==================== mem_access_unit
Fig. 1: mem_access_unit, clock nets
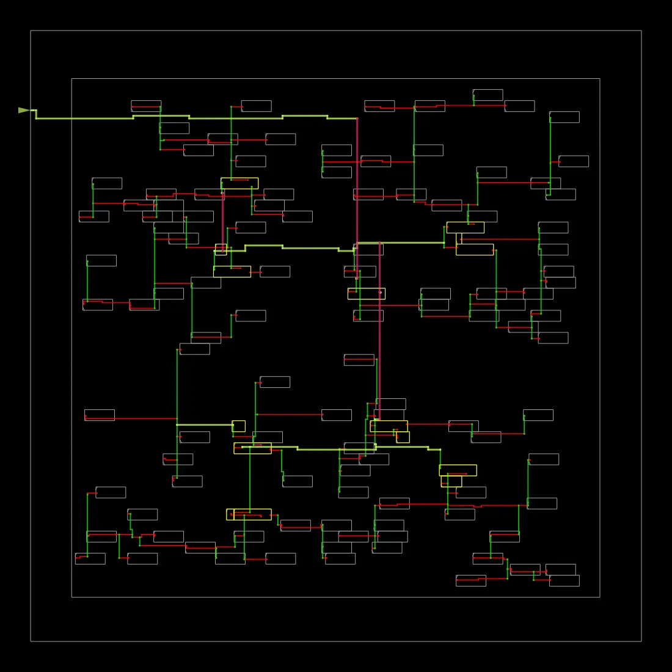

<file path="config.mk">
export PLATFORM = sky130hd
export DESIGN_NAME = mem_access_unit
export DESIGN_NICKNAME = d
export VERILOG_FILES = /design/src/rtl/mem_access_unit.sv
export SDC_FILE = /design/constraint.sdc
export NUM_CORES = 1
export LEC_CHECK = 0
export ABC_AREA = 0
export CAP_MARGIN = 40
export CORE_MARGIN = 10
export CORE_UTILIZATION = 35
export CTS_CLUSTER_DIAMETER = 200
export CTS_CLUSTER_SIZE = 25
export DETAILED_ROUTE_END_ITERATION = 7
export PLACE_DENSITY_LB_ADDON = 0.08
export SLEW_MARGIN = 20
export SYNTH_ARGS = -nofsm -noshare
export SYNTH_HDL_FRONTEND = slang
export SYNTH_SLANG_ARGS = --single-unit
</file>
<file path="constraint.sdc">
create_clock -name clk -period 2.35 [get_ports clk]
set_input_delay 0.5875 -clock clk [delete_from_list [all_inputs] [get_ports clk]]
set_output_delay 0.5875 -clock clk [all_outputs]
set_load 0.05 [all_outputs]
</file>
<file path="src/rtl/mem_access_unit.sv">
// MEM-stage data-memory access unit: request/response handshake, store lane shifting, load extraction.
// Optional request timeout is enabled by defining MEM_ACCESS_TIMEOUT_EN.
module mem_access_unit #(
    parameter int unsigned TIMEOUT_CYCLES = 256
) (
    input  logic        clk,
    input  logic        rst,
    input  logic        in_valid,
    input  logic        in_mem_read,
    input  logic        in_mem_write,
    input  logic [2:0]  in_funct3,
    input  logic [31:0] in_addr,
    input  logic [31:0] in_wdata,
    output logic        dmem_read,
    output logic        dmem_write,
    output logic [31:0] dmem_address,
    output logic [31:0] dmem_wdata,
    output logic [3:0]  dmem_mbe,
    input  logic        dmem_resp,
    input  logic [31:0] dmem_rdata,
    output logic        stall,
    output logic        out_valid,
    output logic [31:0] load_data,
    output logic        misaligned,
    output logic        timeout
);

    typedef enum logic [1:0] {IDLE, BUSY, DONE} state_t;

    if (TIMEOUT_CYCLES < 1) begin : g_bad_timeout
        $error("TIMEOUT_CYCLES must be at least 1");
    end

    state_t      state, state_next;
    logic        mem_op, illegal, tmo_hit;
    logic [3:0]  mask_next;
    logic [2:0]  f3_q;
    logic [1:0]  off_q;
    logic        is_load_q;
    logic [31:0] load_q;
    logic        misaligned_q, timeout_q;
    logic [7:0]  rbyte;
    logic [15:0] rhalf;
    logic [31:0] ext;

    assign mem_op = in_valid & (in_mem_read | in_mem_write);

    always_comb begin
        illegal = 1'b0;
        if (in_mem_read && in_mem_write)
            illegal = 1'b1;
        else if (in_mem_write)
            illegal = (in_funct3 != 3'b000) && (in_funct3 != 3'b001) && (in_funct3 != 3'b010);
        else
            illegal = (in_funct3 == 3'b011) || (in_funct3 == 3'b110) || (in_funct3 == 3'b111);
        if (in_funct3[1:0] == 2'b10 && in_addr[1:0] != 2'b00)
            illegal = 1'b1;
        if (in_funct3[1:0] == 2'b01 && in_addr[0])
            illegal = 1'b1;
    end

    always_comb begin
        mask_next = 4'b1111;
        if (in_mem_write) begin
            case (in_funct3[1:0])
                2'b00:   mask_next = 4'b0001 << in_addr[1:0];
                2'b01:   mask_next = 4'b0011 << {in_addr[1], 1'b0};
                default: mask_next = 4'b1111;
            endcase
        end
    end

    always_comb begin
        rbyte = 8'(dmem_rdata >> {off_q, 3'b000});
        rhalf = off_q[1] ? dmem_rdata[31:16] : dmem_rdata[15:0];
        case (f3_q)
            3'b000:  ext = {{24{rbyte[7]}}, rbyte};
            3'b100:  ext = {24'b0, rbyte};
            3'b001:  ext = {{16{rhalf[15]}}, rhalf};
            3'b101:  ext = {16'b0, rhalf};
            default: ext = dmem_rdata;
        endcase
    end

`ifdef MEM_ACCESS_TIMEOUT_EN
    localparam int unsigned CW = $clog2(TIMEOUT_CYCLES + 1);
    logic [CW-1:0] tmo_cnt;

    // Hit on the last permitted BUSY cycle so the request stays up exactly TIMEOUT_CYCLES cycles.
    assign tmo_hit = (tmo_cnt == CW'(TIMEOUT_CYCLES - 1)) && !dmem_resp;

    always_ff @(posedge clk) begin
        if (rst || state != BUSY)
            tmo_cnt <= '0;
        else if (!dmem_resp)
            tmo_cnt <= tmo_cnt + 1'b1;
    end
`else
    assign tmo_hit = 1'b0;
`endif

    always_ff @(posedge clk) begin
        if (rst)
            state <= IDLE;
        else
            state <= state_next;
    end

    always_comb begin
        state_next = state;
        stall      = 1'b0;
        out_valid  = 1'b0;
        case (state)
            IDLE: begin
                if (mem_op) begin
                    stall      = 1'b1;
                    state_next = illegal ? DONE : BUSY;
                end
            end
            BUSY: begin
                stall = 1'b1;
                if (dmem_resp || tmo_hit)
                    state_next = DONE;
            end
            DONE: begin
                out_valid  = 1'b1;
                state_next = IDLE;
            end
            default: state_next = IDLE;
        endcase
    end

    always_ff @(posedge clk) begin
        if (rst) begin
            dmem_read    <= 1'b0;
            dmem_write   <= 1'b0;
            dmem_address <= '0;
            dmem_wdata   <= '0;
            dmem_mbe     <= '0;
            f3_q         <= '0;
            off_q        <= '0;
            is_load_q    <= 1'b0;
            load_q       <= '0;
            misaligned_q <= 1'b0;
            timeout_q    <= 1'b0;
        end else begin
            case (state)
                IDLE: begin
                    if (mem_op) begin
                        f3_q         <= in_funct3;
                        off_q        <= in_addr[1:0];
                        is_load_q    <= in_mem_read & ~in_mem_write;
                        misaligned_q <= illegal;
                        timeout_q    <= 1'b0;
                        load_q       <= '0;
                        if (!illegal) begin
                            dmem_read    <= in_mem_read;
                            dmem_write   <= in_mem_write;
                            dmem_address <= {in_addr[31:2], 2'b00};
                            dmem_wdata   <= in_mem_write ? (in_wdata << {in_addr[1:0], 3'b000}) : '0;
                            dmem_mbe     <= mask_next;
                        end
                    end
                end
                BUSY: begin
                    if (dmem_resp || tmo_hit) begin
                        dmem_read    <= 1'b0;
                        dmem_write   <= 1'b0;
                        dmem_address <= '0;
                        dmem_wdata   <= '0;
                        dmem_mbe     <= '0;
                        timeout_q    <= ~dmem_resp;
                        load_q       <= (dmem_resp && is_load_q) ? ext : '0;
                    end
                end
                default: begin
                    load_q       <= '0;
                    misaligned_q <= 1'b0;
                    timeout_q    <= 1'b0;
                end
            endcase
        end
    end

    assign load_data  = load_q;
    assign misaligned = misaligned_q;
    assign timeout    = timeout_q;

endmodule

</file>
==================== rr_arbiter_4_1_flat
**src/rtl/rr_arbiter_4_1_if.sv**
```systemverilog
// Handshake bundle between four producer channels, the round-robin arbiter and its consumer.
// Latency: none (wires only).
// Backpressure: carries in_ready per channel and out_ready from the consumer.
// Ports: in_valid/d0..d3 (channels -> arbiter), in_ready/sel (arbiter -> channels/mux),
//        out_valid/out_data/out_chan (arbiter -> consumer), out_ready (consumer -> arbiter).
interface rr_arbiter_4_1_if #(
    parameter int width = 8
);
    logic [3:0]       in_valid;
    logic [width-1:0] d0;
    logic [width-1:0] d1;
    logic [width-1:0] d2;
    logic [width-1:0] d3;
    logic [3:0]       in_ready;
    logic [1:0]       sel;
    logic             out_valid;
    logic [width-1:0] out_data;
    logic [1:0]       out_chan;
    logic             out_ready;

    // Arbiter side.
    modport slave (
        input  in_valid, d0, d1, d2, d3, out_ready,
        output in_ready, sel, out_valid, out_data, out_chan
    );

    // Producer/consumer side.
    modport master (
        output in_valid, d0, d1, d2, d3, out_ready,
        input  in_ready, sel, out_valid, out_data, out_chan
    );
endinterface

```
**src/rtl/rr_arbiter_4_1.sv**
```systemverilog
// 4:1 data mux steered by a 2-bit select.
// Latency: combinational.
// Backpressure: none.
// Ports: sel_i (select), d0_i..d3_i (data in), y_o (selected data).
module mux_4_1 #(
    parameter int width = 8
) (
    input  logic [1:0]       sel_i,
    input  logic [width-1:0] d0_i,
    input  logic [width-1:0] d1_i,
    input  logic [width-1:0] d2_i,
    input  logic [width-1:0] d3_i,
    output logic [width-1:0] y_o
);
    always_comb begin
        y_o = d0_i;
        case (sel_i)
            2'd0:    y_o = d0_i;
            2'd1:    y_o = d1_i;
            2'd2:    y_o = d2_i;
            default: y_o = d3_i;
        endcase
    end
endmodule

// Round-robin arbiter over four valid/ready channels feeding a registered output stage.
// Latency: one cycle from in_ready[i] to out_valid; one word per cycle sustained.
// Backpressure: out_ready=0 while full stalls the output register and deasserts all in_ready.
// Ports: clk, rst_n (synchronous, active-low), bus (slave modport of rr_arbiter_4_1_if).
module rr_arbiter_4_1 #(
    parameter int width = 8
) (
    input  logic              clk,
    input  logic              rst_n,
    rr_arbiter_4_1_if.slave   bus
);
    // Output-register occupancy; the state is exactly out_valid.
    localparam logic [0:0] EMPTY = 1'b0;
    localparam logic [0:0] FULL  = 1'b1;

    logic [0:0]       state_q, state_d;
    logic [width-1:0] data_q,  data_d;
    logic [1:0]       chan_q,  chan_d;
    logic [1:0]       ptr_q,   ptr_d;

    logic             load;
    logic             grant_any;
    logic [1:0]       grant;
    logic [1:0]       idx;
    logic             found;
    logic [width-1:0] mux_dat;

    // A new word may land when the register is empty or is being drained this cycle.
    assign load      = (state_q == EMPTY) || bus.out_ready;
    assign grant_any = |bus.in_valid;

    // Rotating priority search starting at ptr_q; idx wraps naturally in 2 bits.
    always_comb begin
        grant = 2'd0;
        found = 1'b0;
        idx   = 2'd0;
        for (int k = 0; k < 4; k++) begin
            idx = ptr_q + 2'(k);
            if (!found && bus.in_valid[idx]) begin
                grant = idx;
                found = 1'b1;
            end
        end
    end

    assign bus.sel = grant_any ? grant : 2'd0;

    // Mux steered by the same select that is published, so both always agree.
    mux_4_1 #(.width(width)) u_mux (
        .sel_i (bus.sel),
        .d0_i  (bus.d0),
        .d1_i  (bus.d1),
        .d2_i  (bus.d2),
        .d3_i  (bus.d3),
        .y_o   (mux_dat)
    );

    // rst_n gates acceptance so no channel believes a word was taken during reset.
    assign bus.in_ready = (load && grant_any && rst_n) ? (4'b0001 << grant) : 4'b0000;

    always_comb begin
        state_d = state_q;
        data_d  = data_q;
        chan_d  = chan_q;
        ptr_d   = ptr_q;
        if (load) begin
            if (grant_any) begin
                state_d = FULL;
                data_d  = mux_dat;
                chan_d  = grant;
                ptr_d   = grant + 2'd1;
            end else begin
                state_d = EMPTY;
            end
        end
    end

    always_ff @(posedge clk) begin
        if (!rst_n) begin
            state_q <= EMPTY;
            data_q  <= '0;
            chan_q  <= 2'd0;
            ptr_q   <= 2'd0;
        end else begin
            state_q <= state_d;
            data_q  <= data_d;
            chan_q  <= chan_d;
            ptr_q   <= ptr_d;
        end
    end

    assign bus.out_valid = (state_q == FULL);
    assign bus.out_data  = data_q;
    assign bus.out_chan  = chan_q;
endmodule

```
**src/flat_wrapper.sv**
```systemverilog
// flat-port wrapper written by rule: the top's interface ports become plain ports
module rr_arbiter_4_1_flat 
#(
    parameter int width = 8
)
  (clk, rst_n, bus_in_valid, bus_d0, bus_d1, bus_d2, bus_d3, bus_out_ready, bus_in_ready, bus_sel, bus_out_valid, bus_out_data, bus_out_chan);
  rr_arbiter_4_1_if #(.width(width)) bus_i ();
  input  logic clk;
  input  logic rst_n;
  input wire logic [$bits(bus_i.in_valid)-1:0] bus_in_valid;
  input wire logic [$bits(bus_i.d0)-1:0] bus_d0;
  input wire logic [$bits(bus_i.d1)-1:0] bus_d1;
  input wire logic [$bits(bus_i.d2)-1:0] bus_d2;
  input wire logic [$bits(bus_i.d3)-1:0] bus_d3;
  input wire logic [$bits(bus_i.out_ready)-1:0] bus_out_ready;
  output wire logic [$bits(bus_i.in_ready)-1:0] bus_in_ready;
  output wire logic [$bits(bus_i.sel)-1:0] bus_sel;
  output wire logic [$bits(bus_i.out_valid)-1:0] bus_out_valid;
  output wire logic [$bits(bus_i.out_data)-1:0] bus_out_data;
  output wire logic [$bits(bus_i.out_chan)-1:0] bus_out_chan;
  assign bus_i.in_valid = bus_in_valid;
  assign bus_i.d0 = bus_d0;
  assign bus_i.d1 = bus_d1;
  assign bus_i.d2 = bus_d2;
  assign bus_i.d3 = bus_d3;
  assign bus_i.out_ready = bus_out_ready;
  assign bus_in_ready = bus_i.in_ready;
  assign bus_sel = bus_i.sel;
  assign bus_out_valid = bus_i.out_valid;
  assign bus_out_data = bus_i.out_data;
  assign bus_out_chan = bus_i.out_chan;
  rr_arbiter_4_1 #(.width(width)) u_core (.clk(clk), .rst_n(rst_n), .bus(bus_i));
endmodule
```
**config.mk**
```make
export PLATFORM = sky130hd
export DESIGN_NAME = rr_arbiter_4_1_flat
export DESIGN_NICKNAME = d
export VERILOG_FILES = /design/src/rtl/rr_arbiter_4_1_if.sv /design/src/rtl/rr_arbiter_4_1.sv /design/src/flat_wrapper.sv
export SDC_FILE = /design/constraint.sdc
export NUM_CORES = 1
export LEC_CHECK = 0
export ABC_AREA = 1
export CAP_MARGIN = 40
export CORE_ASPECT_RATIO = 1.2
export CORE_UTILIZATION = 42
export DETAILED_ROUTE_END_ITERATION = 6
export GPL_ROUTABILITY_DRIVEN = 0
export GPL_TIMING_DRIVEN = 1
export PLACE_DENSITY = 0.81
export SETUP_SLACK_MARGIN = 0.4
export SKIP_LAST_GASP = 1
export SLEW_MARGIN = 30
export SYNTH_ARGS = -nofsm -noshare
export SYNTH_HDL_FRONTEND = slang
export SYNTH_SLANG_ARGS = --single-unit
export TNS_END_PERCENT = 50
```
**constraint.sdc**
```tcl
create_clock -name clk -period 2.4 [get_ports clk]
set_input_delay 0.48 -clock clk [delete_from_list [all_inputs] [get_ports clk]]
set_output_delay 0.48 -clock clk [all_outputs]
set_load 0.03 [all_outputs]
```

==> screenshots <==
Routed metal, one colour a layer.
Two of the layers only.
(a)
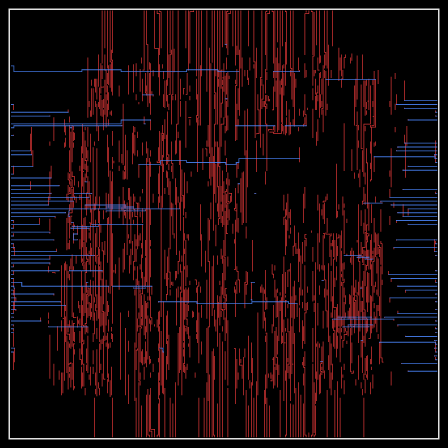
(b)
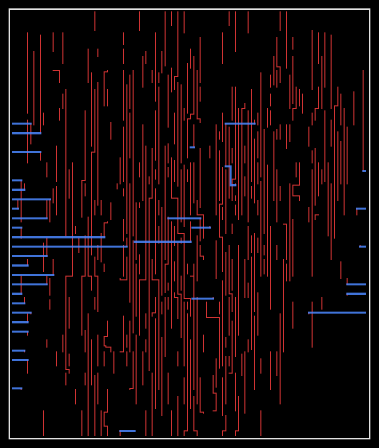
(a) -> mem_access_unit
(b) -> rr_arbiter_4_1_flat

Fig. 2: rr_arbiter_4_1_flat, cell area per tile
Scale bar: 20 um. The die is cut into 5 by 6 equal tiles; dark purple is low, yellow is high, 0 to 100% covered.
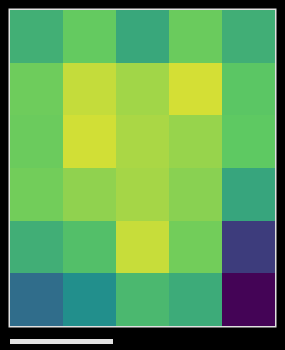
The fullest tile reaches 94%. The emptiest ninth of the die: south-east. 53% of the tiles are over 75% full. The mean over all tiles is 70%. 3.3% of the tiles are nearly empty.
Core Util at FP: 44.2%
post-layout util: 80.7%
core area: 2810 um2

==> flow_summary.toml, rr_arbiter_4_1_flat <==
# synthesis and place-and-route metrics
[cells_and_area]
drive_gt1_share_pct = 32.0
antenna_cells = 0

[timing]
setup_viol = 5
drv_slew = 0
setup_tns_ns = -0.315
fin_ws_ns = -0.0827

[status]
violations = "setup timing"
outcome = "finished with violations"

[synth]
syn_avg_cell_area_um2 = 6.24
most_common_cell = "nand2_1"
ys_ff = 13
yosysCellCount = 199

[setup_path]
start_kind = "flip-flop"

[floorplanning]
die-area_um2 = 3180
die_width_um = 51.7

[global_routing]
grt_max_degree = 19

[route]
routed_wl_mm = 3.84
wire_per_inst_um = 12.2
wirelength_met1_mm = 1.61

[min_path]
hold_path.startpoint = "u_core.bus.out_data[7]$_SDFFE_PN0P_"

[power]
p_sw_mw = 1.75
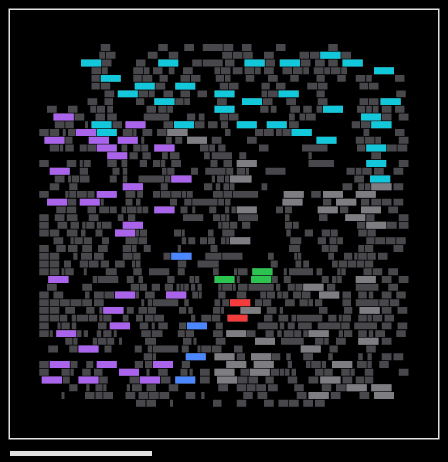
Fig. 3. Sequential cells grouped by signal name (mem_access_unit).
Scale bar: 50 um. Other sequential cells in the stronger grey, the rest of the logic in the fainter grey.
Key: dmem_wdata = purple [sequential cells 32]; dmem_mbe = blue [sequential cells 4, where south]; f3_q = green [sequential cells 3]; off_q = red [sequential cells 2]; dmem_address = cyan [sequential cells 30, where a horizontal strip, top]
post-layout util: 52.8%
sequential power: 2.00 mW
Flop area: 2200 um2

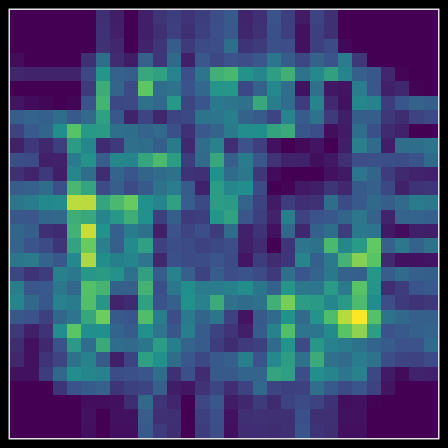
Fig. 4. Wire density map (mem_access_unit).
The die is cut into 30 by 30 equal tiles; dark purple is low, yellow is high, scaled to the fullest tile. Values are wire area over tile area, all layers added.
The mean over all tiles is 0.15. 13% of the tiles are nearly empty. The emptiest ninth of the die: north-east. The densest ninth of the die: west. The fullest tile reaches 0.57.
routed vias: 5972
drt wl/cell: 20.4 um
final wirelength: 21.6 mm

About Fig. 1:
CTS Buf Count: 9
clock skew: 0.00792 ns
Seq cells: 110

==> flow_summary.toml, mem_access_unit <==
# synthesis and place-and-route metrics
[status]
outcome = "finished, final reports clean"

[power]
clkPwrFrac_pct = 30.9
powerDensity_nw_per_um2 = 543

[cells_and_area]
lay_top_count = "clkdlybuf4s50_1"
final_cell_mix = "clkdlybuf4s50_1 (202), dfxtp_1 (109), nor2b_1 (48)"
drive_gt1_share_pct = 11.0
fillers = 1554

[timing]
hold_violations = 0
fmax_ghz = 0.455

[route]
drt_iter0_markers = 357
routed-wl-met2_mm = 10.5

[min_path]
min_to = "load_data[9]$_SDFFE_PP0P_"

[floorplanning]
num_rows = 47
die_width_um = 151
io_pins = 211

[global_routing]
antenna_found_initial = 0
grt_pass1_vias = 6180
grt_pass1_wl_mm = 33.7

[synth]
top_area_cell = "dfxtp_1"
synth_warnings = 0
ys_ff = 110
topCombFamilyByArea = "AND-OR/OR-AND gates"
ys_sh_xor_pct = 0
postSynthSeqShare_pct = 36.9

[setup_path]
timing.rr.start = "state[0]$_SDFFE_PP0P_"
crit_type = "in2out"
crit_buf_inv = 2
end_kind = "primary output"

[cts]
post-cts-setup-buffers = 0
cts.sinks = 110

[job]
maxCapViolCount = 0

[place]
io_buffers = 208

==================== hdc_seq_ctrl
Fig. 5: hdc_seq_ctrl, routed metal, one colour a layer
Two of the layers only.
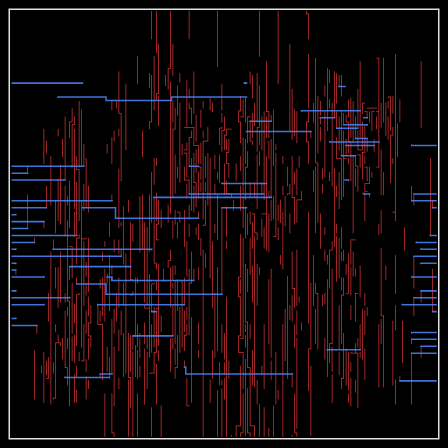

==> config.mk <==
export PLATFORM = sky130hd
export DESIGN_NAME = hdc_seq_ctrl
export DESIGN_NICKNAME = d
export VERILOG_FILES = /design/src/rtl/hdc_pkg.sv /design/src/rtl/hdc_ack_watchdog.sv /design/src/rtl/hdc_seq_ctrl.sv
export SDC_FILE = /design/constraint.sdc
export NUM_CORES = 1
export LEC_CHECK = 0
export CAP_MARGIN = 30
export CORE_MARGIN = 3
export CORE_UTILIZATION = 55
export CTS_CLUSTER_DIAMETER = 30
export DETAILED_ROUTE_END_ITERATION = 10
export GPL_ROUTABILITY_DRIVEN = 0
export PLACE_DENSITY = 0.95
export SYNTH_ARGS = -nofsm -noshare
export SYNTH_HDL_FRONTEND = slang
export SYNTH_HIERARCHICAL = 1
export SYNTH_SLANG_ARGS = --single-unit
==> constraint.sdc <==
create_clock -name clk -period 5.4 [get_ports clk]
set_clock_uncertainty 0.15 [all_clocks]
set_input_delay 1.62 -clock clk [delete_from_list [all_inputs] [get_ports clk]]
set_output_delay 1.62 -clock clk [all_outputs]
set_load 0.01 [all_outputs]
==> src/rtl/hdc_pkg.sv <==
// hdc_pkg: shared state type, symbol width and defaults for the HDC sequencer
package hdc_pkg;
  localparam int SYM_W = 5;
  localparam int MAXLEN_DEF = 20;
  localparam int ACK_TIMEOUT_DEF = 64;
  localparam logic [SYM_W-1:0] SYM_MAX = 5'd9;
  typedef enum logic [2:0] {
    S_IDLE, S_ISSUE, S_WAIT_ACK, S_FINAL, S_WAIT_FIN, S_DONE, S_DRAIN
  } state_e;
  function automatic logic sym_legal(input logic [SYM_W-1:0] s);
    return s <= SYM_MAX;
  endfunction
endpackage

==> src/rtl/hdc_ack_watchdog.sv <==
// hdc_ack_watchdog: counts cycles spent waiting for dp_ack and flags expiry
module hdc_ack_watchdog #(
  parameter int TIMEOUT = 64
) (
  input  logic clk,
  input  logic rst,
  input  logic load_i,
  input  logic count_i,
  output logic expire_o
);
  localparam int CW = $clog2(TIMEOUT + 1);
  logic [CW-1:0] cnt_q, cnt_d;
  assign expire_o = count_i && (cnt_q == CW'(TIMEOUT - 1));
  // restart on entry to a wait state, then count until expiry
  always_comb cnt_d = load_i ? '0 : (count_i && !expire_o) ? cnt_q + 1'b1 : cnt_q;
  // counter register
  always_ff @(posedge clk or negedge rst)
    if (!rst) cnt_q <= '0;
    else cnt_q <= cnt_d;
endmodule

==> src/rtl/hdc_seq_ctrl.sv <==
// hdc_seq_ctrl: sequences symbols of a sample into the associative-memory datapath
module hdc_seq_ctrl
  import hdc_pkg::*;
#(
  parameter int MAXLEN = MAXLEN_DEF,
  parameter int ACK_TIMEOUT = ACK_TIMEOUT_DEF
) (
  input  logic             clk,
  input  logic             rst,
  input  logic             sym_valid,
  output logic             sym_ready,
  input  logic [SYM_W-1:0] sym_data,
  input  logic             sym_last,
  input  logic [SYM_W-1:0] sym_label,
  input  logic             mode,
  output logic [SYM_W-1:0] dp_letter,
  output logic [SYM_W-1:0] dp_position,
  output logic [SYM_W-1:0] dp_label,
  output logic             dp_t_signal,
  output logic             dp_f_signal,
  output logic             dp_mode,
  input  logic             dp_ack,
  output logic             sample_done,
  output logic [15:0]      sample_count,
  output logic [15:0]      bad_sym_count,
  output logic             err_overflow,
  output logic             err_timeout,
  input  logic             err_clr
);
  state_e state_q, state_d;
  logic [SYM_W-1:0] pos_q, pos_d, letter_q, letter_d, position_q, position_d, label_q, label_d;
  logic last_q, last_d, mode_q, mode_d, trunc_q, trunc_d, ovf_q, ovf_d, tmo_q, tmo_d;
  logic [15:0] scnt_q, scnt_d, bcnt_q, bcnt_d;
  logic hs, set_ovf, set_tmo, wd_load, wd_count, wd_expire;

  assign sym_ready = (state_q == S_IDLE) || (state_q == S_DRAIN);
  assign hs = sym_valid && sym_ready;
  assign wd_load = (state_q == S_ISSUE) || (state_q == S_FINAL);
  assign wd_count = (state_q == S_WAIT_ACK) || (state_q == S_WAIT_FIN);
  assign dp_t_signal = state_q == S_ISSUE;
  assign dp_f_signal = state_q == S_FINAL;
  assign sample_done = state_q == S_DONE;
  assign dp_letter = letter_q;
  assign dp_position = position_q;
  assign dp_label = label_q;
  assign dp_mode = mode_q;
  assign sample_count = scnt_q;
  assign bad_sym_count = bcnt_q;
  assign err_overflow = ovf_q;
  assign err_timeout = tmo_q;

  hdc_ack_watchdog #(.TIMEOUT(ACK_TIMEOUT)) u_wd (
    .clk(clk), .rst(rst), .load_i(wd_load), .count_i(wd_count), .expire_o(wd_expire)
  );

  // next-state, operand latching, counters and sticky errors
  always_comb begin
    state_d = state_q;
    pos_d = pos_q;
    letter_d = letter_q;
    position_d = position_q;
    label_d = label_q;
    last_d = last_q;
    mode_d = mode_q;
    trunc_d = trunc_q;
    scnt_d = scnt_q;
    bcnt_d = bcnt_q;
    set_ovf = 1'b0;
    set_tmo = 1'b0;
    case (state_q)
      S_IDLE:
        if (hs && sym_legal(sym_data)) begin
          letter_d = sym_data;
          position_d = pos_q;
          last_d = sym_last;
          label_d = (pos_q == '0) ? sym_label : label_q;
          mode_d = (pos_q == '0) ? mode : mode_q;
          state_d = S_ISSUE;
        end else if (hs) begin
          bcnt_d = &bcnt_q ? bcnt_q : bcnt_q + 16'd1;
          state_d = (sym_last && pos_q != '0) ? S_FINAL : S_IDLE;
        end
      S_ISSUE: state_d = S_WAIT_ACK;
      S_WAIT_ACK:
        if (dp_ack) begin
          pos_d = pos_q + 1'b1;
          set_ovf = !last_q && (pos_q == SYM_W'(MAXLEN - 1));
          trunc_d = set_ovf;
          state_d = (last_q || set_ovf) ? S_FINAL : S_IDLE;
        end else if (wd_expire) begin
          set_tmo = 1'b1;
          pos_d = '0;
          state_d = S_IDLE;
        end
      S_FINAL: state_d = S_WAIT_FIN;
      S_WAIT_FIN:
        if (dp_ack) state_d = S_DONE;
        else if (wd_expire) begin
          set_tmo = 1'b1;
          pos_d = '0;
          trunc_d = 1'b0;
          state_d = S_IDLE;
        end
      S_DONE: begin
        scnt_d = scnt_q + 16'd1;
        pos_d = '0;
        trunc_d = 1'b0;
        state_d = trunc_q ? S_DRAIN : S_IDLE;
      end
      S_DRAIN: state_d = (hs && sym_last) ? S_IDLE : S_DRAIN;
      default: state_d = S_IDLE;
    endcase
    ovf_d = set_ovf || (ovf_q && !err_clr);
    tmo_d = set_tmo || (tmo_q && !err_clr);
  end

  // state and datapath registers
  always_ff @(posedge clk or negedge rst)
    if (!rst) begin
      state_q <= S_IDLE;
      pos_q <= '0;
      letter_q <= '0;
      position_q <= '0;
      label_q <= '0;
      last_q <= 1'b0;
      mode_q <= 1'b0;
      trunc_q <= 1'b0;
      scnt_q <= '0;
      bcnt_q <= '0;
      ovf_q <= 1'b0;
      tmo_q <= 1'b0;
    end else begin
      state_q <= state_d;
      pos_q <= pos_d;
      letter_q <= letter_d;
      position_q <= position_d;
      label_q <= label_d;
      last_q <= last_d;
      mode_q <= mode_d;
      trunc_q <= trunc_d;
      scnt_q <= scnt_d;
      bcnt_q <= bcnt_d;
      ovf_q <= ovf_d;
      tmo_q <= tmo_d;
    end
endmodule

==================== alu_txn_ctrl
===== src/rtl/alu_pkg.sv =====
// Shared definitions for the ALU transaction controller: opcodes, flag bit
// positions and the controller state encoding.
package alu_pkg;

    localparam logic [1:0] OP_ADD = 2'b00;
    localparam logic [1:0] OP_SUB = 2'b01;
    localparam logic [1:0] OP_AND = 2'b10;
    localparam logic [1:0] OP_OR  = 2'b11;

    localparam int unsigned FLG_Z = 0;
    localparam int unsigned FLG_C = 1;
    localparam int unsigned FLG_V = 2;

    typedef logic [1:0] state_t;

    localparam state_t ST_IDLE    = 2'd0;
    localparam state_t ST_DRIVE   = 2'd1;
    localparam state_t ST_CAPTURE = 2'd2;
    localparam state_t ST_RESP    = 2'd3;

endpackage


===== src/rtl/sat_counter.sv =====
// Saturating up-counter with a synchronous clear that wins over increment.
module sat_counter #(
    parameter int unsigned CNT_W = 16
) (
    input  logic             clk,
    input  logic             rst_n,
    input  logic             inc_i,
    input  logic             clr_i,
    output logic [CNT_W-1:0] count_o
);

    localparam logic [CNT_W-1:0] ONE = {{(CNT_W-1){1'b0}}, 1'b1};

    logic [CNT_W-1:0] count_q, count_d;

    always_comb begin
        count_d = count_q;
        if (clr_i) begin
            count_d = '0;
        end else if (inc_i && (count_q != '1)) begin
            count_d = count_q + ONE;
        end
    end

    always_ff @(posedge clk or negedge rst_n) begin
        if (!rst_n) begin
            count_q <= '0;
        end else begin
            count_q <= count_d;
        end
    end

    assign count_o = count_q;

endmodule


===== src/rtl/alu_txn_ctrl.sv =====
// Valid/ready initiator for the combinational safe ALU: registers a command onto
// the ALU inputs, waits SETTLE cycles, captures result/flags and returns them.
module alu_txn_ctrl
    import alu_pkg::*;
#(
    parameter int unsigned DATA_W = 8,
    parameter int unsigned TAG_W  = 4,
    parameter int unsigned SETTLE = 1,
    parameter int unsigned CNT_W  = 16
) (
    input  logic              clk,
    input  logic              rst_n,
    input  logic              cmd_valid_i,
    output logic              cmd_ready_o,
    input  logic [DATA_W-1:0] cmd_a_i,
    input  logic [DATA_W-1:0] cmd_b_i,
    input  logic [1:0]        cmd_op_i,
    input  logic [TAG_W-1:0]  cmd_tag_i,
    output logic [DATA_W-1:0] alu_a_o,
    output logic [DATA_W-1:0] alu_b_o,
    output logic [1:0]        alu_opcode_o,
    input  logic [DATA_W-1:0] alu_result_i,
    input  logic              alu_zero_i,
    input  logic              alu_carry_i,
    input  logic              alu_overflow_i,
    output logic              rsp_valid_o,
    input  logic              rsp_ready_i,
    output logic [DATA_W-1:0] rsp_result_o,
    output logic [2:0]        rsp_flags_o,
    output logic [TAG_W-1:0]  rsp_tag_o,
    input  logic              clr_stats_i,
    output logic [CNT_W-1:0]  op_count_o,
    output logic [CNT_W-1:0]  ovf_count_o,
    output logic              busy_o
);

    // Settle counter starts at SETTLE-1 so DRIVE lasts exactly SETTLE cycles.
    localparam logic [3:0] SETTLE_LOAD = 4'(SETTLE - 1);

    state_t              state_q, state_d;
    logic [3:0]          cnt_q, cnt_d;
    logic [DATA_W-1:0]   alu_a_q, alu_a_d;
    logic [DATA_W-1:0]   alu_b_q, alu_b_d;
    logic [1:0]          alu_op_q, alu_op_d;
    logic [TAG_W-1:0]    tag_q, tag_d;
    logic [DATA_W-1:0]   rsp_result_q, rsp_result_d;
    logic [2:0]          rsp_flags_q, rsp_flags_d;
    logic [TAG_W-1:0]    rsp_tag_q, rsp_tag_d;
    logic                op_inc;
    logic                ovf_inc;

    always_comb begin
        state_d      = state_q;
        cnt_d        = cnt_q;
        alu_a_d      = alu_a_q;
        alu_b_d      = alu_b_q;
        alu_op_d     = alu_op_q;
        tag_d        = tag_q;
        rsp_result_d = rsp_result_q;
        rsp_flags_d  = rsp_flags_q;
        rsp_tag_d    = rsp_tag_q;
        case (state_q)
            ST_IDLE: begin
                if (cmd_valid_i) begin
                    alu_a_d  = cmd_a_i;
                    alu_b_d  = cmd_b_i;
                    alu_op_d = cmd_op_i;
                    tag_d    = cmd_tag_i;
                    cnt_d    = SETTLE_LOAD;
                    state_d  = ST_DRIVE;
                end
            end
            ST_DRIVE: begin
                if (cnt_q == 4'd0) begin
                    state_d = ST_CAPTURE;
                end else begin
                    cnt_d = cnt_q - 4'd1;
                end
            end
            ST_CAPTURE: begin
                rsp_result_d        = alu_result_i;
                rsp_flags_d[FLG_Z]  = alu_zero_i;
                rsp_flags_d[FLG_C]  = alu_carry_i;
                rsp_flags_d[FLG_V]  = alu_overflow_i;
                rsp_tag_d           = tag_q;
                state_d             = ST_RESP;
            end
            ST_RESP: begin
                if (rsp_ready_i) begin
                    state_d = ST_IDLE;
                end
            end
            default: state_d = ST_IDLE;
        endcase
    end

    always_ff @(posedge clk or negedge rst_n) begin
        if (!rst_n) begin
            state_q      <= ST_IDLE;
            cnt_q        <= '0;
            alu_a_q      <= '0;
            alu_b_q      <= '0;
            alu_op_q     <= OP_ADD;
            tag_q        <= '0;
            rsp_result_q <= '0;
            rsp_flags_q  <= '0;
            rsp_tag_q    <= '0;
        end else begin
            state_q      <= state_d;
            cnt_q        <= cnt_d;
            alu_a_q      <= alu_a_d;
            alu_b_q      <= alu_b_d;
            alu_op_q     <= alu_op_d;
            tag_q        <= tag_d;
            rsp_result_q <= rsp_result_d;
            rsp_flags_q  <= rsp_flags_d;
            rsp_tag_q    <= rsp_tag_d;
        end
    end

    assign cmd_ready_o  = (state_q == ST_IDLE);
    assign busy_o       = (state_q != ST_IDLE);
    assign rsp_valid_o  = (state_q == ST_RESP);
    assign alu_a_o      = alu_a_q;
    assign alu_b_o      = alu_b_q;
    assign alu_opcode_o = alu_op_q;
    assign rsp_result_o = rsp_result_q;
    assign rsp_flags_o  = rsp_flags_q;
    assign rsp_tag_o    = rsp_tag_q;

    assign op_inc  = rsp_valid_o && rsp_ready_i;
    assign ovf_inc = op_inc && rsp_flags_q[FLG_V];

    sat_counter #(
        .CNT_W (CNT_W)
    ) u_op_count (
        .clk     (clk),
        .rst_n   (rst_n),
        .inc_i   (op_inc),
        .clr_i   (clr_stats_i),
        .count_o (op_count_o)
    );

    sat_counter #(
        .CNT_W (CNT_W)
    ) u_ovf_count (
        .clk     (clk),
        .rst_n   (rst_n),
        .inc_i   (ovf_inc),
        .clr_i   (clr_stats_i),
        .count_o (ovf_count_o)
    );

endmodule


===== config.mk =====
export PLATFORM = sky130hd
export DESIGN_NAME = alu_txn_ctrl
export DESIGN_NICKNAME = d
export VERILOG_FILES = /design/src/rtl/alu_pkg.sv /design/src/rtl/sat_counter.sv /design/src/rtl/alu_txn_ctrl.sv
export SDC_FILE = /design/constraint.sdc
export NUM_CORES = 1
export LEC_CHECK = 0
export CAP_MARGIN = 20
export CORE_ASPECT_RATIO = 0.5
export CORE_UTILIZATION = 31
export CTS_CLUSTER_SIZE = 8
export DETAILED_ROUTE_END_ITERATION = 12
export DONT_BUFFER_PORTS = 1
export GPL_TIMING_DRIVEN = 0
export PLACE_DENSITY_LB_ADDON = 0.25
export SLEW_MARGIN = 10
export SYNTH_ARGS = -nofsm -noshare
export SYNTH_HDL_FRONTEND = slang
export SYNTH_SLANG_ARGS = --single-unit
export TNS_END_PERCENT = 20

===== constraint.sdc =====
create_clock -name clk -period 2.8 [get_ports clk]
set_clock_uncertainty 0.1 [all_clocks]
set_input_delay 0.56 -clock clk [delete_from_list [all_inputs] [get_ports clk]]
set_output_delay 0.56 -clock clk [all_outputs]
set_load 0.01 [all_outputs]

==================== inst_loader
**config.mk**
```make
export PLATFORM = sky130hd
export DESIGN_NAME = inst_loader
export DESIGN_NICKNAME = d
export VERILOG_FILES = /design/src/rtl/loader_pkg.sv /design/src/rtl/load_csum.sv /design/src/rtl/inst_loader.sv
export SDC_FILE = /design/constraint.sdc
export NUM_CORES = 1
export LEC_CHECK = 0
export CORE_MARGIN = 4
export CORE_UTILIZATION = 45
export CTS_CLUSTER_DIAMETER = 40
export CTS_CLUSTER_SIZE = 16
export DETAILED_ROUTE_END_ITERATION = 10
export PLACE_DENSITY_LB_ADDON = 0.15
export SYNTH_ARGS = -nofsm -noshare
export SYNTH_HDL_FRONTEND = slang
export SYNTH_HIERARCHICAL = 1
export SYNTH_SLANG_ARGS = --single-unit
```
**constraint.sdc**
```tcl
create_clock -name clk -period 2.9 [get_ports clk]
set_clock_uncertainty 0.2 [all_clocks]
set_input_delay 0.29 -clock clk [delete_from_list [all_inputs] [get_ports clk]]
set_output_delay 0.29 -clock clk [all_outputs]
set_load 0.01 [all_outputs]
```
**src/rtl/loader_pkg.sv**
```systemverilog
// Shared types for the instruction-memory loader: FSM states, length width and stream field order.
package loader_pkg;

   localparam int LEN_W = 16;

   typedef enum logic [2:0] {
      S_LEN_LO,
      S_LEN_HI,
      S_DATA,
      S_CHECK,
      S_DONE,
      S_ERROR
   } state_t;

   // Order of fields on the wire; the checksum field exists only when LOADER_CHECKSUM_EN is defined.
   typedef enum logic [1:0] {
      F_LEN_LO,
      F_LEN_HI,
      F_PAYLOAD,
      F_CSUM
   } field_t;

   function automatic logic accepts_byte(input state_t s);
      return (s == S_LEN_LO) || (s == S_LEN_HI) || (s == S_DATA) || (s == S_CHECK);
   endfunction

endpackage

```
**src/rtl/load_csum.sv**
```systemverilog
// XOR accumulator over payload bytes; clr has priority over en.
module load_csum (
   input  logic       clk,
   input  logic       rst,
   input  logic       clr,
   input  logic       en,
   input  logic [7:0] din,
   output logic [7:0] value
);

   always_ff @(posedge clk) begin
      if (rst || clr) begin
         value <= '0;
      end else if (en) begin
         value <= value ^ din;
      end
   end

endmodule

```
**src/rtl/inst_loader.sv**
```systemverilog
// Length-prefixed byte-stream loader for instruction memory; holds the CPU until a full image is written.
// Optional trailing XOR checksum byte is enabled by defining LOADER_CHECKSUM_EN.
module inst_loader
   import loader_pkg::*;
#(
   parameter int MEM_BYTES = 256,
   parameter int ADDR_W    = 8
) (
   input  logic              clk,
   input  logic              rst,
   input  logic              start,
   input  logic              in_valid,
   input  logic [7:0]        in_data,
   output logic              in_ready,
   output logic              mem_we,
   output logic [ADDR_W-1:0] mem_addr,
   output logic [7:0]        mem_wdata,
   output logic              cpu_hold,
   output logic              done,
   output logic              error,
   output logic [LEN_W-1:0]  byte_count
);

   localparam logic [LEN_W:0] MAX_LEN = (LEN_W + 1)'(MEM_BYTES);

`ifdef LOADER_CHECKSUM_EN
   localparam state_t S_PAYLOAD_END = S_CHECK;
`else
   localparam state_t S_PAYLOAD_END = S_DONE;
`endif

   state_t           state, state_nxt;
   logic [7:0]       len_lo;
   logic [LEN_W-1:0] len;
   logic [LEN_W:0]   len_new;
   logic             xfer;
   logic             restart;

   assign in_ready = accepts_byte(state);
   assign xfer     = in_valid && in_ready;
   assign restart  = start && ((state == S_DONE) || (state == S_ERROR));
   // One extra bit so lengths above MEM_BYTES compare correctly at the 16-bit limit.
   assign len_new  = {1'b0, in_data, len_lo};

`ifdef LOADER_CHECKSUM_EN
   logic [7:0] csum;

   load_csum u_csum (
      .clk   (clk),
      .rst   (rst),
      .clr   (restart),
      .en    (xfer && (state == S_DATA)),
      .din   (in_data),
      .value (csum)
   );
`endif

   always_ff @(posedge clk) begin
      if (rst) begin
         state <= S_LEN_LO;
      end else begin
         state <= state_nxt;
      end
   end

   always_comb begin
      state_nxt = state;
      case (state)
         S_LEN_LO: begin
            if (xfer) state_nxt = S_LEN_HI;
         end
         S_LEN_HI: begin
            if (xfer) begin
               if (len_new > MAX_LEN)    state_nxt = S_ERROR;
               else if (len_new == '0)   state_nxt = S_PAYLOAD_END;
               else                      state_nxt = S_DATA;
            end
         end
         S_DATA: begin
            if (xfer && ((byte_count + 16'd1) == len)) state_nxt = S_PAYLOAD_END;
         end
`ifdef LOADER_CHECKSUM_EN
         S_CHECK: begin
            if (xfer) state_nxt = (in_data == csum) ? S_DONE : S_ERROR;
         end
`endif
         S_DONE, S_ERROR: begin
            if (start) state_nxt = S_LEN_LO;
         end
         default: state_nxt = S_ERROR;
      endcase
   end

   always_ff @(posedge clk) begin
      if (rst) begin
         len_lo     <= '0;
         len        <= '0;
         byte_count <= '0;
         mem_we     <= 1'b0;
         mem_addr   <= '0;
         mem_wdata  <= '0;
         done       <= 1'b0;
         error      <= 1'b0;
         cpu_hold   <= 1'b1;
      end else begin
         mem_we   <= 1'b0;
         done     <= (state_nxt == S_DONE);
         error    <= (state_nxt == S_ERROR);
         cpu_hold <= (state_nxt != S_DONE);
         if (xfer && (state == S_LEN_LO)) len_lo <= in_data;
         if (xfer && (state == S_LEN_HI)) len <= len_new[LEN_W-1:0];
         if (xfer && (state == S_DATA)) begin
            mem_we     <= 1'b1;
            mem_addr   <= byte_count[ADDR_W-1:0];
            mem_wdata  <= in_data;
            byte_count <= byte_count + 16'd1;
         end
         if (restart) byte_count <= '0;
      end
   end

endmodule

```
Fig. 6: hdc_seq_ctrl, wire density map
The die is cut into 17 by 17 equal tiles; dark purple is low, yellow is high, scaled to the fullest tile. Values are wire area over tile area, all layers added.
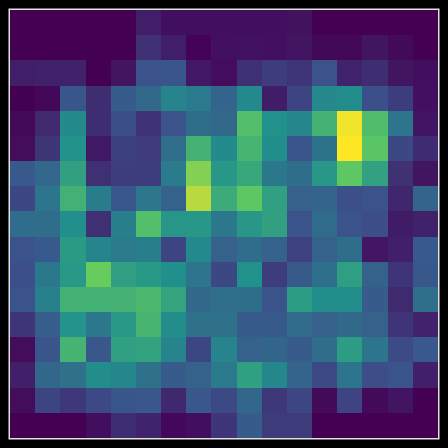
16% of the tiles are over half the peak. The emptiest ninth of the die: north-west. The mean over all tiles is 0.18.
drt wl/cell: 16.7 um
routed vias: 2690

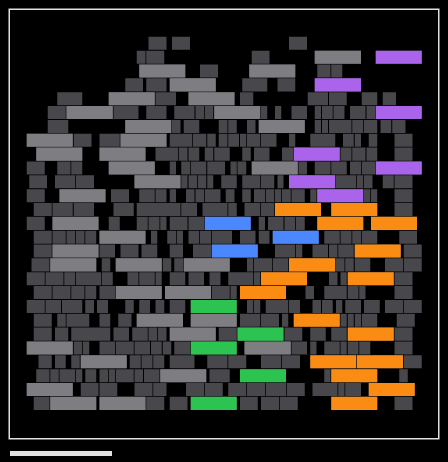
Fig. 7. Sequential cells grouped by signal name (hdc_seq_ctrl).
Scale bar: 20 um. Other sequential cells in the stronger grey, the rest of the logic in the fainter grey.
Key: dp_label = green [sequential cells 5, where south]; u_wd/cnt_q = purple [sequential cells 7]; state_q = blue [sequential cells 3]; sample_count = orange [sequential cells 16]
sequential power: 789 uW
Flop area: 1680 um2

## Picture notes: Fig. 5
Key: metal 2 = red [wire length 3840 um]; metal 3 = blue [wire length 547 um]
final wirelength: 7.68 mm
GRT Util Overall: 22.9%

==> flow_summary.toml, hdc_seq_ctrl <==
# synthesis and place-and-route metrics
[cells_and_area]
flop-count = 67
buf_share_pct = 16.5
fin_cells = 460
drive_gt1_share_pct = 10.3

[timing]
hold_violations = 0
period_minus_slack_ns = 4.11
max_slew_margin_pct = 42.2
drv_slew = 0
period_used_pct = 76.1

[route]
routed-wl-met2_mm = 3.84
route.top_layer_used = "met4"
remaining_drc_errors = 0

[synth]
ys_sh_mux_pct = 6.68
synth_warnings = 6
adder_share_pct = 1.87
ys.flop_type = "dfrtp_1"
edf_count = 0
ys_ff = 67
aoi_share_pct = 8.88
most_common_cell = "dfrtp_1"

[job]
maxCapViolCount = 0

[power]
p_sw_uw = 644
p_int_mw = 1.15
pg_clk_uw = 355
clkPwrFrac_pct = 19.8

[min_path]
min_to = "sample_count[15]$_DFFE_PN0N_"

[setup_path]
timing.rr.start = "state_q[1]$_DFFE_PN0P_"
crit_buf_inv = 2
crit_arrival_ns = 2.34
crit_cells = 4
end_kind = "primary output"

[status]
outcome = "finished, final reports clean"

[cts]
clk_pin_slew_ns = 0.08
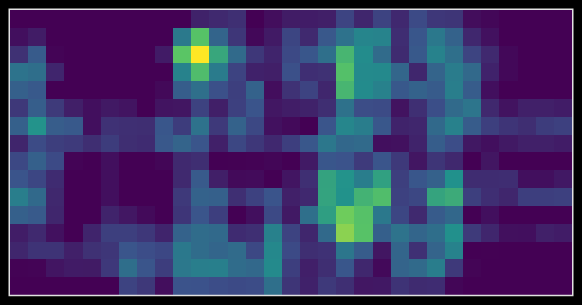
Fig. 8. Wire density map (alu_txn_ctrl).
The die is cut into 31 by 16 equal tiles; dark purple is low, yellow is high, scaled to the fullest tile. Values are wire area over tile area, all layers added.
The emptiest ninth of the die: north-west. 24% of the tiles are nearly empty. The mean over all tiles is 0.12. 4.6% of the tiles are over half the peak. The fullest tile reaches 0.65.
routed vias: 2665
drt wl/cell: 18.1 um

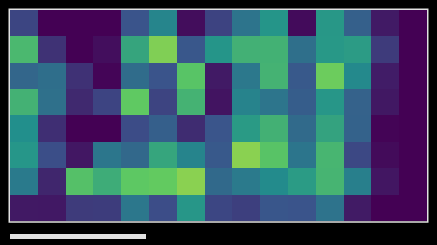
Fig. 9. Cell area per tile (alu_txn_ctrl).
Scale bar: 50 um. The die is cut into 15 by 8 equal tiles; dark purple is low, yellow is high, 0 to 100% covered.
The emptiest ninth of the die: north-west. 5.0% of the tiles are over 75% full. 14% of the tiles are nearly empty. The fullest tile reaches 82%.
Core Util at FP: 32.2%
post-layout util: 36.5%
core area: 11100 um2

==> flow_summary.toml, alu_txn_ctrl <==
# synthesis and place-and-route metrics
[status]
outcome = "finished, final reports clean"

[synth]
yosysCellCount = 316
ys_ff = 75
syn_avg_cell_area_um2 = 11.3
top_cells_by_count = "dfrtp_1 (75), mux2_2 (41), a21oi_1 (19)"
ys_sh_mux_pct = 14.0
yosys_area_um2 = 3570
adder_share_pct = 3.15
synth_warnings = 0
synth_area_um2 = 3570

[cells_and_area]
final_cell_mix = "dfrtp_1 (75), mux2_2 (41), a21oi_1 (19)"
sh_comb_area_pct = 39.7
lay_top_count = "dfrtp_1"
finish.net_count = 375
design_area_um2 = 4050
clkbuf_count = 12
seq_area_share_pct = 46.3

[power]
combPwrFrac_pct = 21.1
p_sw_mw = 1.11
p_seq_share_pct = 48.9

[setup_path]
cp_cell_sequence = "ha_1 -> nand2_1 -> or4_1 -> buf_2 -> nor4_1 -> mux2_2"
crit_type = "reg2reg"
crit_arrival_ns = 2.66
timing.rr.end = "u_ovf_count.count_o[13]$_DFFE_PN0P_"
crit_fanout = 7

[global_routing]
grt_max_degree = 76
use_met1_pct = 17.4
overflow = 0
grt_pass1_wl_mm = 14.2

[route]
route.top_layer_used = "met4"
routed_wl_mm = 8.61
remaining_drc_errors = 0
via_per_inst = 5.59
wirelength_met1_mm = 3.59

[cts]
clockBufferDepth = 2
clk_latency_ns = 0.33
cts.sinks = 75

[min_path]
hold_class = "in2async"

[place]
dp_hpwl_mm = 6.18
placedCellCount = 461
gp_congestion = 0.813

[floorplanning]
num_rows = 27
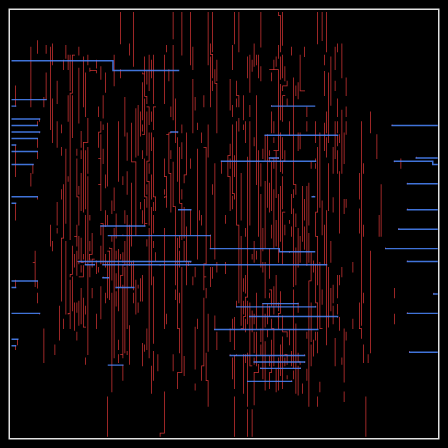
Fig. 10. Routed metal, one colour a layer (inst_loader).
Two of the layers only.
Key: metal 3 = blue [wire length 461 um]; metal 2 = red [wire length 3410 um]
drt wl/cell: 14.8 um
final wirelength: 7.38 mm
routed vias: 2668

==> flow_summary.toml, inst_loader <==
# synthesis and place-and-route metrics
[setup_path]
crit_cells = 6
r2r_slack_ns = 0.32
reg2reg_depth = 6
start_kind = "flip-flop"
timing.rr.end = "cpu_hold$_SDFF_PP1_"

[timing]
period_minus_slack_ns = 2.58

[route]
met3_length_um = 461
via_per_inst = 5.34

[place]
pre_cts_slack_ns = 0.177

[global_routing]
grt_max_degree = 38

[synth]
floorplan.nets = 385
synth_cell_types = 48
ys_sh_mux_pct = 0
yosys_area_um2 = 3020
ys_ff = 63

[floorplanning]
io_pins = 49
chipHeight_um = 89.9
die-area_um2 = 8080

[status]
outcome = "finished, final reports clean"

[cts]
clk_pin_slew_ns = 0.08
clockBufferDepth = 2
cts_tree = "yes"

[cells_and_area]
syn_to_final_growth_pct = 24.6
buf_share_pct = 15.2
flop-count = 63

[job]
tool_warnings = 26

[power]
finalPower_mw = 2.02

==================== ereg_rr_arbiter_flat
Fig. 11: ereg_rr_arbiter_flat, clock nets
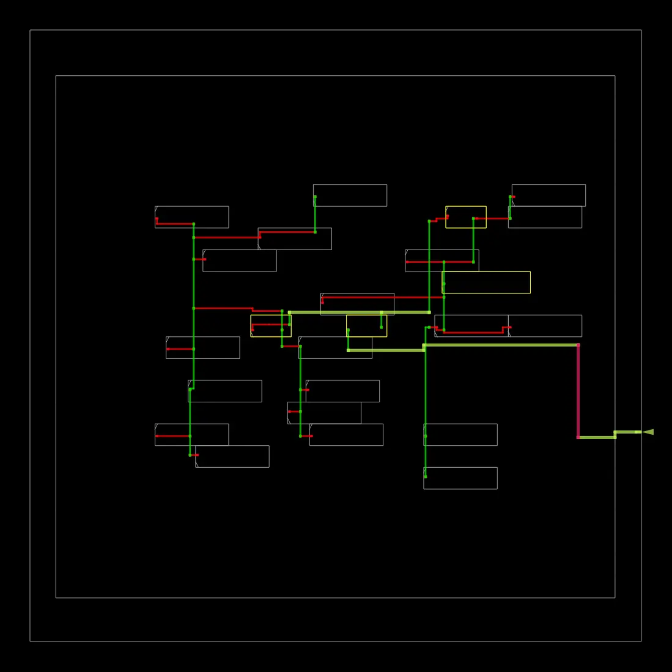

[config.mk]
export PLATFORM = sky130hd
export DESIGN_NAME = ereg_rr_arbiter_flat
export DESIGN_NICKNAME = d
export VERILOG_FILES = /design/src/rtl/ereg_rr_arbiter_if.sv /design/src/rtl/ereg_rr_arbiter.sv /design/src/flat_wrapper.sv
export SDC_FILE = /design/constraint.sdc
export NUM_CORES = 1
export LEC_CHECK = 0
export CAP_MARGIN = 0
export CELL_PAD_IN_SITES_DETAIL_PLACEMENT = 0
export CELL_PAD_IN_SITES_GLOBAL_PLACEMENT = 2
export CORE_MARGIN = 3
export CORE_UTILIZATION = 23
export CTS_CLUSTER_DIAMETER = 50
export DETAILED_ROUTE_END_ITERATION = 6
export PLACE_DENSITY = 0.8
export REMOVE_ABC_BUFFERS = 1
export SYNTH_ARGS = -nofsm -noshare
export SYNTH_HDL_FRONTEND = slang
export SYNTH_SLANG_ARGS = --single-unit
[constraint.sdc]
create_clock -name CLK -period 2.4 [get_ports CLK]
set_input_delay 0.24 -clock CLK [delete_from_list [all_inputs] [get_ports CLK]]
set_output_delay 0.24 -clock CLK [all_outputs]
set_load 0.02 [all_outputs]
[src/rtl/ereg_rr_arbiter_if.sv]
// ereg_rr_arbiter_if: requester and shared-bank signals of the arbiter (req/din/ack on the requester side; Ce/Din to the bank; grant_id and busy as status)
interface ereg_rr_arbiter_if #(
  parameter int N = 4,
  parameter int W = 8
);
  localparam int GW = $clog2(N);
  logic [N-1:0]   req;
  logic [N*W-1:0] din;
  logic [N-1:0]   ack;
  logic           Ce;
  logic [W-1:0]   Din;
  logic [GW-1:0]  grant_id;
  logic           busy;
  modport master (output req, din, input ack, Ce, Din, grant_id, busy);
  modport slave  (input req, din, output ack, Ce, Din, grant_id, busy);
endinterface

[src/rtl/ereg_rr_arbiter.sv]
// ereg_rr_arbiter: round-robin write arbiter; ports CLK, RST (async active-low), bus (slave: req/din in, ack/Ce/Din/grant_id/busy out, all registered)
module ereg_rr_arbiter #(
  parameter int N = 4,
  parameter int W = 8
) (
  input logic CLK,
  input logic RST,
  ereg_rr_arbiter_if.slave bus
);
  localparam int GW = $clog2(N);
  localparam logic [1:0] IDLE = 2'd0, WRITE = 2'd1, ACK = 2'd2;
  logic [1:0]    state;
  logic [GW-1:0] ptr, g, idx;
  // scan downward from ptr+N-1 to ptr so the last hit is the first set bit at or after ptr
  always_comb begin
    g = '0;
    idx = '0;
    for (int k = N - 1; k >= 0; k--) begin
      idx = GW'((int'(ptr) + k) % N);
      if (bus.req[idx]) g = idx;
    end
  end
  always_ff @(posedge CLK or negedge RST)
    if (!RST) begin
      state <= IDLE;
      ptr <= '0;
      bus.Ce <= 1'b0;
      bus.ack <= '0;
      bus.Din <= '0;
      bus.grant_id <= '0;
      bus.busy <= 1'b0;
    end else
      case (state)
        IDLE:
          if (|bus.req) begin
            state <= WRITE;
            bus.Din <= bus.din[g*W +: W];
            bus.grant_id <= g;
            bus.Ce <= 1'b1;
            bus.busy <= 1'b1;
          end
        WRITE: begin
          state <= ACK;
          bus.Ce <= 1'b0;
          bus.ack <= N'(1) << bus.grant_id;
        end
        ACK:
          if (!bus.req[bus.grant_id]) begin
            state <= IDLE;
            bus.ack <= '0;
            bus.busy <= 1'b0;
            ptr <= (bus.grant_id == GW'(N - 1)) ? '0 : bus.grant_id + 1'b1;
          end
        default: state <= IDLE;
      endcase
endmodule
[src/flat_wrapper.sv]
// flat-port wrapper written by rule: the top's interface ports become plain ports
module ereg_rr_arbiter_flat 
#(
  parameter int N = 4,
  parameter int W = 8
)
  (CLK, RST, bus_req, bus_din, bus_ack, bus_Ce, bus_Din, bus_grant_id, bus_busy);
  ereg_rr_arbiter_if #(.N(N), .W(W)) bus_i ();
  input logic CLK;
  input logic RST;
  input wire logic [$bits(bus_i.req)-1:0] bus_req;
  input wire logic [$bits(bus_i.din)-1:0] bus_din;
  output wire logic [$bits(bus_i.ack)-1:0] bus_ack;
  output wire logic [$bits(bus_i.Ce)-1:0] bus_Ce;
  output wire logic [$bits(bus_i.Din)-1:0] bus_Din;
  output wire logic [$bits(bus_i.grant_id)-1:0] bus_grant_id;
  output wire logic [$bits(bus_i.busy)-1:0] bus_busy;
  assign bus_i.req = bus_req;
  assign bus_i.din = bus_din;
  assign bus_ack = bus_i.ack;
  assign bus_Ce = bus_i.Ce;
  assign bus_Din = bus_i.Din;
  assign bus_grant_id = bus_i.grant_id;
  assign bus_busy = bus_i.busy;
  ereg_rr_arbiter #(.N(N), .W(W)) u_core (.CLK(CLK), .RST(RST), .bus(bus_i));
endmodule
==================== countdown_timer
**src/rtl/countdown_timer.sv**
```systemverilog
// countdown_timer: four-digit BCD countdown with preset load, run/pause and expiry flag.
// Optional macro COUNTDOWN_AUTO_RELOAD_EN reloads the last accepted preset on expiry.
module countdown_timer #(
  parameter logic [15:0] DEFAULT_PRESET = 16'h0100
) (
  input  logic       clk,
  input  logic       reset,
  input  logic       tick,
  input  logic       stopStart,
  input  logic       load,
  input  logic [1:0] mode,
  input  logic [7:0] sw,
  output logic [3:0] seg0,
  output logic [3:0] seg1,
  output logic [3:0] seg2,
  output logic [3:0] seg3,
  output logic       running,
  output logic       done,
  output logic       expired
);
  typedef enum logic [1:0] {IDLE, RUN, PAUSE, DONE} state_t;
  state_t state;
  logic [15:0] cnt, dec, ld_val;
  logic [4:0] br;
  logic [3:0] hi, lo;
`ifdef COUNTDOWN_AUTO_RELOAD_EN
  logic [15:0] preset;
`endif
  assign {seg3, seg2, seg1, seg0} = cnt;
  assign hi = sw[7:4] > 4'd9 ? 4'd9 : sw[7:4];
  assign lo = sw[3:0] > 4'd9 ? 4'd9 : sw[3:0];
  assign ld_val = mode[0] ? DEFAULT_PRESET : {hi, lo, 8'h00};
  assign br[0] = 1'b1;
  // borrow ripples upward through every digit sitting at zero
  for (genvar i = 0; i < 4; i++) begin : g_dec
    assign dec[4*i+:4] = br[i] ? (cnt[4*i+:4] == 4'd0 ? 4'd9 : cnt[4*i+:4] - 4'd1) : cnt[4*i+:4];
    assign br[i+1] = br[i] && cnt[4*i+:4] == 4'd0;
  end
  always_ff @(posedge clk) begin
    if (reset) begin
      cnt     <= 16'h0000;
      state   <= IDLE;
      running <= 1'b0;
      done    <= 1'b0;
      expired <= 1'b0;
`ifdef COUNTDOWN_AUTO_RELOAD_EN
      preset  <= 16'h0000;
`endif
    end else begin
      expired <= 1'b0;
      if (load) begin
        if (state != RUN && !mode[1]) begin
          cnt     <= ld_val;
          state   <= IDLE;
          running <= 1'b0;
          done    <= 1'b0;
`ifdef COUNTDOWN_AUTO_RELOAD_EN
          preset  <= ld_val;
`endif
        end
      end else if (stopStart) begin
        if ((state == IDLE && cnt != 16'h0000) || state == PAUSE) begin
          state   <= RUN;
          running <= 1'b1;
        end else if (state == RUN) begin
          state   <= PAUSE;
          running <= 1'b0;
        end
      end else if (tick && state == RUN && cnt != 16'h0000) begin
        if (cnt == 16'h0001) begin
          expired <= 1'b1;
`ifdef COUNTDOWN_AUTO_RELOAD_EN
          if (preset != 16'h0000) begin
            cnt <= preset;
          end else begin
            cnt     <= 16'h0000;
            state   <= DONE;
            running <= 1'b0;
            done    <= 1'b1;
          end
`else
          cnt     <= 16'h0000;
          state   <= DONE;
          running <= 1'b0;
          done    <= 1'b1;
`endif
        end else begin
          cnt <= dec;
        end
      end
    end
  end
endmodule

```
**config.mk**
```make
export PLATFORM = sky130hd
export DESIGN_NAME = countdown_timer
export DESIGN_NICKNAME = d
export VERILOG_FILES = /design/src/rtl/countdown_timer.sv
export SDC_FILE = /design/constraint.sdc
export NUM_CORES = 1
export LEC_CHECK = 0
export ABC_AREA = 1
export CORE_UTILIZATION = 50
export CTS_CLUSTER_SIZE = 16
export DETAILED_ROUTE_END_ITERATION = 7
export PLACE_DENSITY = 0.8
export SLEW_MARGIN = 10
export SYNTH_ARGS = -nofsm -noshare
export SYNTH_HDL_FRONTEND = slang
export SYNTH_SLANG_ARGS = --single-unit
```
**constraint.sdc**
```tcl
create_clock -name clk -period 1.9 [get_ports clk]
set_input_delay 0.38 -clock clk [delete_from_list [all_inputs] [get_ports clk]]
set_output_delay 0.38 -clock clk [all_outputs]
set_load 0.02 [all_outputs]
```
==================== product_bcd_display
## config.mk

```make
export PLATFORM = sky130hd
export DESIGN_NAME = product_bcd_display
export DESIGN_NICKNAME = d
export VERILOG_FILES = /design/src/rtl/product_bcd_display.sv
export SDC_FILE = /design/constraint.sdc
export NUM_CORES = 1
export LEC_CHECK = 0
export ABC_AREA = 1
export CAP_MARGIN = 20
export CORE_ASPECT_RATIO = 1.2
export CORE_UTILIZATION = 29
export DETAILED_ROUTE_END_ITERATION = 12
export SYNTH_ARGS = -nofsm -noshare
export SYNTH_HDL_FRONTEND = slang
export SYNTH_SLANG_ARGS = --single-unit
```

## constraint.sdc

```tcl
create_clock -name mHz -period 3.4 [get_ports mHz]
set_clock_uncertainty 0.15 [all_clocks]
set_input_delay 0.51 -clock mHz [delete_from_list [all_inputs] [get_ports mHz]]
set_output_delay 0.51 -clock mHz [all_outputs]
set_load 0.03 [all_outputs]
```

## src/rtl/product_bcd_display.sv

```systemverilog
// Product to BCD converter (sequential double-dabble) with a
// multiplexed active-low 7-segment display driver.
module product_bcd_display #(
  parameter int SCAN_DIV = 25000
) (
  input  logic        mHz,
  input  logic        reset,
  input  logic [7:0]  bin,
  input  logic        start,
  output logic        busy,
  output logic        done,
  output logic [11:0] bcd,
  output logic [6:0]  seg,
  output logic [3:0]  an
);

  localparam int CW = $clog2(SCAN_DIV);

  typedef enum logic [1:0] {
    IDLE,
    SHIFT,
    DONE
  } state_t;

  state_t        state_q;
  logic [19:0]   scr_q;
  logic [2:0]    cnt_q;
  logic [11:0]   bcd_q;
  logic          busy_q;
  logic          done_q;
  logic [CW-1:0] scan_q;
  logic [1:0]    idx_q;

  logic [19:0]   scr_adj;
  logic [19:0]   scr_sh;

  always_comb begin
    scr_adj = scr_q;
    if (scr_q[11:8] >= 4'd5)
      scr_adj[11:8] = scr_q[11:8] + 4'd3;
    if (scr_q[15:12] >= 4'd5)
      scr_adj[15:12] = scr_q[15:12] + 4'd3;
    if (scr_q[19:16] >= 4'd5)
      scr_adj[19:16] = scr_q[19:16] + 4'd3;
    scr_sh = scr_adj << 1;
  end

  // done lags the DONE state by one edge so it coincides with IDLE
  always_ff @(posedge mHz or posedge reset) begin
    if (reset) begin
      state_q <= IDLE;
      scr_q   <= '0;
      cnt_q   <= '0;
      bcd_q   <= '0;
      busy_q  <= 1'b0;
      done_q  <= 1'b0;
    end else begin
      done_q <= (state_q == DONE);
      unique case (state_q)
        IDLE: begin
          busy_q <= start;
          if (start) begin
            scr_q   <= {12'b0, bin};
            cnt_q   <= '0;
            state_q <= SHIFT;
          end
        end
        SHIFT: begin
          scr_q <= scr_sh;
          cnt_q <= cnt_q + 3'd1;
          if (cnt_q == 3'd7) begin
            bcd_q   <= scr_sh[19:8];
            state_q <= DONE;
          end
        end
        DONE: begin
          state_q <= IDLE;
        end
        default: begin
          state_q <= IDLE;
        end
      endcase
    end
  end

  always_ff @(posedge mHz or posedge reset) begin
    if (reset) begin
      scan_q <= '0;
      idx_q  <= '0;
    end else if (scan_q == CW'(SCAN_DIV - 1)) begin
      scan_q <= '0;
      idx_q  <= (idx_q == 2'd2) ? 2'd0 : idx_q + 2'd1;
    end else begin
      scan_q <= scan_q + CW'(1);
    end
  end

  logic [3:0] nib;
  logic       blank;
  logic [6:0] dec;

  always_comb begin
    nib   = bcd_q[3:0];
    blank = 1'b0;
    an    = 4'b1110;
    case (idx_q)
      2'd1: begin
        nib   = bcd_q[7:4];
        blank = (bcd_q[11:8] == 4'd0) && (bcd_q[7:4] == 4'd0);
        an    = 4'b1101;
      end
      2'd2: begin
        nib   = bcd_q[11:8];
        blank = (bcd_q[11:8] == 4'd0);
        an    = 4'b1011;
      end
      default: begin
        nib   = bcd_q[3:0];
        blank = 1'b0;
        an    = 4'b1110;
      end
    endcase
  end

  always_comb begin
    case (nib)
      4'd0:    dec = 7'h40;
      4'd1:    dec = 7'h79;
      4'd2:    dec = 7'h24;
      4'd3:    dec = 7'h30;
      4'd4:    dec = 7'h19;
      4'd5:    dec = 7'h12;
      4'd6:    dec = 7'h02;
      4'd7:    dec = 7'h78;
      4'd8:    dec = 7'h00;
      4'd9:    dec = 7'h10;
      default: dec = 7'h7F;
    endcase
  end

  assign seg  = blank ? 7'h7F : dec;
  assign bcd  = bcd_q;
  assign busy = busy_q;
  assign done = done_q;

endmodule

```

==================== fragment_tex_scheduler
File: src/rtl/fragment_tex_scheduler_pkg.sv
// Shared types for the fragment texture scheduler: the attribute record held
// while a texel is in flight, and the flush sequencer states.
package fragment_pkg;

  localparam int unsigned PKG_DATA_WIDTH = 32;
  localparam int unsigned PKG_VEC_SIZE   = 4;
  localparam int unsigned PKG_CORD_WIDTH = 10;

  typedef struct packed {
    logic signed [PKG_CORD_WIDTH-1:0]          x;
    logic signed [PKG_CORD_WIDTH-1:0]          y;
    logic [PKG_VEC_SIZE*PKG_DATA_WIDTH-1:0]    color;
  } frag_attr_t;

  typedef enum logic [1:0] {
    ST_RUN,
    ST_DRAIN,
    ST_DONE
  } sched_state_e;

endpackage

File: src/rtl/frag_attr_fifo.sv
// Synchronous FIFO of fragment attributes; head is visible combinationally so
// the scheduler can capture it on the same cycle the texel arrives.
module frag_attr_fifo
  import fragment_pkg::*;
#(
  parameter int unsigned DEPTH = 4
) (
  input  logic                     clk,
  input  logic                     rst,
  input  logic                     push,
  input  frag_attr_t               push_data,
  input  logic                     pop,
  output frag_attr_t               pop_data,
  output logic [$clog2(DEPTH):0]   count
);

  localparam int unsigned PW = $clog2(DEPTH);
  localparam logic [PW:0] FULL_CNT = (PW+1)'(DEPTH);

  frag_attr_t    mem_q [DEPTH];
  frag_attr_t    mem_d [DEPTH];
  logic [PW-1:0] wr_ptr_q, wr_ptr_d;
  logic [PW-1:0] rd_ptr_q, rd_ptr_d;
  logic [PW:0]   count_q, count_d;
  logic          push_ok, pop_ok;

  always_comb begin
    push_ok  = push & (count_q != FULL_CNT);
    pop_ok   = pop & (count_q != '0);
    mem_d    = mem_q;
    wr_ptr_d = wr_ptr_q;
    rd_ptr_d = rd_ptr_q;
    count_d  = count_q;
    if (push_ok) begin
      mem_d[wr_ptr_q] = push_data;
      wr_ptr_d        = wr_ptr_q + 1'b1;
    end
    if (pop_ok) begin
      rd_ptr_d = rd_ptr_q + 1'b1;
    end
    case ({push_ok, pop_ok})
      2'b10:   count_d = count_q + 1'b1;
      2'b01:   count_d = count_q - 1'b1;
      default: count_d = count_q;
    endcase
  end

  always_ff @(posedge clk) begin
    if (rst) begin
      wr_ptr_q <= '0;
      rd_ptr_q <= '0;
      count_q  <= '0;
    end else begin
      wr_ptr_q <= wr_ptr_d;
      rd_ptr_q <= rd_ptr_d;
      count_q  <= count_d;
    end
  end

  always_ff @(posedge clk) begin
    mem_q <= mem_d;
  end

  assign pop_data = mem_q[rd_ptr_q];
  assign count    = count_q;

endmodule

File: src/rtl/fragment_tex_scheduler.sv
// Issues one texture fetch per rasterized fragment, parks the attributes until
// the in-order texel returns, then emits fragment + texel as one shader beat.
module fragment_tex_scheduler
  import fragment_pkg::*;
#(
  parameter int unsigned DATA_WIDTH      = PKG_DATA_WIDTH,
  parameter int unsigned VEC_SIZE        = PKG_VEC_SIZE,
  parameter int unsigned CORD_WIDTH      = PKG_CORD_WIDTH,
  parameter int unsigned MAX_OUTSTANDING = 4
) (
  input  logic                                 clk,
  input  logic                                 rst,
  input  logic                                 i_frag_valid,
  output logic                                 o_frag_ready,
  input  logic signed [CORD_WIDTH-1:0]         i_frag_x,
  input  logic signed [CORD_WIDTH-1:0]         i_frag_y,
  input  logic [VEC_SIZE*DATA_WIDTH-1:0]       i_frag_color,
  input  logic [2*DATA_WIDTH-1:0]              i_frag_tex_coord,
  output logic                                 o_tex_req_valid,
  input  logic                                 i_tex_req_ready,
  output logic [2*DATA_WIDTH-1:0]              o_tex_req_coord,
  input  logic                                 i_tex_resp_valid,
  input  logic [VEC_SIZE*DATA_WIDTH-1:0]       i_tex_resp_texel,
  input  logic                                 i_flush,
  output logic                                 o_flush_done,
  output logic                                 o_shade_valid,
  output logic signed [CORD_WIDTH-1:0]         o_shade_x,
  output logic signed [CORD_WIDTH-1:0]         o_shade_y,
  output logic [VEC_SIZE*DATA_WIDTH-1:0]       o_shade_color,
  output logic [VEC_SIZE*DATA_WIDTH-1:0]       o_shade_texel,
  output logic [$clog2(MAX_OUTSTANDING):0]     o_outstanding,
  output logic                                 o_err
);

  localparam int unsigned CW = $clog2(MAX_OUTSTANDING) + 1;
  localparam logic [CW-1:0] MAX_CNT = CW'(MAX_OUTSTANDING);

  sched_state_e                  state_q, state_d;
  logic                          req_valid_q, req_valid_d;
  logic [2*DATA_WIDTH-1:0]       req_coord_q, req_coord_d;
  logic                          shade_valid_q, shade_valid_d;
  frag_attr_t                    shade_attr_q, shade_attr_d;
  logic [VEC_SIZE*DATA_WIDTH-1:0] shade_texel_q, shade_texel_d;
  logic                          err_q, err_d;

  logic [CW-1:0] count;
  frag_attr_t    push_attr, head_attr;
  logic          frag_ready, accept, fire, pop, flush_done;

  frag_attr_fifo #(
    .DEPTH (MAX_OUTSTANDING)
  ) u_attr_fifo (
    .clk       (clk),
    .rst       (rst),
    .push      (accept),
    .push_data (push_attr),
    .pop       (pop),
    .pop_data  (head_attr),
    .count     (count)
  );

  always_comb begin
    fire       = req_valid_q & i_tex_req_ready;
    frag_ready = (state_q == ST_RUN) && (count < MAX_CNT) && (!req_valid_q || i_tex_req_ready);
    accept     = i_frag_valid & frag_ready;
    pop        = i_tex_resp_valid & (count != '0);

    push_attr       = '0;
    push_attr.x     = i_frag_x;
    push_attr.y     = i_frag_y;
    push_attr.color = i_frag_color;

    // A fire and a new accept in the same cycle must leave the new request loaded.
    req_valid_d = req_valid_q;
    req_coord_d = req_coord_q;
    if (fire) begin
      req_valid_d = 1'b0;
      req_coord_d = '0;
    end
    if (accept) begin
      req_valid_d = 1'b1;
      req_coord_d = i_frag_tex_coord;
    end

    shade_valid_d = pop;
    shade_attr_d  = shade_attr_q;
    shade_texel_d = shade_texel_q;
    if (pop) begin
      shade_attr_d  = head_attr;
      shade_texel_d = i_tex_resp_texel;
    end

    err_d = err_q | (i_tex_resp_valid & (count == '0));
  end

  always_comb begin
    state_d    = state_q;
    flush_done = 1'b0;
    case (state_q)
      ST_RUN: begin
        if (i_flush) state_d = ST_DRAIN;
      end
      ST_DRAIN: begin
        if ((count == '0) && !req_valid_q) state_d = ST_DONE;
      end
      ST_DONE: begin
        flush_done = 1'b1;
        state_d    = ST_RUN;
      end
      default: state_d = ST_RUN;
    endcase
  end

  always_ff @(posedge clk) begin
    if (rst) begin
      state_q       <= ST_RUN;
      req_valid_q   <= 1'b0;
      req_coord_q   <= '0;
      shade_valid_q <= 1'b0;
      shade_attr_q  <= '0;
      shade_texel_q <= '0;
      err_q         <= 1'b0;
    end else begin
      state_q       <= state_d;
      req_valid_q   <= req_valid_d;
      req_coord_q   <= req_coord_d;
      shade_valid_q <= shade_valid_d;
      shade_attr_q  <= shade_attr_d;
      shade_texel_q <= shade_texel_d;
      err_q         <= err_d;
    end
  end

  assign o_frag_ready    = frag_ready;
  assign o_tex_req_valid = req_valid_q;
  assign o_tex_req_coord = req_coord_q;
  assign o_flush_done    = flush_done;
  assign o_shade_valid   = shade_valid_q;
  assign o_shade_x       = shade_attr_q.x;
  assign o_shade_y       = shade_attr_q.y;
  assign o_shade_color   = shade_attr_q.color;
  assign o_shade_texel   = shade_texel_q;
  assign o_outstanding   = count;
  assign o_err           = err_q;

endmodule

File: config.mk
export PLATFORM = sky130hd
export DESIGN_NAME = fragment_tex_scheduler
export DESIGN_NICKNAME = d
export VERILOG_FILES = /design/src/rtl/fragment_tex_scheduler_pkg.sv /design/src/rtl/frag_attr_fifo.sv /design/src/rtl/fragment_tex_scheduler.sv
export SDC_FILE = /design/constraint.sdc
export NUM_CORES = 1
export LEC_CHECK = 0
export ABC_AREA = 0
export ABC_CLOCK_PERIOD_IN_PS = 17100
export CAP_MARGIN = 0
export CORE_MARGIN = 3
export CORE_UTILIZATION = 50
export CTS_BUF_LIST = sky130_fd_sc_hd__clkbuf_16
export DETAILED_ROUTE_END_ITERATION = 16
export PLACE_DENSITY_LB_ADDON = 0.12
export SLEW_MARGIN = 30
export SYNTH_ARGS = -nofsm -noshare
export SYNTH_HDL_FRONTEND = slang
export SYNTH_SLANG_ARGS = --single-unit
File: constraint.sdc
create_clock -name clk -period 17.1 [get_ports clk]
set_clock_uncertainty 0.2 [all_clocks]
set_input_delay 4.275 -clock clk [delete_from_list [all_inputs] [get_ports clk]]
set_output_delay 4.275 -clock clk [all_outputs]
set_load 0.005 [all_outputs]
==================== sgdmac_write
**config.mk**
```make
export PLATFORM = sky130hd
export DESIGN_NAME = sgdmac_write
export DESIGN_NICKNAME = d
export VERILOG_FILES = /design/src/rtl/sgdmac_pkg.sv /design/src/rtl/sgdmac_write.sv
export SDC_FILE = /design/constraint.sdc
export NUM_CORES = 1
export LEC_CHECK = 0
export ABC_AREA = 1
export CORE_MARGIN = 5
export CORE_UTILIZATION = 40
export DETAILED_ROUTE_END_ITERATION = 16
export DONT_BUFFER_PORTS = 1
export PLACE_DENSITY = 0.6
export RECOVER_POWER = 25
export SLEW_MARGIN = 15
export SYNTH_ARGS = -nofsm -noshare
export SYNTH_HDL_FRONTEND = slang
export SYNTH_SLANG_ARGS = --single-unit
```
**constraint.sdc**
```tcl
create_clock -name clk -period 2.5 [get_ports clk]
set_input_delay 0.5 -clock clk [delete_from_list [all_inputs] [get_ports clk]]
set_output_delay 0.5 -clock clk [all_outputs]
set_load 0.01 [all_outputs]
```
**src/rtl/sgdmac_pkg.sv**
```systemverilog
// Shared types and AXI constants for the scatter-gather DMA engines.
// Used by sgdmac_write (and its read-side mirror).
package sgdmac_pkg;

    typedef enum logic [1:0] {
        IDLE,
        AW_REQ,
        W_DATA,
        B_WAIT
    } state_e;

    localparam logic [2:0]  AXI_SIZE_4B     = 3'b010;
    localparam logic [1:0]  AXI_BURST_INCR  = 2'b01;
    localparam logic [1:0]  AXI_RESP_OKAY   = 2'b00;
    localparam logic [15:0] MAX_BURST_BYTES = 16'd64;
    localparam logic [3:0]  MAX_BURST_LEN   = 4'hF;

    function automatic logic [3:0] burst_len(input logic [15:0] remain);
        if (remain >= MAX_BURST_BYTES) begin
            return MAX_BURST_LEN;
        end
        return remain[5:2] - 4'd1;
    endfunction

endpackage

```
**src/rtl/sgdmac_write.sv**
```systemverilog
// AXI3 write master: drains the data FIFO into 64 B INCR bursts.
// Define SGDMAC_WRITE_ERR_EN to add the sticky err_o response flag.
module sgdmac_write
    import sgdmac_pkg::*;
#(
    parameter int         FIFO_DEPTH = 64,
    parameter logic [3:0] AXI_ID     = 4'd0,
    localparam int        CW         = $clog2(FIFO_DEPTH) + 1
) (
    input  logic          clk,
    input  logic          rst,
    output logic [3:0]    awid_o,
    output logic [31:0]   awaddr_o,
    output logic [3:0]    awlen_o,
    output logic [2:0]    awsize_o,
    output logic [1:0]    awburst_o,
    output logic          awvalid_o,
    input  logic          awready_i,
    output logic [3:0]    wid_o,
    output logic [31:0]   wdata_o,
    output logic [3:0]    wstrb_o,
    output logic          wlast_o,
    output logic          wvalid_o,
    input  logic          wready_i,
    input  logic [3:0]    bid_i,
    input  logic [1:0]    bresp_i,
    input  logic          bvalid_i,
    output logic          bready_o,
    input  logic          start_i,
    input  logic [47:0]   cmd_i,
    output logic          done_o,
`ifdef SGDMAC_WRITE_ERR_EN
    output logic          err_o,
`endif
    input  logic          fifo_empty_i,
    input  logic [CW-1:0] fifo_cnt_i,
    input  logic [31:0]   fifo_rdata_i,
    output logic          fifo_rden_o
);

    state_e state_q, state_d;

    logic [31:0] addr_q;
    logic [15:0] remain_q;
    logic [3:0]  len_q;
    logic [3:0]  beat_q;
    logic        awvalid_q;

    logic [3:0]  len_c;
    logic [15:0] step_c;
    logic        fifo_ok;
    logic        start_ok;
    logic        aw_hs;
    logic        w_hs;

    assign len_c    = burst_len(remain_q);
    assign step_c   = (remain_q >= MAX_BURST_BYTES)
                    ? MAX_BURST_BYTES : remain_q;
    // Whole burst must sit in the FIFO so W never bubbles.
    assign fifo_ok  = fifo_cnt_i >= (CW'(len_c) + CW'(1));
    assign start_ok = (state_q == IDLE) && start_i;
    assign aw_hs    = awvalid_q && awready_i;
    assign w_hs     = wvalid_o && wready_i;

    assign awid_o    = AXI_ID;
    assign awaddr_o  = addr_q;
    assign awlen_o   = len_c;
    assign awsize_o  = AXI_SIZE_4B;
    assign awburst_o = AXI_BURST_INCR;
    assign awvalid_o = awvalid_q;

    assign wid_o       = AXI_ID;
    assign wdata_o     = fifo_rdata_i;
    assign wstrb_o     = 4'hF;
    assign wvalid_o    = (state_q == W_DATA) && !fifo_empty_i;
    assign wlast_o     = (state_q == W_DATA) && (beat_q == len_q);
    assign fifo_rden_o = w_hs;

    assign bready_o = (state_q == B_WAIT);
    assign done_o   = (state_q == IDLE);

    always_comb begin
        state_d = state_q;
        unique case (state_q)
            IDLE: begin
                if (start_i) state_d = AW_REQ;
            end
            AW_REQ: begin
                if (remain_q == 16'd0) state_d = IDLE;
                else if (aw_hs)        state_d = W_DATA;
            end
            W_DATA: begin
                if (w_hs && wlast_o) state_d = B_WAIT;
            end
            B_WAIT: begin
                if (bvalid_i) begin
                    state_d = (remain_q == 16'd0) ? IDLE : AW_REQ;
                end
            end
            default: state_d = IDLE;
        endcase
    end

    always_ff @(posedge clk or posedge rst) begin
        if (rst) begin
            state_q   <= IDLE;
            addr_q    <= '0;
            remain_q  <= '0;
            len_q     <= '0;
            beat_q    <= '0;
            awvalid_q <= 1'b0;
        end else begin
            state_q <= state_d;
            if (start_ok) begin
                addr_q   <= cmd_i[47:16];
                remain_q <= cmd_i[15:0];
            end
            if (aw_hs) begin
                awvalid_q <= 1'b0;
                len_q     <= len_c;
                beat_q    <= '0;
                addr_q    <= addr_q + 32'(MAX_BURST_BYTES);
                remain_q  <= remain_q - step_c;
            end else if ((state_q == AW_REQ) && (remain_q != 16'd0)
                         && fifo_ok) begin
                awvalid_q <= 1'b1;
            end
            if (w_hs) begin
                beat_q <= beat_q + 4'd1;
            end
        end
    end

`ifdef SGDMAC_WRITE_ERR_EN
    logic err_q;

    always_ff @(posedge clk or posedge rst) begin
        if (rst) begin
            err_q <= 1'b0;
        end else if (start_ok) begin
            err_q <= 1'b0;
        end else if (bvalid_i && bready_o && (bresp_i != AXI_RESP_OKAY)) begin
            err_q <= 1'b1;
        end
    end

    assign err_o = err_q;

    logic unused_in;
    assign unused_in = ^bid_i;
`else
    logic unused_in;
    assign unused_in = ^{bid_i, bresp_i};
`endif

endmodule

```
Fig. 12: countdown_timer, wire density map
The die is cut into 11 by 11 equal tiles; dark purple is low, yellow is high, scaled to the fullest tile. Values are wire area over tile area, all layers added.
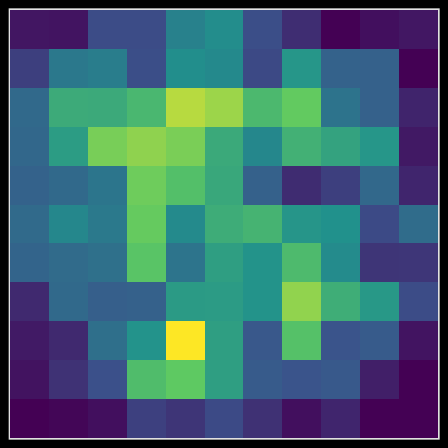
The fullest tile reaches 0.45. The mean over all tiles is 0.17. 33% of the tiles are over half the peak.
GRT Util Overall: 22.8%
drt wl/cell: 11.6 um
final wirelength: 3.35 mm
routed vias: 1506

==> flow_summary.toml, countdown_timer <==
# synthesis and place-and-route metrics
[synth]
yosysCellCount = 215
floorplan.nets = 236
adder_share_pct = 5.15
synthesis.instances = 215
top_cells_by_count = "nand2_1 (41), nor2_1 (29), inv_1 (25)"
ys.flop_type = "dfxtp_1"
synthArstFlopShare_pct = 0

[setup_path]
critPathTopFamily = "buffers and inverters"
critPathSlowestCell = "clkdlybuf4s50_1"
crit_arrival_ns = 1.42
cp.required_ns = 1.52
cpPeakStageDelay_ns = 0.65
timing.rr.start = "cnt[9]$_SDFFE_PP0P_"

[cells_and_area]
buf_share_pct = 20.8
final_cell_mix = "nand2_1 (40), clkdlybuf4s50_1 (33), nor2_1 (29)"
drive_gt1_share_pct = 16.3
sh_comb_area_pct = 47.9

[route]
drt_iter0_markers = 77
firstDrtPassIters = 4
remaining_drc_errors = 0
met3_length_um = 127

[status]
outcome = "finished, final reports clean"

[place]
io_buffers = 33
pre_cts_slack_ns = 0.0237
dp_hpwl_mm = 2.54

[timing]
drv_slew = 0
period_minus_slack_ns = 1.80
setup_tns_ns = 0
setup_viol = 0
period_used_pct = 94.6
tightest_slew_ns = 0.321

[global_routing]
grt_max_degree = 15
use_met3_pct = 3.02

[floorplanning]
die_width_um = 56.0

[power]
combinationalPower_uw = 603

[job]
maxCapViolCount = 0
tool_warnings = 28

[min_path]
hold_depth = 2

[cts]
clk_latency_ns = 0.32
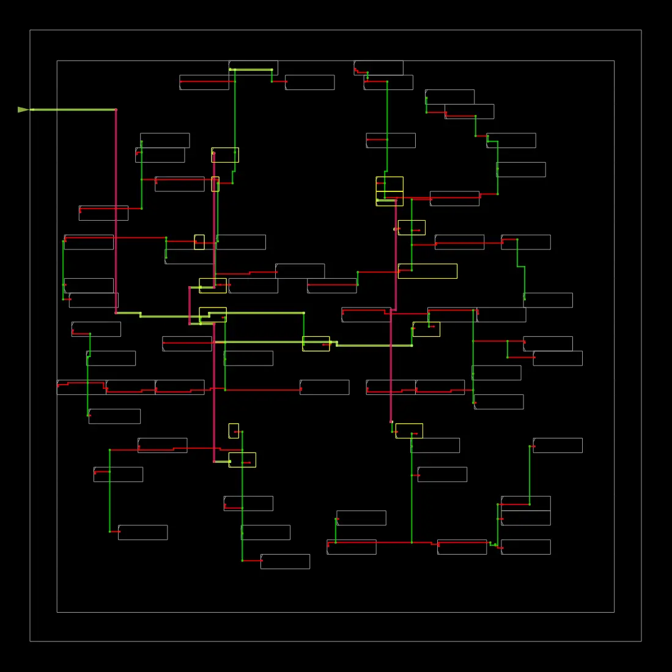
Fig. 13. Clock nets (sgdmac_write).
CTS Buf Count: 9
clock skew: 0.00704 ns

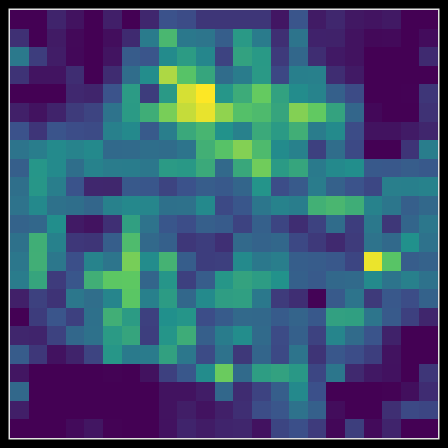
Fig. 14. Wire density map (sgdmac_write).
The die is cut into 23 by 23 equal tiles; dark purple is low, yellow is high, scaled to the fullest tile. Values are wire area over tile area, all layers added.
The mean over all tiles is 0.14. The densest ninth of the die: north. 13% of the tiles are nearly empty. 17% of the tiles are over half the peak.
drt wl/cell: 15.5 um
routed vias: 3757

==> flow_summary.toml, sgdmac_write <==
# synthesis and place-and-route metrics
[status]
outcome = "finished, final reports clean"

[power]
p_sw_mw = 2.44
leakage_nw = 2.11
finalPower_mw = 5.12
p_sw_share_pct = 47.7
p_seq_share_pct = 39.7

[synth]
yosysCellCount = 611
ys_ff = 59
yosys_area_um2 = 4370

[cells_and_area]
flop-count = 59
comb_area_um2 = 2280

[setup_path]
cp.required_ns = 2.72
start_kind = "flip-flop"
reg2reg_depth = 14
endpoint = "awvalid_o$_DFFE_PP0P_"

[place]
placedCellCount = 719
dp_hpwl_mm = 8.69

[cts]
cts-hold-fix-buffers = 0

[floorplanning]
chipHeight_um = 115
fp.coreArea_um2 = 10800

[global_routing]
use_met2_pct = 25.4
use_met3_pct = 4.55
grt_pass1_wl_mm = 18.1

[timing]
setup_viol = 0
tightest_slew_ns = 1.13
hold_slack_ns = 0.279

[route]
met3_length_um = 959
ant_nets = 0
firstDrtPassIters = 5
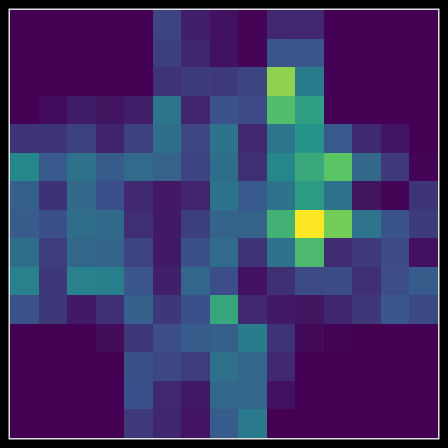
Fig. 15. Wire density map (ereg_rr_arbiter_flat).
The die is cut into 15 by 15 equal tiles; dark purple is low, yellow is high, scaled to the fullest tile. Values are wire area over tile area, all layers added.
5.3% of the tiles are over half the peak. The mean over all tiles is 0.079. The densest ninth of the die: east.
routed vias: 1014
GRT Util Overall: 10.6%

Notes on Fig. 11 above:
Latency at later pin: 0.26 ns
Seq cells: 20
# clock sinks: 20
CLK BUF: 3
clock skew: 0.00264 ns

==> flow_summary.toml, ereg_rr_arbiter_flat <==
# synthesis and place-and-route metrics
[status]
outcome = "finished, final reports clean"

[setup_path]
timing.rr.start = "u_core.bus.grant_id[0]$_DFFE_PN0P_"
critPathSlowestCell = "clkdlybuf4s50_1"
reg2reg_depth = 3
crit_fanout = 13
critPathTopFamily = "simple AND/OR/NAND/NOR gates"
crit_cells = 5
timing.rr.end = "u_core.ptr[1]$_DFFE_PN0P_"
crit_arrival_ns = 2.03

[cells_and_area]
inv_count = 6
drive_gt1_share_pct = 7.55
comb_cells = 75
antenna_cells = 0

[route]
met3_length_um = 164
wirelength_met1_mm = 1.21
routed-wl-met2_mm = 1.57

[synth]
synth-simple-area-share_pct = 10.5
top_area_share_pct = 43.9
edf_count = 0

[timing]
period_used_pct = 79.1
tightest_slew_ns = 0.895

[global_routing]
grt_busiest_layer = "met2"
grt_pass1_wl_mm = 5.03
use_met1_pct = 11.5

[floorplanning]
die-area_um2 = 5840
chipHeight_um = 76.4

[power]
combinationalPower_mw = 1.15

[cts]
cts.repair.resized = 0
cts_buffers = 3
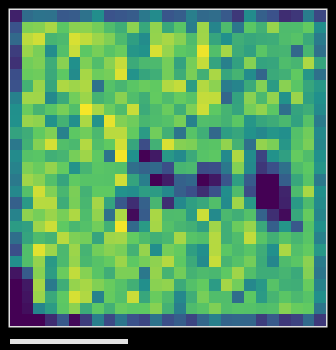
Fig. 16. Cell area per tile (fragment_tex_scheduler).
Scale bar: 100 um. The die is cut into 27 by 27 equal tiles; dark purple is low, yellow is high, 0 to 100% covered.
The fullest tile reaches 99%. The mean over all tiles is 61%. 30% of the tiles are over 75% full.
Core Util at FP: 50.9%
core area: 67800 um2
post-layout util: 66.7%

==> flow_summary.toml, fragment_tex_scheduler <==
# synthesis and place-and-route metrics
[synth]
edf_count = 592
synth-simple-area-share_pct = 9.36

[cells_and_area]
sh_comb_area_pct = 19.6
clock_tree_area_fraction_pct = 6.90
dominant_cells = "registers"

[power]
p_sw_mw = 1.94
p_int_mw = 4.82

[floorplanning]
io_pins = 694

[status]
outcome = "finished, final reports clean"

[timing]
setup_tns_ns = 0
drv_slew = 0

[cts]
root_buffer = "clkbuf_16"

[job]
maxCapViolCount = 0

[setup_path]
crit_type = "in2out"
critPathTopFamily = "buffers and inverters"
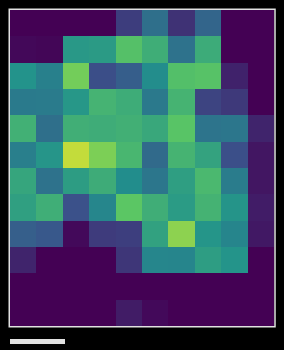
Fig. 17. Cell area per tile (product_bcd_display).
Scale bar: 20 um. The die is cut into 10 by 12 equal tiles; dark purple is low, yellow is high, 0 to 100% covered.
The mean over all tiles is 32%. The fullest tile reaches 91%. 3.3% of the tiles are over 75% full. The emptiest ninth of the die: south-west. 28% of the tiles are nearly empty.
post-layout util: 35.8%
Core Util at FP: 29.7%
core area: 10500 um2

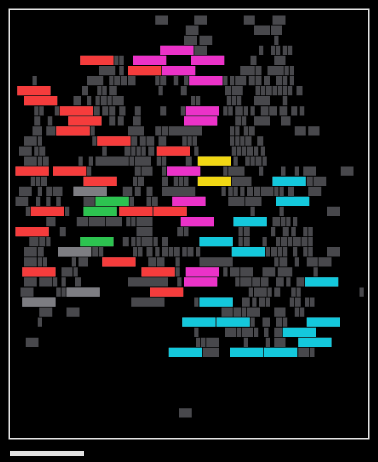
Fig. 18. Sequential cells grouped by signal name (product_bcd_display).
Scale bar: 20 um. Other sequential cells in the stronger grey, the rest of the logic in the fainter grey.
Key: bcd = magenta [sequential cells 12]; scan_q = cyan [sequential cells 15]; cnt_q = green [sequential cells 3]; scr_q = red [sequential cells 20]; idx_q = yellow [sequential cells 2]
Another 4 sequential cells are not coloured.
Flop area: 1400 um2
Seq area share: 37.3%
sequential power: 1.04 mW

==> flow_summary.toml, product_bcd_display <==
# synthesis and place-and-route metrics
[status]
outcome = "finished, final reports clean"

[synth]
synth_area_um2 = 3120
topCellsByArea = "dfrtp_1 (45%), nand2_1 (13%), ha_1 (6.4%), inv_1 (5.5%), nand3_1 (5.5%)"
edf_count = 0

[route]
route.top_layer_used = "met4"

[setup_path]
crit_arrival_ns = 2.56
crit_buf_inv = 2
timing.rr.end = "bcd[4]$_DFFE_PP0P_"

[timing]
rsz0062_at_grt = "no"

[cts]
cts.repair.resized = 5
cts-hold-fix-buffers = 0
clockBufferDepth = 2

[cells_and_area]
syn_to_final_growth_pct = 20.5

[floorplanning]
chipHeight_um = 116

[power]
finalPower_mw = 3.11

==================== mac_acc
Fig. 19: mac_acc, routed metal, one colour a layer
Two of the layers only.
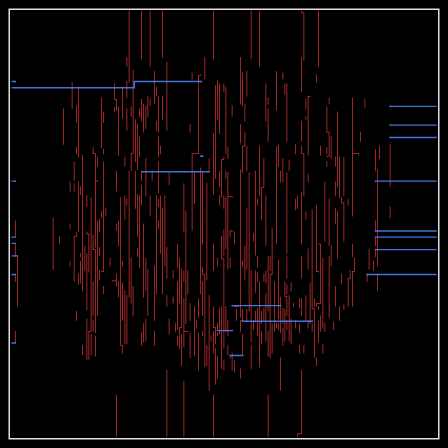

**src/rtl/mac_acc.sv**
```systemverilog
// Signed multiply-accumulate back end: sums N_TAPS products, rounds half-up, rescales to O_WIDTH.
// Define MAC_ACC_SAT_EN to clip the result to O_WIDTH range and report clipping on sat_flag.
module mac_acc #(
    parameter int P_WIDTH   = 15,
    parameter int ACC_WIDTH = 20,
    parameter int O_WIDTH   = 8,
    parameter int SHIFT     = 7,
    parameter int N_TAPS    = 4
) (
    input  logic               clk,
    input  logic               n_rst,
    input  logic               clear,
    input  logic               in_valid,
    input  logic [P_WIDTH-1:0] in_data,
    output logic               in_ready,
    output logic               out_valid,
    input  logic               out_ready,
    output logic [O_WIDTH-1:0] out_data,
    output logic               sat_flag
);

    localparam int CNT_W = (N_TAPS > 1) ? $clog2(N_TAPS) : 1;
    localparam logic [CNT_W-1:0] LAST = CNT_W'(N_TAPS - 1);
    localparam logic signed [ACC_WIDTH:0] HALF = (ACC_WIDTH+1)'(1) << (SHIFT - 1);

    typedef enum logic [1:0] {S_IDLE, S_ACC, S_HOLD} state_t;

    state_t                     r_state;
    state_t                     w_next;
    logic [ACC_WIDTH-1:0]       r_acc;
    logic [CNT_W-1:0]           r_cnt;
    logic [O_WIDTH-1:0]         r_out;
    logic                       r_sat;
    logic                       w_take;
    logic                       w_last;
    logic signed [ACC_WIDTH:0]  w_sum;
    logic signed [ACC_WIDTH:0]  w_rnd;
    logic signed [ACC_WIDTH:0]  w_r;
    logic [O_WIDTH-1:0]         w_out;
    logic                       w_sat;

    assign in_ready  = (r_state != S_HOLD);
    assign out_valid = (r_state == S_HOLD);
    assign out_data  = r_out;
    assign sat_flag  = r_sat;

    assign w_take = in_valid && (r_state != S_HOLD);
    assign w_last = w_take && (r_cnt == LAST);

    // One extra bit of headroom so the rounding offset can never overflow.
    always_comb begin
        w_sum = {r_acc[ACC_WIDTH-1], r_acc}
              + {{(ACC_WIDTH+1-P_WIDTH){in_data[P_WIDTH-1]}}, in_data};
        w_rnd = w_sum + HALF;
        w_r   = w_rnd >>> SHIFT;
    end

`ifdef MAC_ACC_SAT_EN
    localparam logic signed [ACC_WIDTH:0] OMAX = (ACC_WIDTH+1)'((1 << (O_WIDTH - 1)) - 1);
    localparam logic signed [ACC_WIDTH:0] OMIN = ~OMAX;

    always_comb begin
        w_out = w_r[O_WIDTH-1:0];
        w_sat = 1'b0;
        if (w_r > OMAX) begin
            w_out = OMAX[O_WIDTH-1:0];
            w_sat = 1'b1;
        end else if (w_r < OMIN) begin
            w_out = OMIN[O_WIDTH-1:0];
            w_sat = 1'b1;
        end
    end
`else
    logic w_unused;

    assign w_out    = w_r[O_WIDTH-1:0];
    assign w_sat    = 1'b0;
    assign w_unused = ^w_r[ACC_WIDTH:O_WIDTH];
`endif

    always_ff @(posedge clk or negedge n_rst) begin
        if (!n_rst) begin
            r_state <= S_IDLE;
        end else begin
            r_state <= w_next;
        end
    end

    always_comb begin
        w_next = r_state;
        case (r_state)
            S_IDLE, S_ACC: begin
                if (w_last) begin
                    w_next = S_HOLD;
                end else if (w_take) begin
                    w_next = S_ACC;
                end
            end
            S_HOLD: begin
                if (out_ready) begin
                    w_next = S_IDLE;
                end
            end
            default: w_next = S_IDLE;
        endcase
        if (clear) begin
            w_next = S_IDLE;
        end
    end

    always_ff @(posedge clk or negedge n_rst) begin
        if (!n_rst) begin
            r_acc <= '0;
            r_cnt <= '0;
            r_out <= '0;
            r_sat <= 1'b0;
        end else if (clear) begin
            r_acc <= '0;
            r_cnt <= '0;
        end else if (w_last) begin
            r_acc <= '0;
            r_cnt <= '0;
            r_out <= w_out;
            r_sat <= w_sat;
        end else if (w_take) begin
            r_acc <= w_sum[ACC_WIDTH-1:0];
            r_cnt <= r_cnt + 1'b1;
        end
    end

endmodule

```
**config.mk**
```make
export PLATFORM = sky130hd
export DESIGN_NAME = mac_acc
export DESIGN_NICKNAME = d
export VERILOG_FILES = /design/src/rtl/mac_acc.sv
export SDC_FILE = /design/constraint.sdc
export NUM_CORES = 1
export LEC_CHECK = 0
export CAP_MARGIN = 40
export CELL_PAD_IN_SITES_DETAIL_PLACEMENT = 0
export CELL_PAD_IN_SITES_GLOBAL_PLACEMENT = 2
export CORE_MARGIN = 8
export CORE_UTILIZATION = 35
export CTS_BUF_LIST = sky130_fd_sc_hd__clkbuf_4 sky130_fd_sc_hd__clkbuf_8
export CTS_CLUSTER_DIAMETER = 200
export DETAILED_ROUTE_END_ITERATION = 8
export PLACE_DENSITY_LB_ADDON = 0.2
export SYNTH_ARGS = -nofsm -noshare
export SYNTH_HDL_FRONTEND = slang
export SYNTH_SLANG_ARGS = --single-unit
```
**constraint.sdc**
```tcl
create_clock -name clk -period 3.3 [get_ports clk]
set_input_delay 0.495 -clock clk [delete_from_list [all_inputs] [get_ports clk]]
set_output_delay 0.495 -clock clk [all_outputs]
set_load 0.02 [all_outputs]
```
==================== gpio_apb_irq
File: src/rtl/gpio_pkg.sv
// gpio_pkg: shared definitions for the APB GPIO peripheral.
//   - register word indices (paddr[5:2]) for the eleven implemented registers
//   - APB data width
//   - per-pin interrupt mode type, plus helpers that derive the mode from the
//     ITYPE/IPOL/IBOTH bits and evaluate whether a pin raises an event.
package gpio_pkg;

  localparam int REG_W = 32;

  localparam logic [3:0] GPIO_GPO     = 4'd0;
  localparam logic [3:0] GPIO_GPO_SET = 4'd1;
  localparam logic [3:0] GPIO_GPO_CLR = 4'd2;
  localparam logic [3:0] GPIO_GPD     = 4'd3;
  localparam logic [3:0] GPIO_GPI     = 4'd4;
  localparam logic [3:0] GPIO_IE      = 4'd5;
  localparam logic [3:0] GPIO_ITYPE   = 4'd6;
  localparam logic [3:0] GPIO_IPOL    = 4'd7;
  localparam logic [3:0] GPIO_IBOTH   = 4'd8;
  localparam logic [3:0] GPIO_ISTAT   = 4'd9;
  localparam logic [3:0] GPIO_IMSK    = 4'd10;

  typedef enum logic [2:0] {
    IRQ_FALL,
    IRQ_RISE,
    IRQ_BOTH,
    IRQ_LOW,
    IRQ_HIGH
  } irq_mode_e;

  // Level mode ignores IBOTH; in edge mode IBOTH overrides the polarity bit.
  function automatic irq_mode_e irq_mode(input logic itype, input logic ipol,
                                         input logic iboth);
    irq_mode_e m;
    if (itype)      m = ipol ? IRQ_HIGH : IRQ_LOW;
    else if (iboth) m = IRQ_BOTH;
    else            m = ipol ? IRQ_RISE : IRQ_FALL;
    return m;
  endfunction

  // s is the synchronised pin, ps the same value one cycle earlier.
  function automatic logic pin_event(input irq_mode_e mode, input logic s,
                                     input logic ps);
    logic ev;
    case (mode)
      IRQ_FALL: ev = ~s & ps;
      IRQ_RISE: ev = s & ~ps;
      IRQ_BOTH: ev = s ^ ps;
      IRQ_LOW:  ev = ~s;
      IRQ_HIGH: ev = s;
      default:  ev = 1'b0;
    endcase
    return ev;
  endfunction

endpackage

File: src/rtl/gpio_sync.sv
// gpio_sync: multi-flop synchroniser for the asynchronous pin inputs.
// Ports:
//   pclk   in   clock
//   preset in   synchronous active-high reset, clears every stage
//   d      in   W  raw pin inputs
//   s      out  W  synchronised value (last stage)
//   ps     out  W  s delayed by one more cycle, used for edge detection
module gpio_sync #(
  parameter int W      = 8,
  parameter int STAGES = 2
) (
  input  logic         pclk,
  input  logic         preset,
  input  logic [W-1:0] d,
  output logic [W-1:0] s,
  output logic [W-1:0] ps
);

  logic [W-1:0] chain [STAGES];

  // Shift the pins through the chain; ps trails the last stage by one cycle.
  always_ff @(posedge pclk) begin
    if (preset) begin
      for (int i = 0; i < STAGES; i++) chain[i] <= '0;
      ps <= '0;
    end else begin
      chain[0] <= d;
      for (int i = 1; i < STAGES; i++) chain[i] <= chain[i-1];
      ps <= chain[STAGES-1];
    end
  end

  assign s = chain[STAGES-1];

endmodule

File: src/rtl/gpio_apb_irq.sv
// gpio_apb_irq: APB3 GPIO peripheral with per-pin interrupts.
// Ports:
//   pclk, preset               clock, synchronous active-high reset
//   paddr[5:0]                 byte address, word index = paddr[5:2]
//   psel, penable, pwrite      APB control; zero wait states (pready = psel & penable)
//   pwdata[31:0], prdata[31:0] write / read data (prdata combinational from registers)
//   pready, pslverr            transfer done / error (bad index or write to a read-only reg)
//   irq                        registered OR of pending and enabled interrupts
//   gpi[GPIO_W-1:0]            asynchronous pin inputs
//   gpo[GPIO_W-1:0]            pin output values
//   gpd[GPIO_W-1:0]            pin directions, 1 = output
module gpio_apb_irq
  import gpio_pkg::*;
#(
  parameter int GPIO_W      = 8,
  parameter int SYNC_STAGES = 2
) (
  input  logic              pclk,
  input  logic              preset,
  input  logic [5:0]        paddr,
  output logic [31:0]       prdata,
  input  logic [31:0]       pwdata,
  input  logic              psel,
  input  logic              penable,
  input  logic              pwrite,
  output logic              pready,
  output logic              pslverr,
  output logic              irq,
  input  logic [GPIO_W-1:0] gpi,
  output logic [GPIO_W-1:0] gpo,
  output logic [GPIO_W-1:0] gpd
);

  localparam int WARM  = SYNC_STAGES + 1;
  localparam int CNT_W = $clog2(WARM + 1);

  logic [3:0]        idx;
  logic              access;
  logic              bad_idx;
  logic              ro_write;
  logic              err;
  logic              wr_en;
  logic [GPIO_W-1:0] wdata;
  logic [GPIO_W-1:0] rd_bits;

  logic [GPIO_W-1:0] ie;
  logic [GPIO_W-1:0] itype;
  logic [GPIO_W-1:0] ipol;
  logic [GPIO_W-1:0] iboth;
  logic [GPIO_W-1:0] istat;
  logic [GPIO_W-1:0] istat_clr;
  logic [GPIO_W-1:0] evt;
  logic [GPIO_W-1:0] s;
  logic [GPIO_W-1:0] ps;

  logic [CNT_W-1:0]  warmcnt;
  logic              warm_done;

  // Address low bits and the unimplemented upper data bits carry no meaning.
  logic              unused_apb;
  assign unused_apb = ^{paddr[1:0], pwdata};

  // APB decode: zero wait states; errors leave all state untouched.
  assign idx      = paddr[5:2];
  assign access   = psel & penable;
  assign bad_idx  = (idx > GPIO_IMSK);
  assign ro_write = pwrite & ((idx == GPIO_GPI) | (idx == GPIO_IMSK));
  assign err      = bad_idx | ro_write;
  assign wr_en    = access & pwrite & ~err;
  assign wdata    = pwdata[GPIO_W-1:0];
  assign pready   = access;
  assign pslverr  = access & err;

  gpio_sync #(
    .W      (GPIO_W),
    .STAGES (SYNC_STAGES)
  ) u_sync (
    .pclk   (pclk),
    .preset (preset),
    .d      (gpi),
    .s      (s),
    .ps     (ps)
  );

  // Read mux. GPO_SET/GPO_CLR are write-only strobes and read as zero;
  // an erroring access always returns zero.
  always_comb begin
    rd_bits = '0;
    case (idx)
      GPIO_GPO:   rd_bits = gpo;
      GPIO_GPD:   rd_bits = gpd;
      GPIO_GPI:   rd_bits = s;
      GPIO_IE:    rd_bits = ie;
      GPIO_ITYPE: rd_bits = itype;
      GPIO_IPOL:  rd_bits = ipol;
      GPIO_IBOTH: rd_bits = iboth;
      GPIO_ISTAT: rd_bits = istat;
      GPIO_IMSK:  rd_bits = istat & ie;
      default:    rd_bits = '0;
    endcase
    prdata = err ? '0 : REG_W'(rd_bits);
  end

  // Plain read/write registers plus the atomic set/clear views of GPO.
  always_ff @(posedge pclk) begin
    if (preset) begin
      gpo   <= '0;
      gpd   <= '0;
      ie    <= '0;
      itype <= '0;
      ipol  <= '0;
      iboth <= '0;
    end else if (wr_en) begin
      case (idx)
        GPIO_GPO:     gpo   <= wdata;
        GPIO_GPO_SET: gpo   <= gpo | wdata;
        GPIO_GPO_CLR: gpo   <= gpo & ~wdata;
        GPIO_GPD:     gpd   <= wdata;
        GPIO_IE:      ie    <= wdata;
        GPIO_ITYPE:   itype <= wdata;
        GPIO_IPOL:    ipol  <= wdata;
        GPIO_IBOTH:   iboth <= wdata;
        default:      ;
      endcase
    end
  end

  // Warm-up counter: the synchroniser and its delayed copy start from zero,
  // so a pin already high at reset would look like a rising edge. Events
  // are held off until the chain has filled with real pin values.
  always_ff @(posedge pclk) begin
    if (preset)          warmcnt <= '0;
    else if (!warm_done) warmcnt <= warmcnt + CNT_W'(1);
  end

  assign warm_done = (warmcnt == CNT_W'(WARM));

  // Per-pin event detection, independent of IE.
  for (genvar i = 0; i < GPIO_W; i++) begin : g_pin
    irq_mode_e mode;
    assign mode   = irq_mode(itype[i], ipol[i], iboth[i]);
    assign evt[i] = warm_done & pin_event(mode, s[i], ps[i]);
  end

  assign istat_clr = (wr_en && (idx == GPIO_ISTAT)) ? wdata : '0;

  // Sticky status: a new event (or a level condition that still holds)
  // beats a write-one-to-clear arriving in the same cycle.
  always_ff @(posedge pclk) begin
    if (preset) istat <= '0;
    else        istat <= evt | (istat & ~istat_clr);
  end

  // Interrupt line registered from the current status and enables.
  always_ff @(posedge pclk) begin
    if (preset) irq <= 1'b0;
    else        irq <= |(istat & ie);
  end

endmodule

File: config.mk
export PLATFORM = sky130hd
export DESIGN_NAME = gpio_apb_irq
export DESIGN_NICKNAME = d
export VERILOG_FILES = /design/src/rtl/gpio_pkg.sv /design/src/rtl/gpio_sync.sv /design/src/rtl/gpio_apb_irq.sv
export SDC_FILE = /design/constraint.sdc
export NUM_CORES = 1
export LEC_CHECK = 0
export CAP_MARGIN = 20
export CORE_UTILIZATION = 51
export DETAILED_ROUTE_END_ITERATION = 6
export PLACE_DENSITY = 0.82
export SLEW_MARGIN = 5
export SYNTH_ARGS = -nofsm -noshare
export SYNTH_HDL_FRONTEND = slang
export SYNTH_SLANG_ARGS = --single-unit
File: constraint.sdc
create_clock -name pclk -period 1.93 [get_ports pclk]
set_input_delay 0.2895 -clock pclk [delete_from_list [all_inputs] [get_ports pclk]]
set_output_delay 0.2895 -clock pclk [all_outputs]
set_load 0.005 [all_outputs]
==================== shift_add_multiplier
===== config.mk =====
export PLATFORM = sky130hd
export DESIGN_NAME = shift_add_multiplier
export DESIGN_NICKNAME = d
export VERILOG_FILES = /design/src/rtl/shift_add_multiplier.sv
export SDC_FILE = /design/constraint.sdc
export NUM_CORES = 1
export LEC_CHECK = 0
export CELL_PAD_IN_SITES_DETAIL_PLACEMENT = 1
export CELL_PAD_IN_SITES_GLOBAL_PLACEMENT = 1
export CORE_AREA = 2 2 79 100
export CTS_BUF_LIST = sky130_fd_sc_hd__clkbuf_2 sky130_fd_sc_hd__clkbuf_4 sky130_fd_sc_hd__clkbuf_8
export DETAILED_ROUTE_END_ITERATION = 10
export DIE_AREA = 0 0 81 102
export GPL_TIMING_DRIVEN = 0
export HOLD_SLACK_MARGIN = 0.03
export PLACE_DENSITY = 0.67
export SLEW_MARGIN = 15
export SYNTH_ARGS = -nofsm -noshare
export SYNTH_HDL_FRONTEND = slang
export SYNTH_SLANG_ARGS = --single-unit

===== constraint.sdc =====
create_clock -name Clk -period 2.45 [get_ports Clk]
set_input_delay 0.49 -clock Clk [delete_from_list [all_inputs] [get_ports Clk]]
set_output_delay 0.49 -clock Clk [all_outputs]
set_load 0.01 [all_outputs]

===== src/rtl/shift_add_multiplier.sv =====
// Sequential shift-and-add multiplier: one ADD and one SHIFT cycle per multiplier bit.
// Define SIGNED_MULT_EN to honour the Signed input (two's-complement operands).
module shift_add_multiplier #(
  parameter int WIDTH = 8
) (
  input  logic               Clk,
  input  logic               Rst_n,
  input  logic               St,
  input  logic               Signed,
  input  logic [WIDTH-1:0]   Mcand,
  input  logic [WIDTH-1:0]   Mplier,
  output logic [2*WIDTH-1:0] Product,
  output logic               Idle,
  output logic               Busy,
  output logic               Done
);
  localparam int CW = (WIDTH > 1) ? $clog2(WIDTH) : 1;
  localparam logic [CW-1:0] LAST = CW'(WIDTH - 1);

  typedef enum logic [1:0] {IDLE, ADD, SHIFT, DONE} state_t;
  state_t state, state_nxt;

  logic [2*WIDTH:0] acc;
  logic [WIDTH-1:0] mc;
  logic [CW-1:0]    cnt;
  logic             sgn;
  logic [WIDTH:0]   mc_ext;
  logic [WIDTH:0]   upper_nxt;
  logic             shift_in;

  always_ff @(posedge Clk or negedge Rst_n) begin
    if (!Rst_n) state <= IDLE;
    else        state <= state_nxt;
  end

  always_comb begin
    state_nxt = state;
    case (state)
      IDLE:    if (St) state_nxt = ADD;
      ADD:     state_nxt = SHIFT;
      SHIFT:   state_nxt = (cnt == LAST) ? DONE : ADD;
      DONE:    state_nxt = IDLE;
      default: state_nxt = IDLE;
    endcase
  end

`ifdef SIGNED_MULT_EN
  always_ff @(posedge Clk or negedge Rst_n) begin
    if (!Rst_n)                 sgn <= 1'b0;
    else if (state == IDLE && St) sgn <= Signed;
  end
`else
  logic unused_signed;
  assign unused_signed = Signed;
  assign sgn = 1'b0;
`endif

  // The multiplier MSB carries negative weight in signed mode, so the last step subtracts.
  assign mc_ext    = {sgn & mc[WIDTH-1], mc};
  assign upper_nxt = (sgn && cnt == LAST) ? acc[2*WIDTH:WIDTH] - mc_ext
                                          : acc[2*WIDTH:WIDTH] + mc_ext;
  assign shift_in  = sgn & acc[2*WIDTH];

  always_ff @(posedge Clk or negedge Rst_n) begin
    if (!Rst_n) begin
      acc     <= '0;
      mc      <= '0;
      cnt     <= '0;
      Product <= '0;
    end else begin
      case (state)
        IDLE: begin
          if (St) begin
            acc <= {{(WIDTH+1){1'b0}}, Mplier};
            mc  <= Mcand;
            cnt <= '0;
          end
        end
        ADD: begin
          if (acc[0]) acc[2*WIDTH:WIDTH] <= upper_nxt;
        end
        SHIFT: begin
          acc <= {shift_in, acc[2*WIDTH:1]};
          if (cnt != LAST) cnt <= cnt + CW'(1);
        end
        DONE: begin
          Product <= acc[2*WIDTH-1:0];
        end
        default: ;
      endcase
    end
  end

  assign Idle = (state == IDLE);
  assign Busy = (state == ADD) || (state == SHIFT);
  assign Done = (state == DONE);

endmodule


Fig. 20: shift_add_multiplier, clock nets
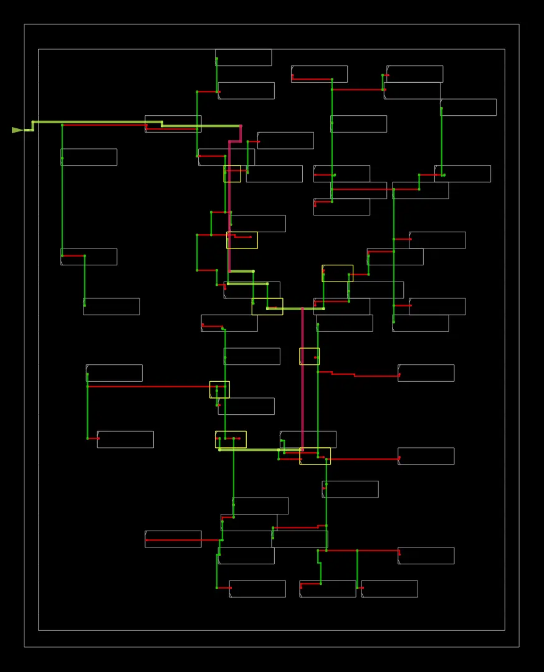
# clock sinks: 46
clock network power: 491 uW
CLK BUF: 5
clock skew: 0.00795 ns

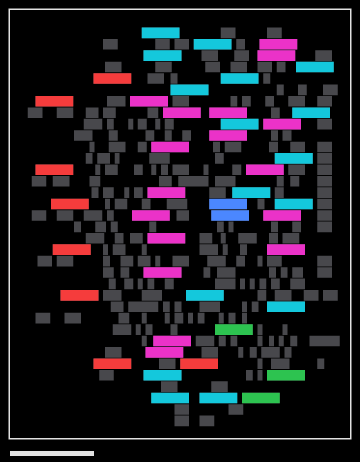
Fig. 21. Sequential cells grouped by signal name (shift_add_multiplier).
Scale bar: 20 um. Other cells in grey.
Key: mc = red [sequential cells 8]; cnt = green [sequential cells 3]; Product = cyan [sequential cells 16]; state = blue [sequential cells 2]; acc = magenta [sequential cells 17]
sequential power: 1.35 mW
Flop area: 1150 um2
post-layout util: 40.4%

==> flow_summary.toml, shift_add_multiplier <==
# synthesis and place-and-route metrics
[power]
combinationalPower_mw = 2.16
p_int_mw = 2.36
maxPowerGroup = "combinational cells"
combPwrFrac_pct = 54.0
ir_drop_v = 0.000427

[cts]
cts_buffers = 5
h-tree-depth = 2
post-cts-setup-buffers = 0
clockBufferDepth = 2

[route]
drt_iter0_markers = 59
routed_wl_mm = 5.48

[global_routing]
grt_pass1_wl_mm = 8.95
grt_max_degree = 31

[synth]
synth_cell_types = 35
topCellsByArea = "dfrtp_1 (49%), mux2_2 (12%), ha_1 (7.5%), o22ai_1 (5.1%), a21oi_1 (3.6%)"
synth_area_um2 = 2340
ys.flop_type = "dfrtp_1"
floorplan.nets = 247
synth-simple-area-share_pct = 8.34

[setup_path]
critPathTopFamily = "buffers and inverters"
start_kind = "flip-flop"
cp_cell_sequence = "inv_1 -> ha_1 -> clkdlybuf4s50_1"
reg2reg_depth = 8
endpoint = "Idle"

[timing]
drv_slew = 0
hold_slack_ns = 0.107
period_minus_slack_ns = 2.18

[place]
io_buffers = 37

[cells_and_area]
comb_cells = 150
inv_count = 8
buf_share_pct = 14.4
syn_to_final_growth_pct = 25.4
fin_cells = 350
largest_reg_flops = 17

[floorplanning]
die_width_um = 81
die-area_um2 = 8260

[status]
outcome = "finished, final reports clean"
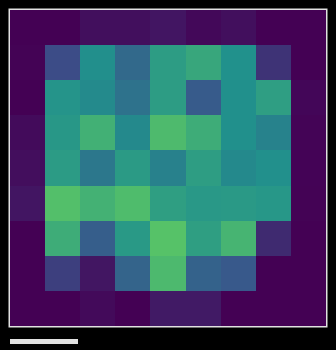
Fig. 22. Cell area per tile (mac_acc).
Scale bar: 20 um. The die is cut into 9 by 9 equal tiles; dark purple is low, yellow is high, 0 to 100% covered.
27% of the tiles are nearly empty. The emptiest ninth of the die: south-east. The mean over all tiles is 29%.
post-layout util: 45.0%
Core Util at FP: 35.9%
core area: 5850 um2

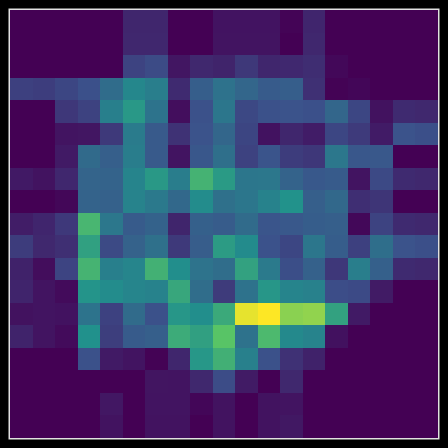
Fig. 23. Wire density map (mac_acc).
The die is cut into 19 by 19 equal tiles; dark purple is low, yellow is high, scaled to the fullest tile. Values are wire area over tile area, all layers added.
31% of the tiles are nearly empty. The mean over all tiles is 0.089. The densest ninth of the die: centre. The fullest tile reaches 0.48.
GRT Util Overall: 12.2%
drt wl/cell: 15.0 um
routed vias: 1752
final wirelength: 5.10 mm

About Fig. 19:
Key: metal 3 = blue [wire length 193 um]; metal 2 = red [wire length 2560 um]

==> flow_summary.toml, mac_acc <==
# synthesis and place-and-route metrics
[status]
outcome = "finished, final reports clean"

[cells_and_area]
syn_to_final_growth_pct = 25.3
final_cell_mix = "clkdlybuf4s50_1 (29), dfrtp_1 (27), nand2_1 (21)"
seq_area_share_pct = 25.7
inv_count = 8
design_area_um2 = 2630
buffers = 48
lay_top_count = "clkdlybuf4s50_1"
sh_comb_area_pct = 51.4

[power]
leakage_nw = 1.16
combPwrFrac_pct = 54.1
p_sw_share_pct = 39.0
p_seq_share_pct = 31.5
powerSeq_uw = 422

[route]
remaining_drc_errors = 0
met3_length_um = 193

[synth]
adder_share_pct = 10.5
synthesis.instances = 219
postSynthSeqShare_pct = 32.2
synth-simple-area-share_pct = 20.5
synth_cell_types = 60
ys_sh_xor_pct = 7.50
yosysCellCount = 219
ys.flop_type = "dfrtp_1"
syn_avg_cell_area_um2 = 9.59

[timing]
fmax_ghz = 0.327
hold_slack_ns = 0.467

[setup_path]
reg2reg_depth = 14
crit_start = "in_data[0]"
end_kind = "flip-flop"
timing.rr.end = "out_data[7]$_DFFE_PN0P_"

[global_routing]
use_met1_pct = 15.3
grt_max_degree = 28

[cts]
cts_buffers = 3
cts_tree = "yes"
cts.repair.resized = 0

[place]
dpl_cell_area_um2 = 2590
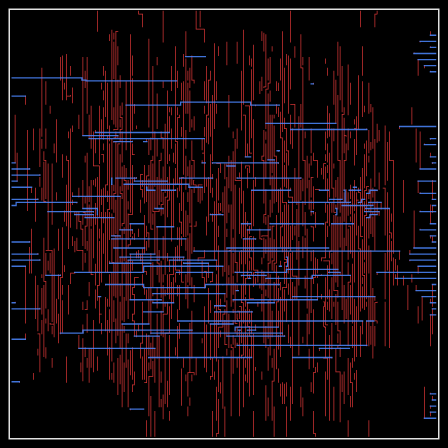
Fig. 24. Routed metal, one colour a layer (gpio_apb_irq).
Two of the layers only.
Key: metal 2 = red [wire length 6030 um]; metal 3 = blue [wire length 1170 um]
final wirelength: 12.6 mm
drt wl/cell: 17.7 um
routed vias: 4207

==> flow_summary.toml, gpio_apb_irq <==
# synthesis and place-and-route metrics
[synth]
ys.flop_type = "dfxtp_1"
ys_sh_xor_pct = 1.76
top_area_share_pct = 37.1
top_cells_by_count = "dfxtp_1 (83), nor2_1 (53), mux2i_1 (38)"
synth_cell_types = 55

[power]
combPwrFrac_pct = 13.2
leakage_nw = 2.46

[timing]
fin_ws_ns = -0.0986
hold_violations = 0
setup_viol = 3
period_minus_slack_ns = 2.03

[route]
remaining_drc_errors = 0

[status]
violations = "setup timing"
outcome = "finished with violations"

[cts]
clk_latency_ns = 0.36

[setup_path]
crit_type = "in2out"

[global_routing]
grt_max_degree = 44

[floorplanning]
die_width_um = 95.8
tap_cells = 105

[min_path]
min_to = "u_sync.ps[0]$_SDFF_PP0_"


==> gallery <==
Wire density map.
shot_01.png
The die is cut into 27 by 27 equal tiles; dark purple is low, yellow is high, scaled to the fullest tile. Values are wire area over tile area, all layers added.
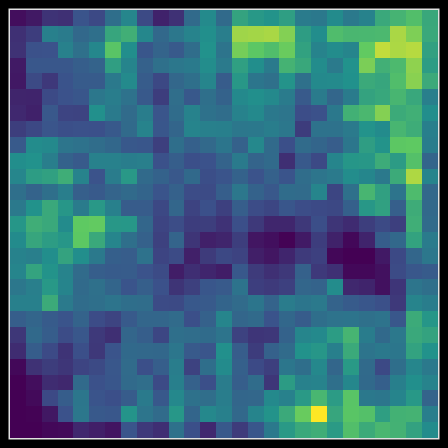
shot_02.png
The die is cut into 10 by 12 equal tiles; dark purple is low, yellow is high, scaled to the fullest tile. Values are wire area over tile area, all layers added.
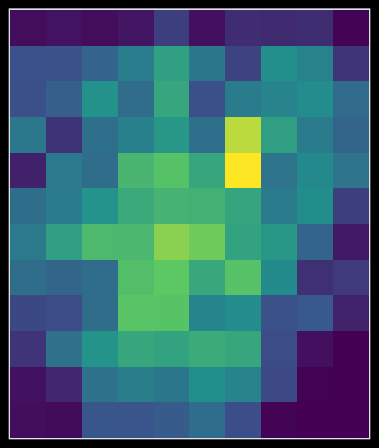
shot_03.png
The die is cut into 19 by 19 equal tiles; dark purple is low, yellow is high, scaled to the fullest tile. Values are wire area over tile area, all layers added.
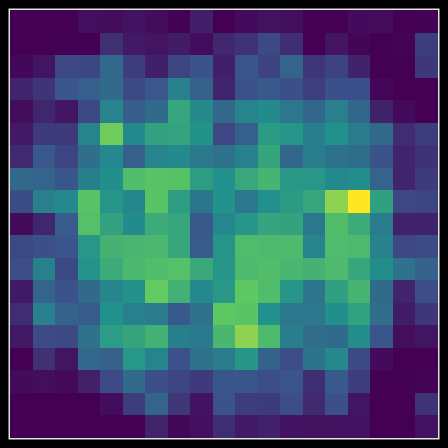
shot_04.png
The die is cut into 16 by 20 equal tiles; dark purple is low, yellow is high, scaled to the fullest tile. Values are wire area over tile area, all layers added.
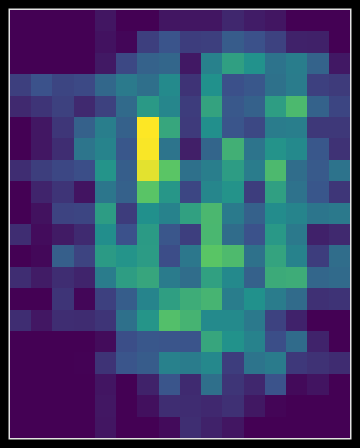
shot_05.png
The die is cut into 19 by 23 equal tiles; dark purple is low, yellow is high, scaled to the fullest tile. Values are wire area over tile area, all layers added.
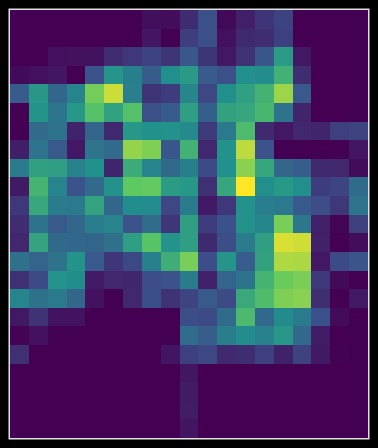
shot_06.png
The die is cut into 18 by 18 equal tiles; dark purple is low, yellow is high, scaled to the fullest tile. Values are wire area over tile area, all layers added.
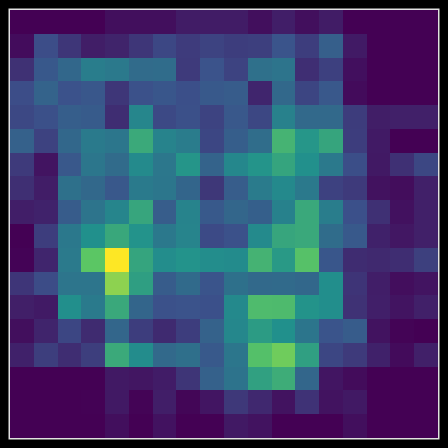
rr_arbiter_4_1_flat: shot_02.png
shift_add_multiplier: shot_04.png
fragment_tex_scheduler: shot_01.png
gpio_apb_irq: shot_03.png
product_bcd_display: shot_05.png
inst_loader: shot_06.png

Key to shot_01.png:
20% of the tiles are over half the peak. The fullest tile reaches 0.61. 1.4% of the tiles are nearly empty. The densest ninth of the die: north-east. The mean over all tiles is 0.23.


==> gallery <==
Clock nets.
panel A
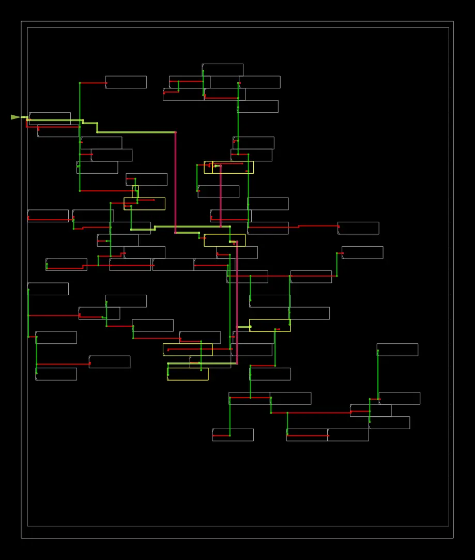
panel B
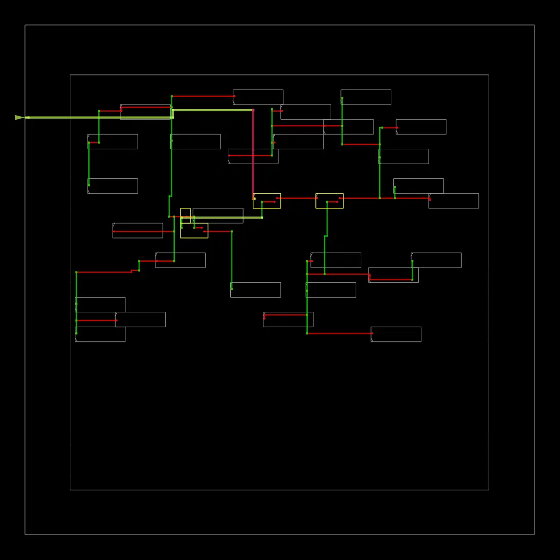
panel C
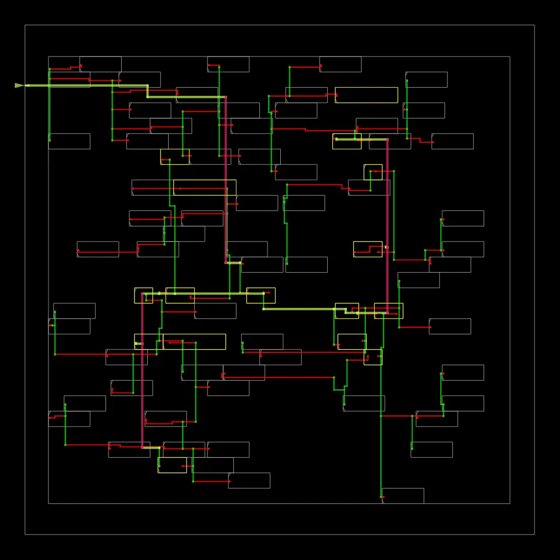
panel D
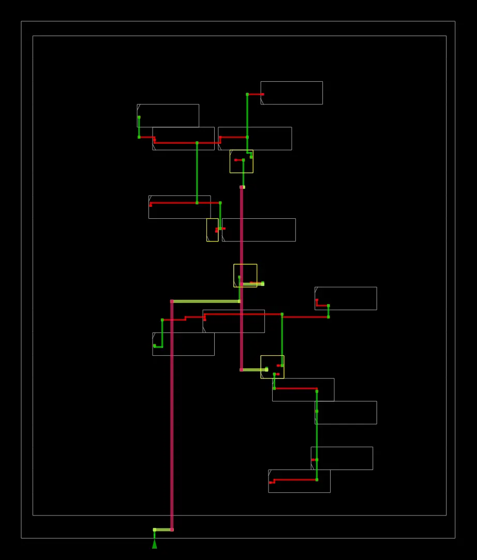
panel E
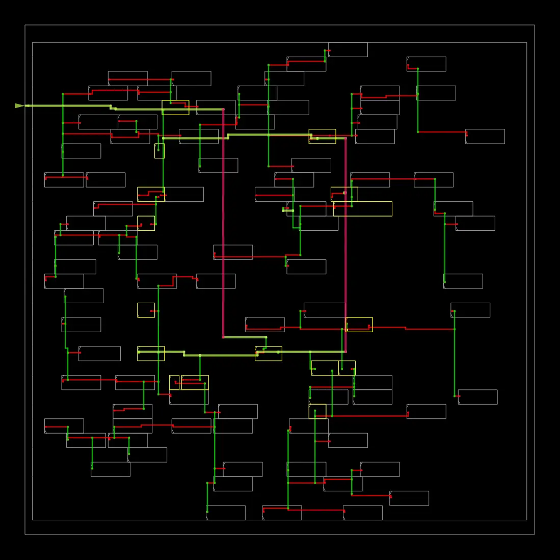
panel F
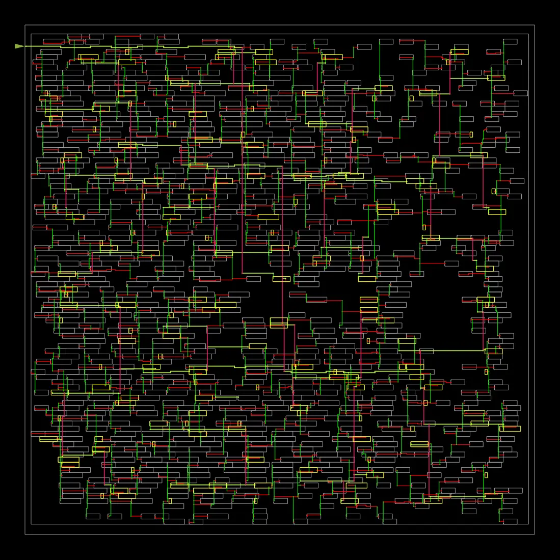
panel D: rr_arbiter_4_1_flat
panel F: fragment_tex_scheduler
panel E: gpio_apb_irq
panel A: product_bcd_display
panel B: mac_acc
panel C: inst_loader
Of these, most sequential cells: panel F
Of these, most clock buffers: panel F

Power figures rest on the tool's default switching activity, not on a simulated workload.
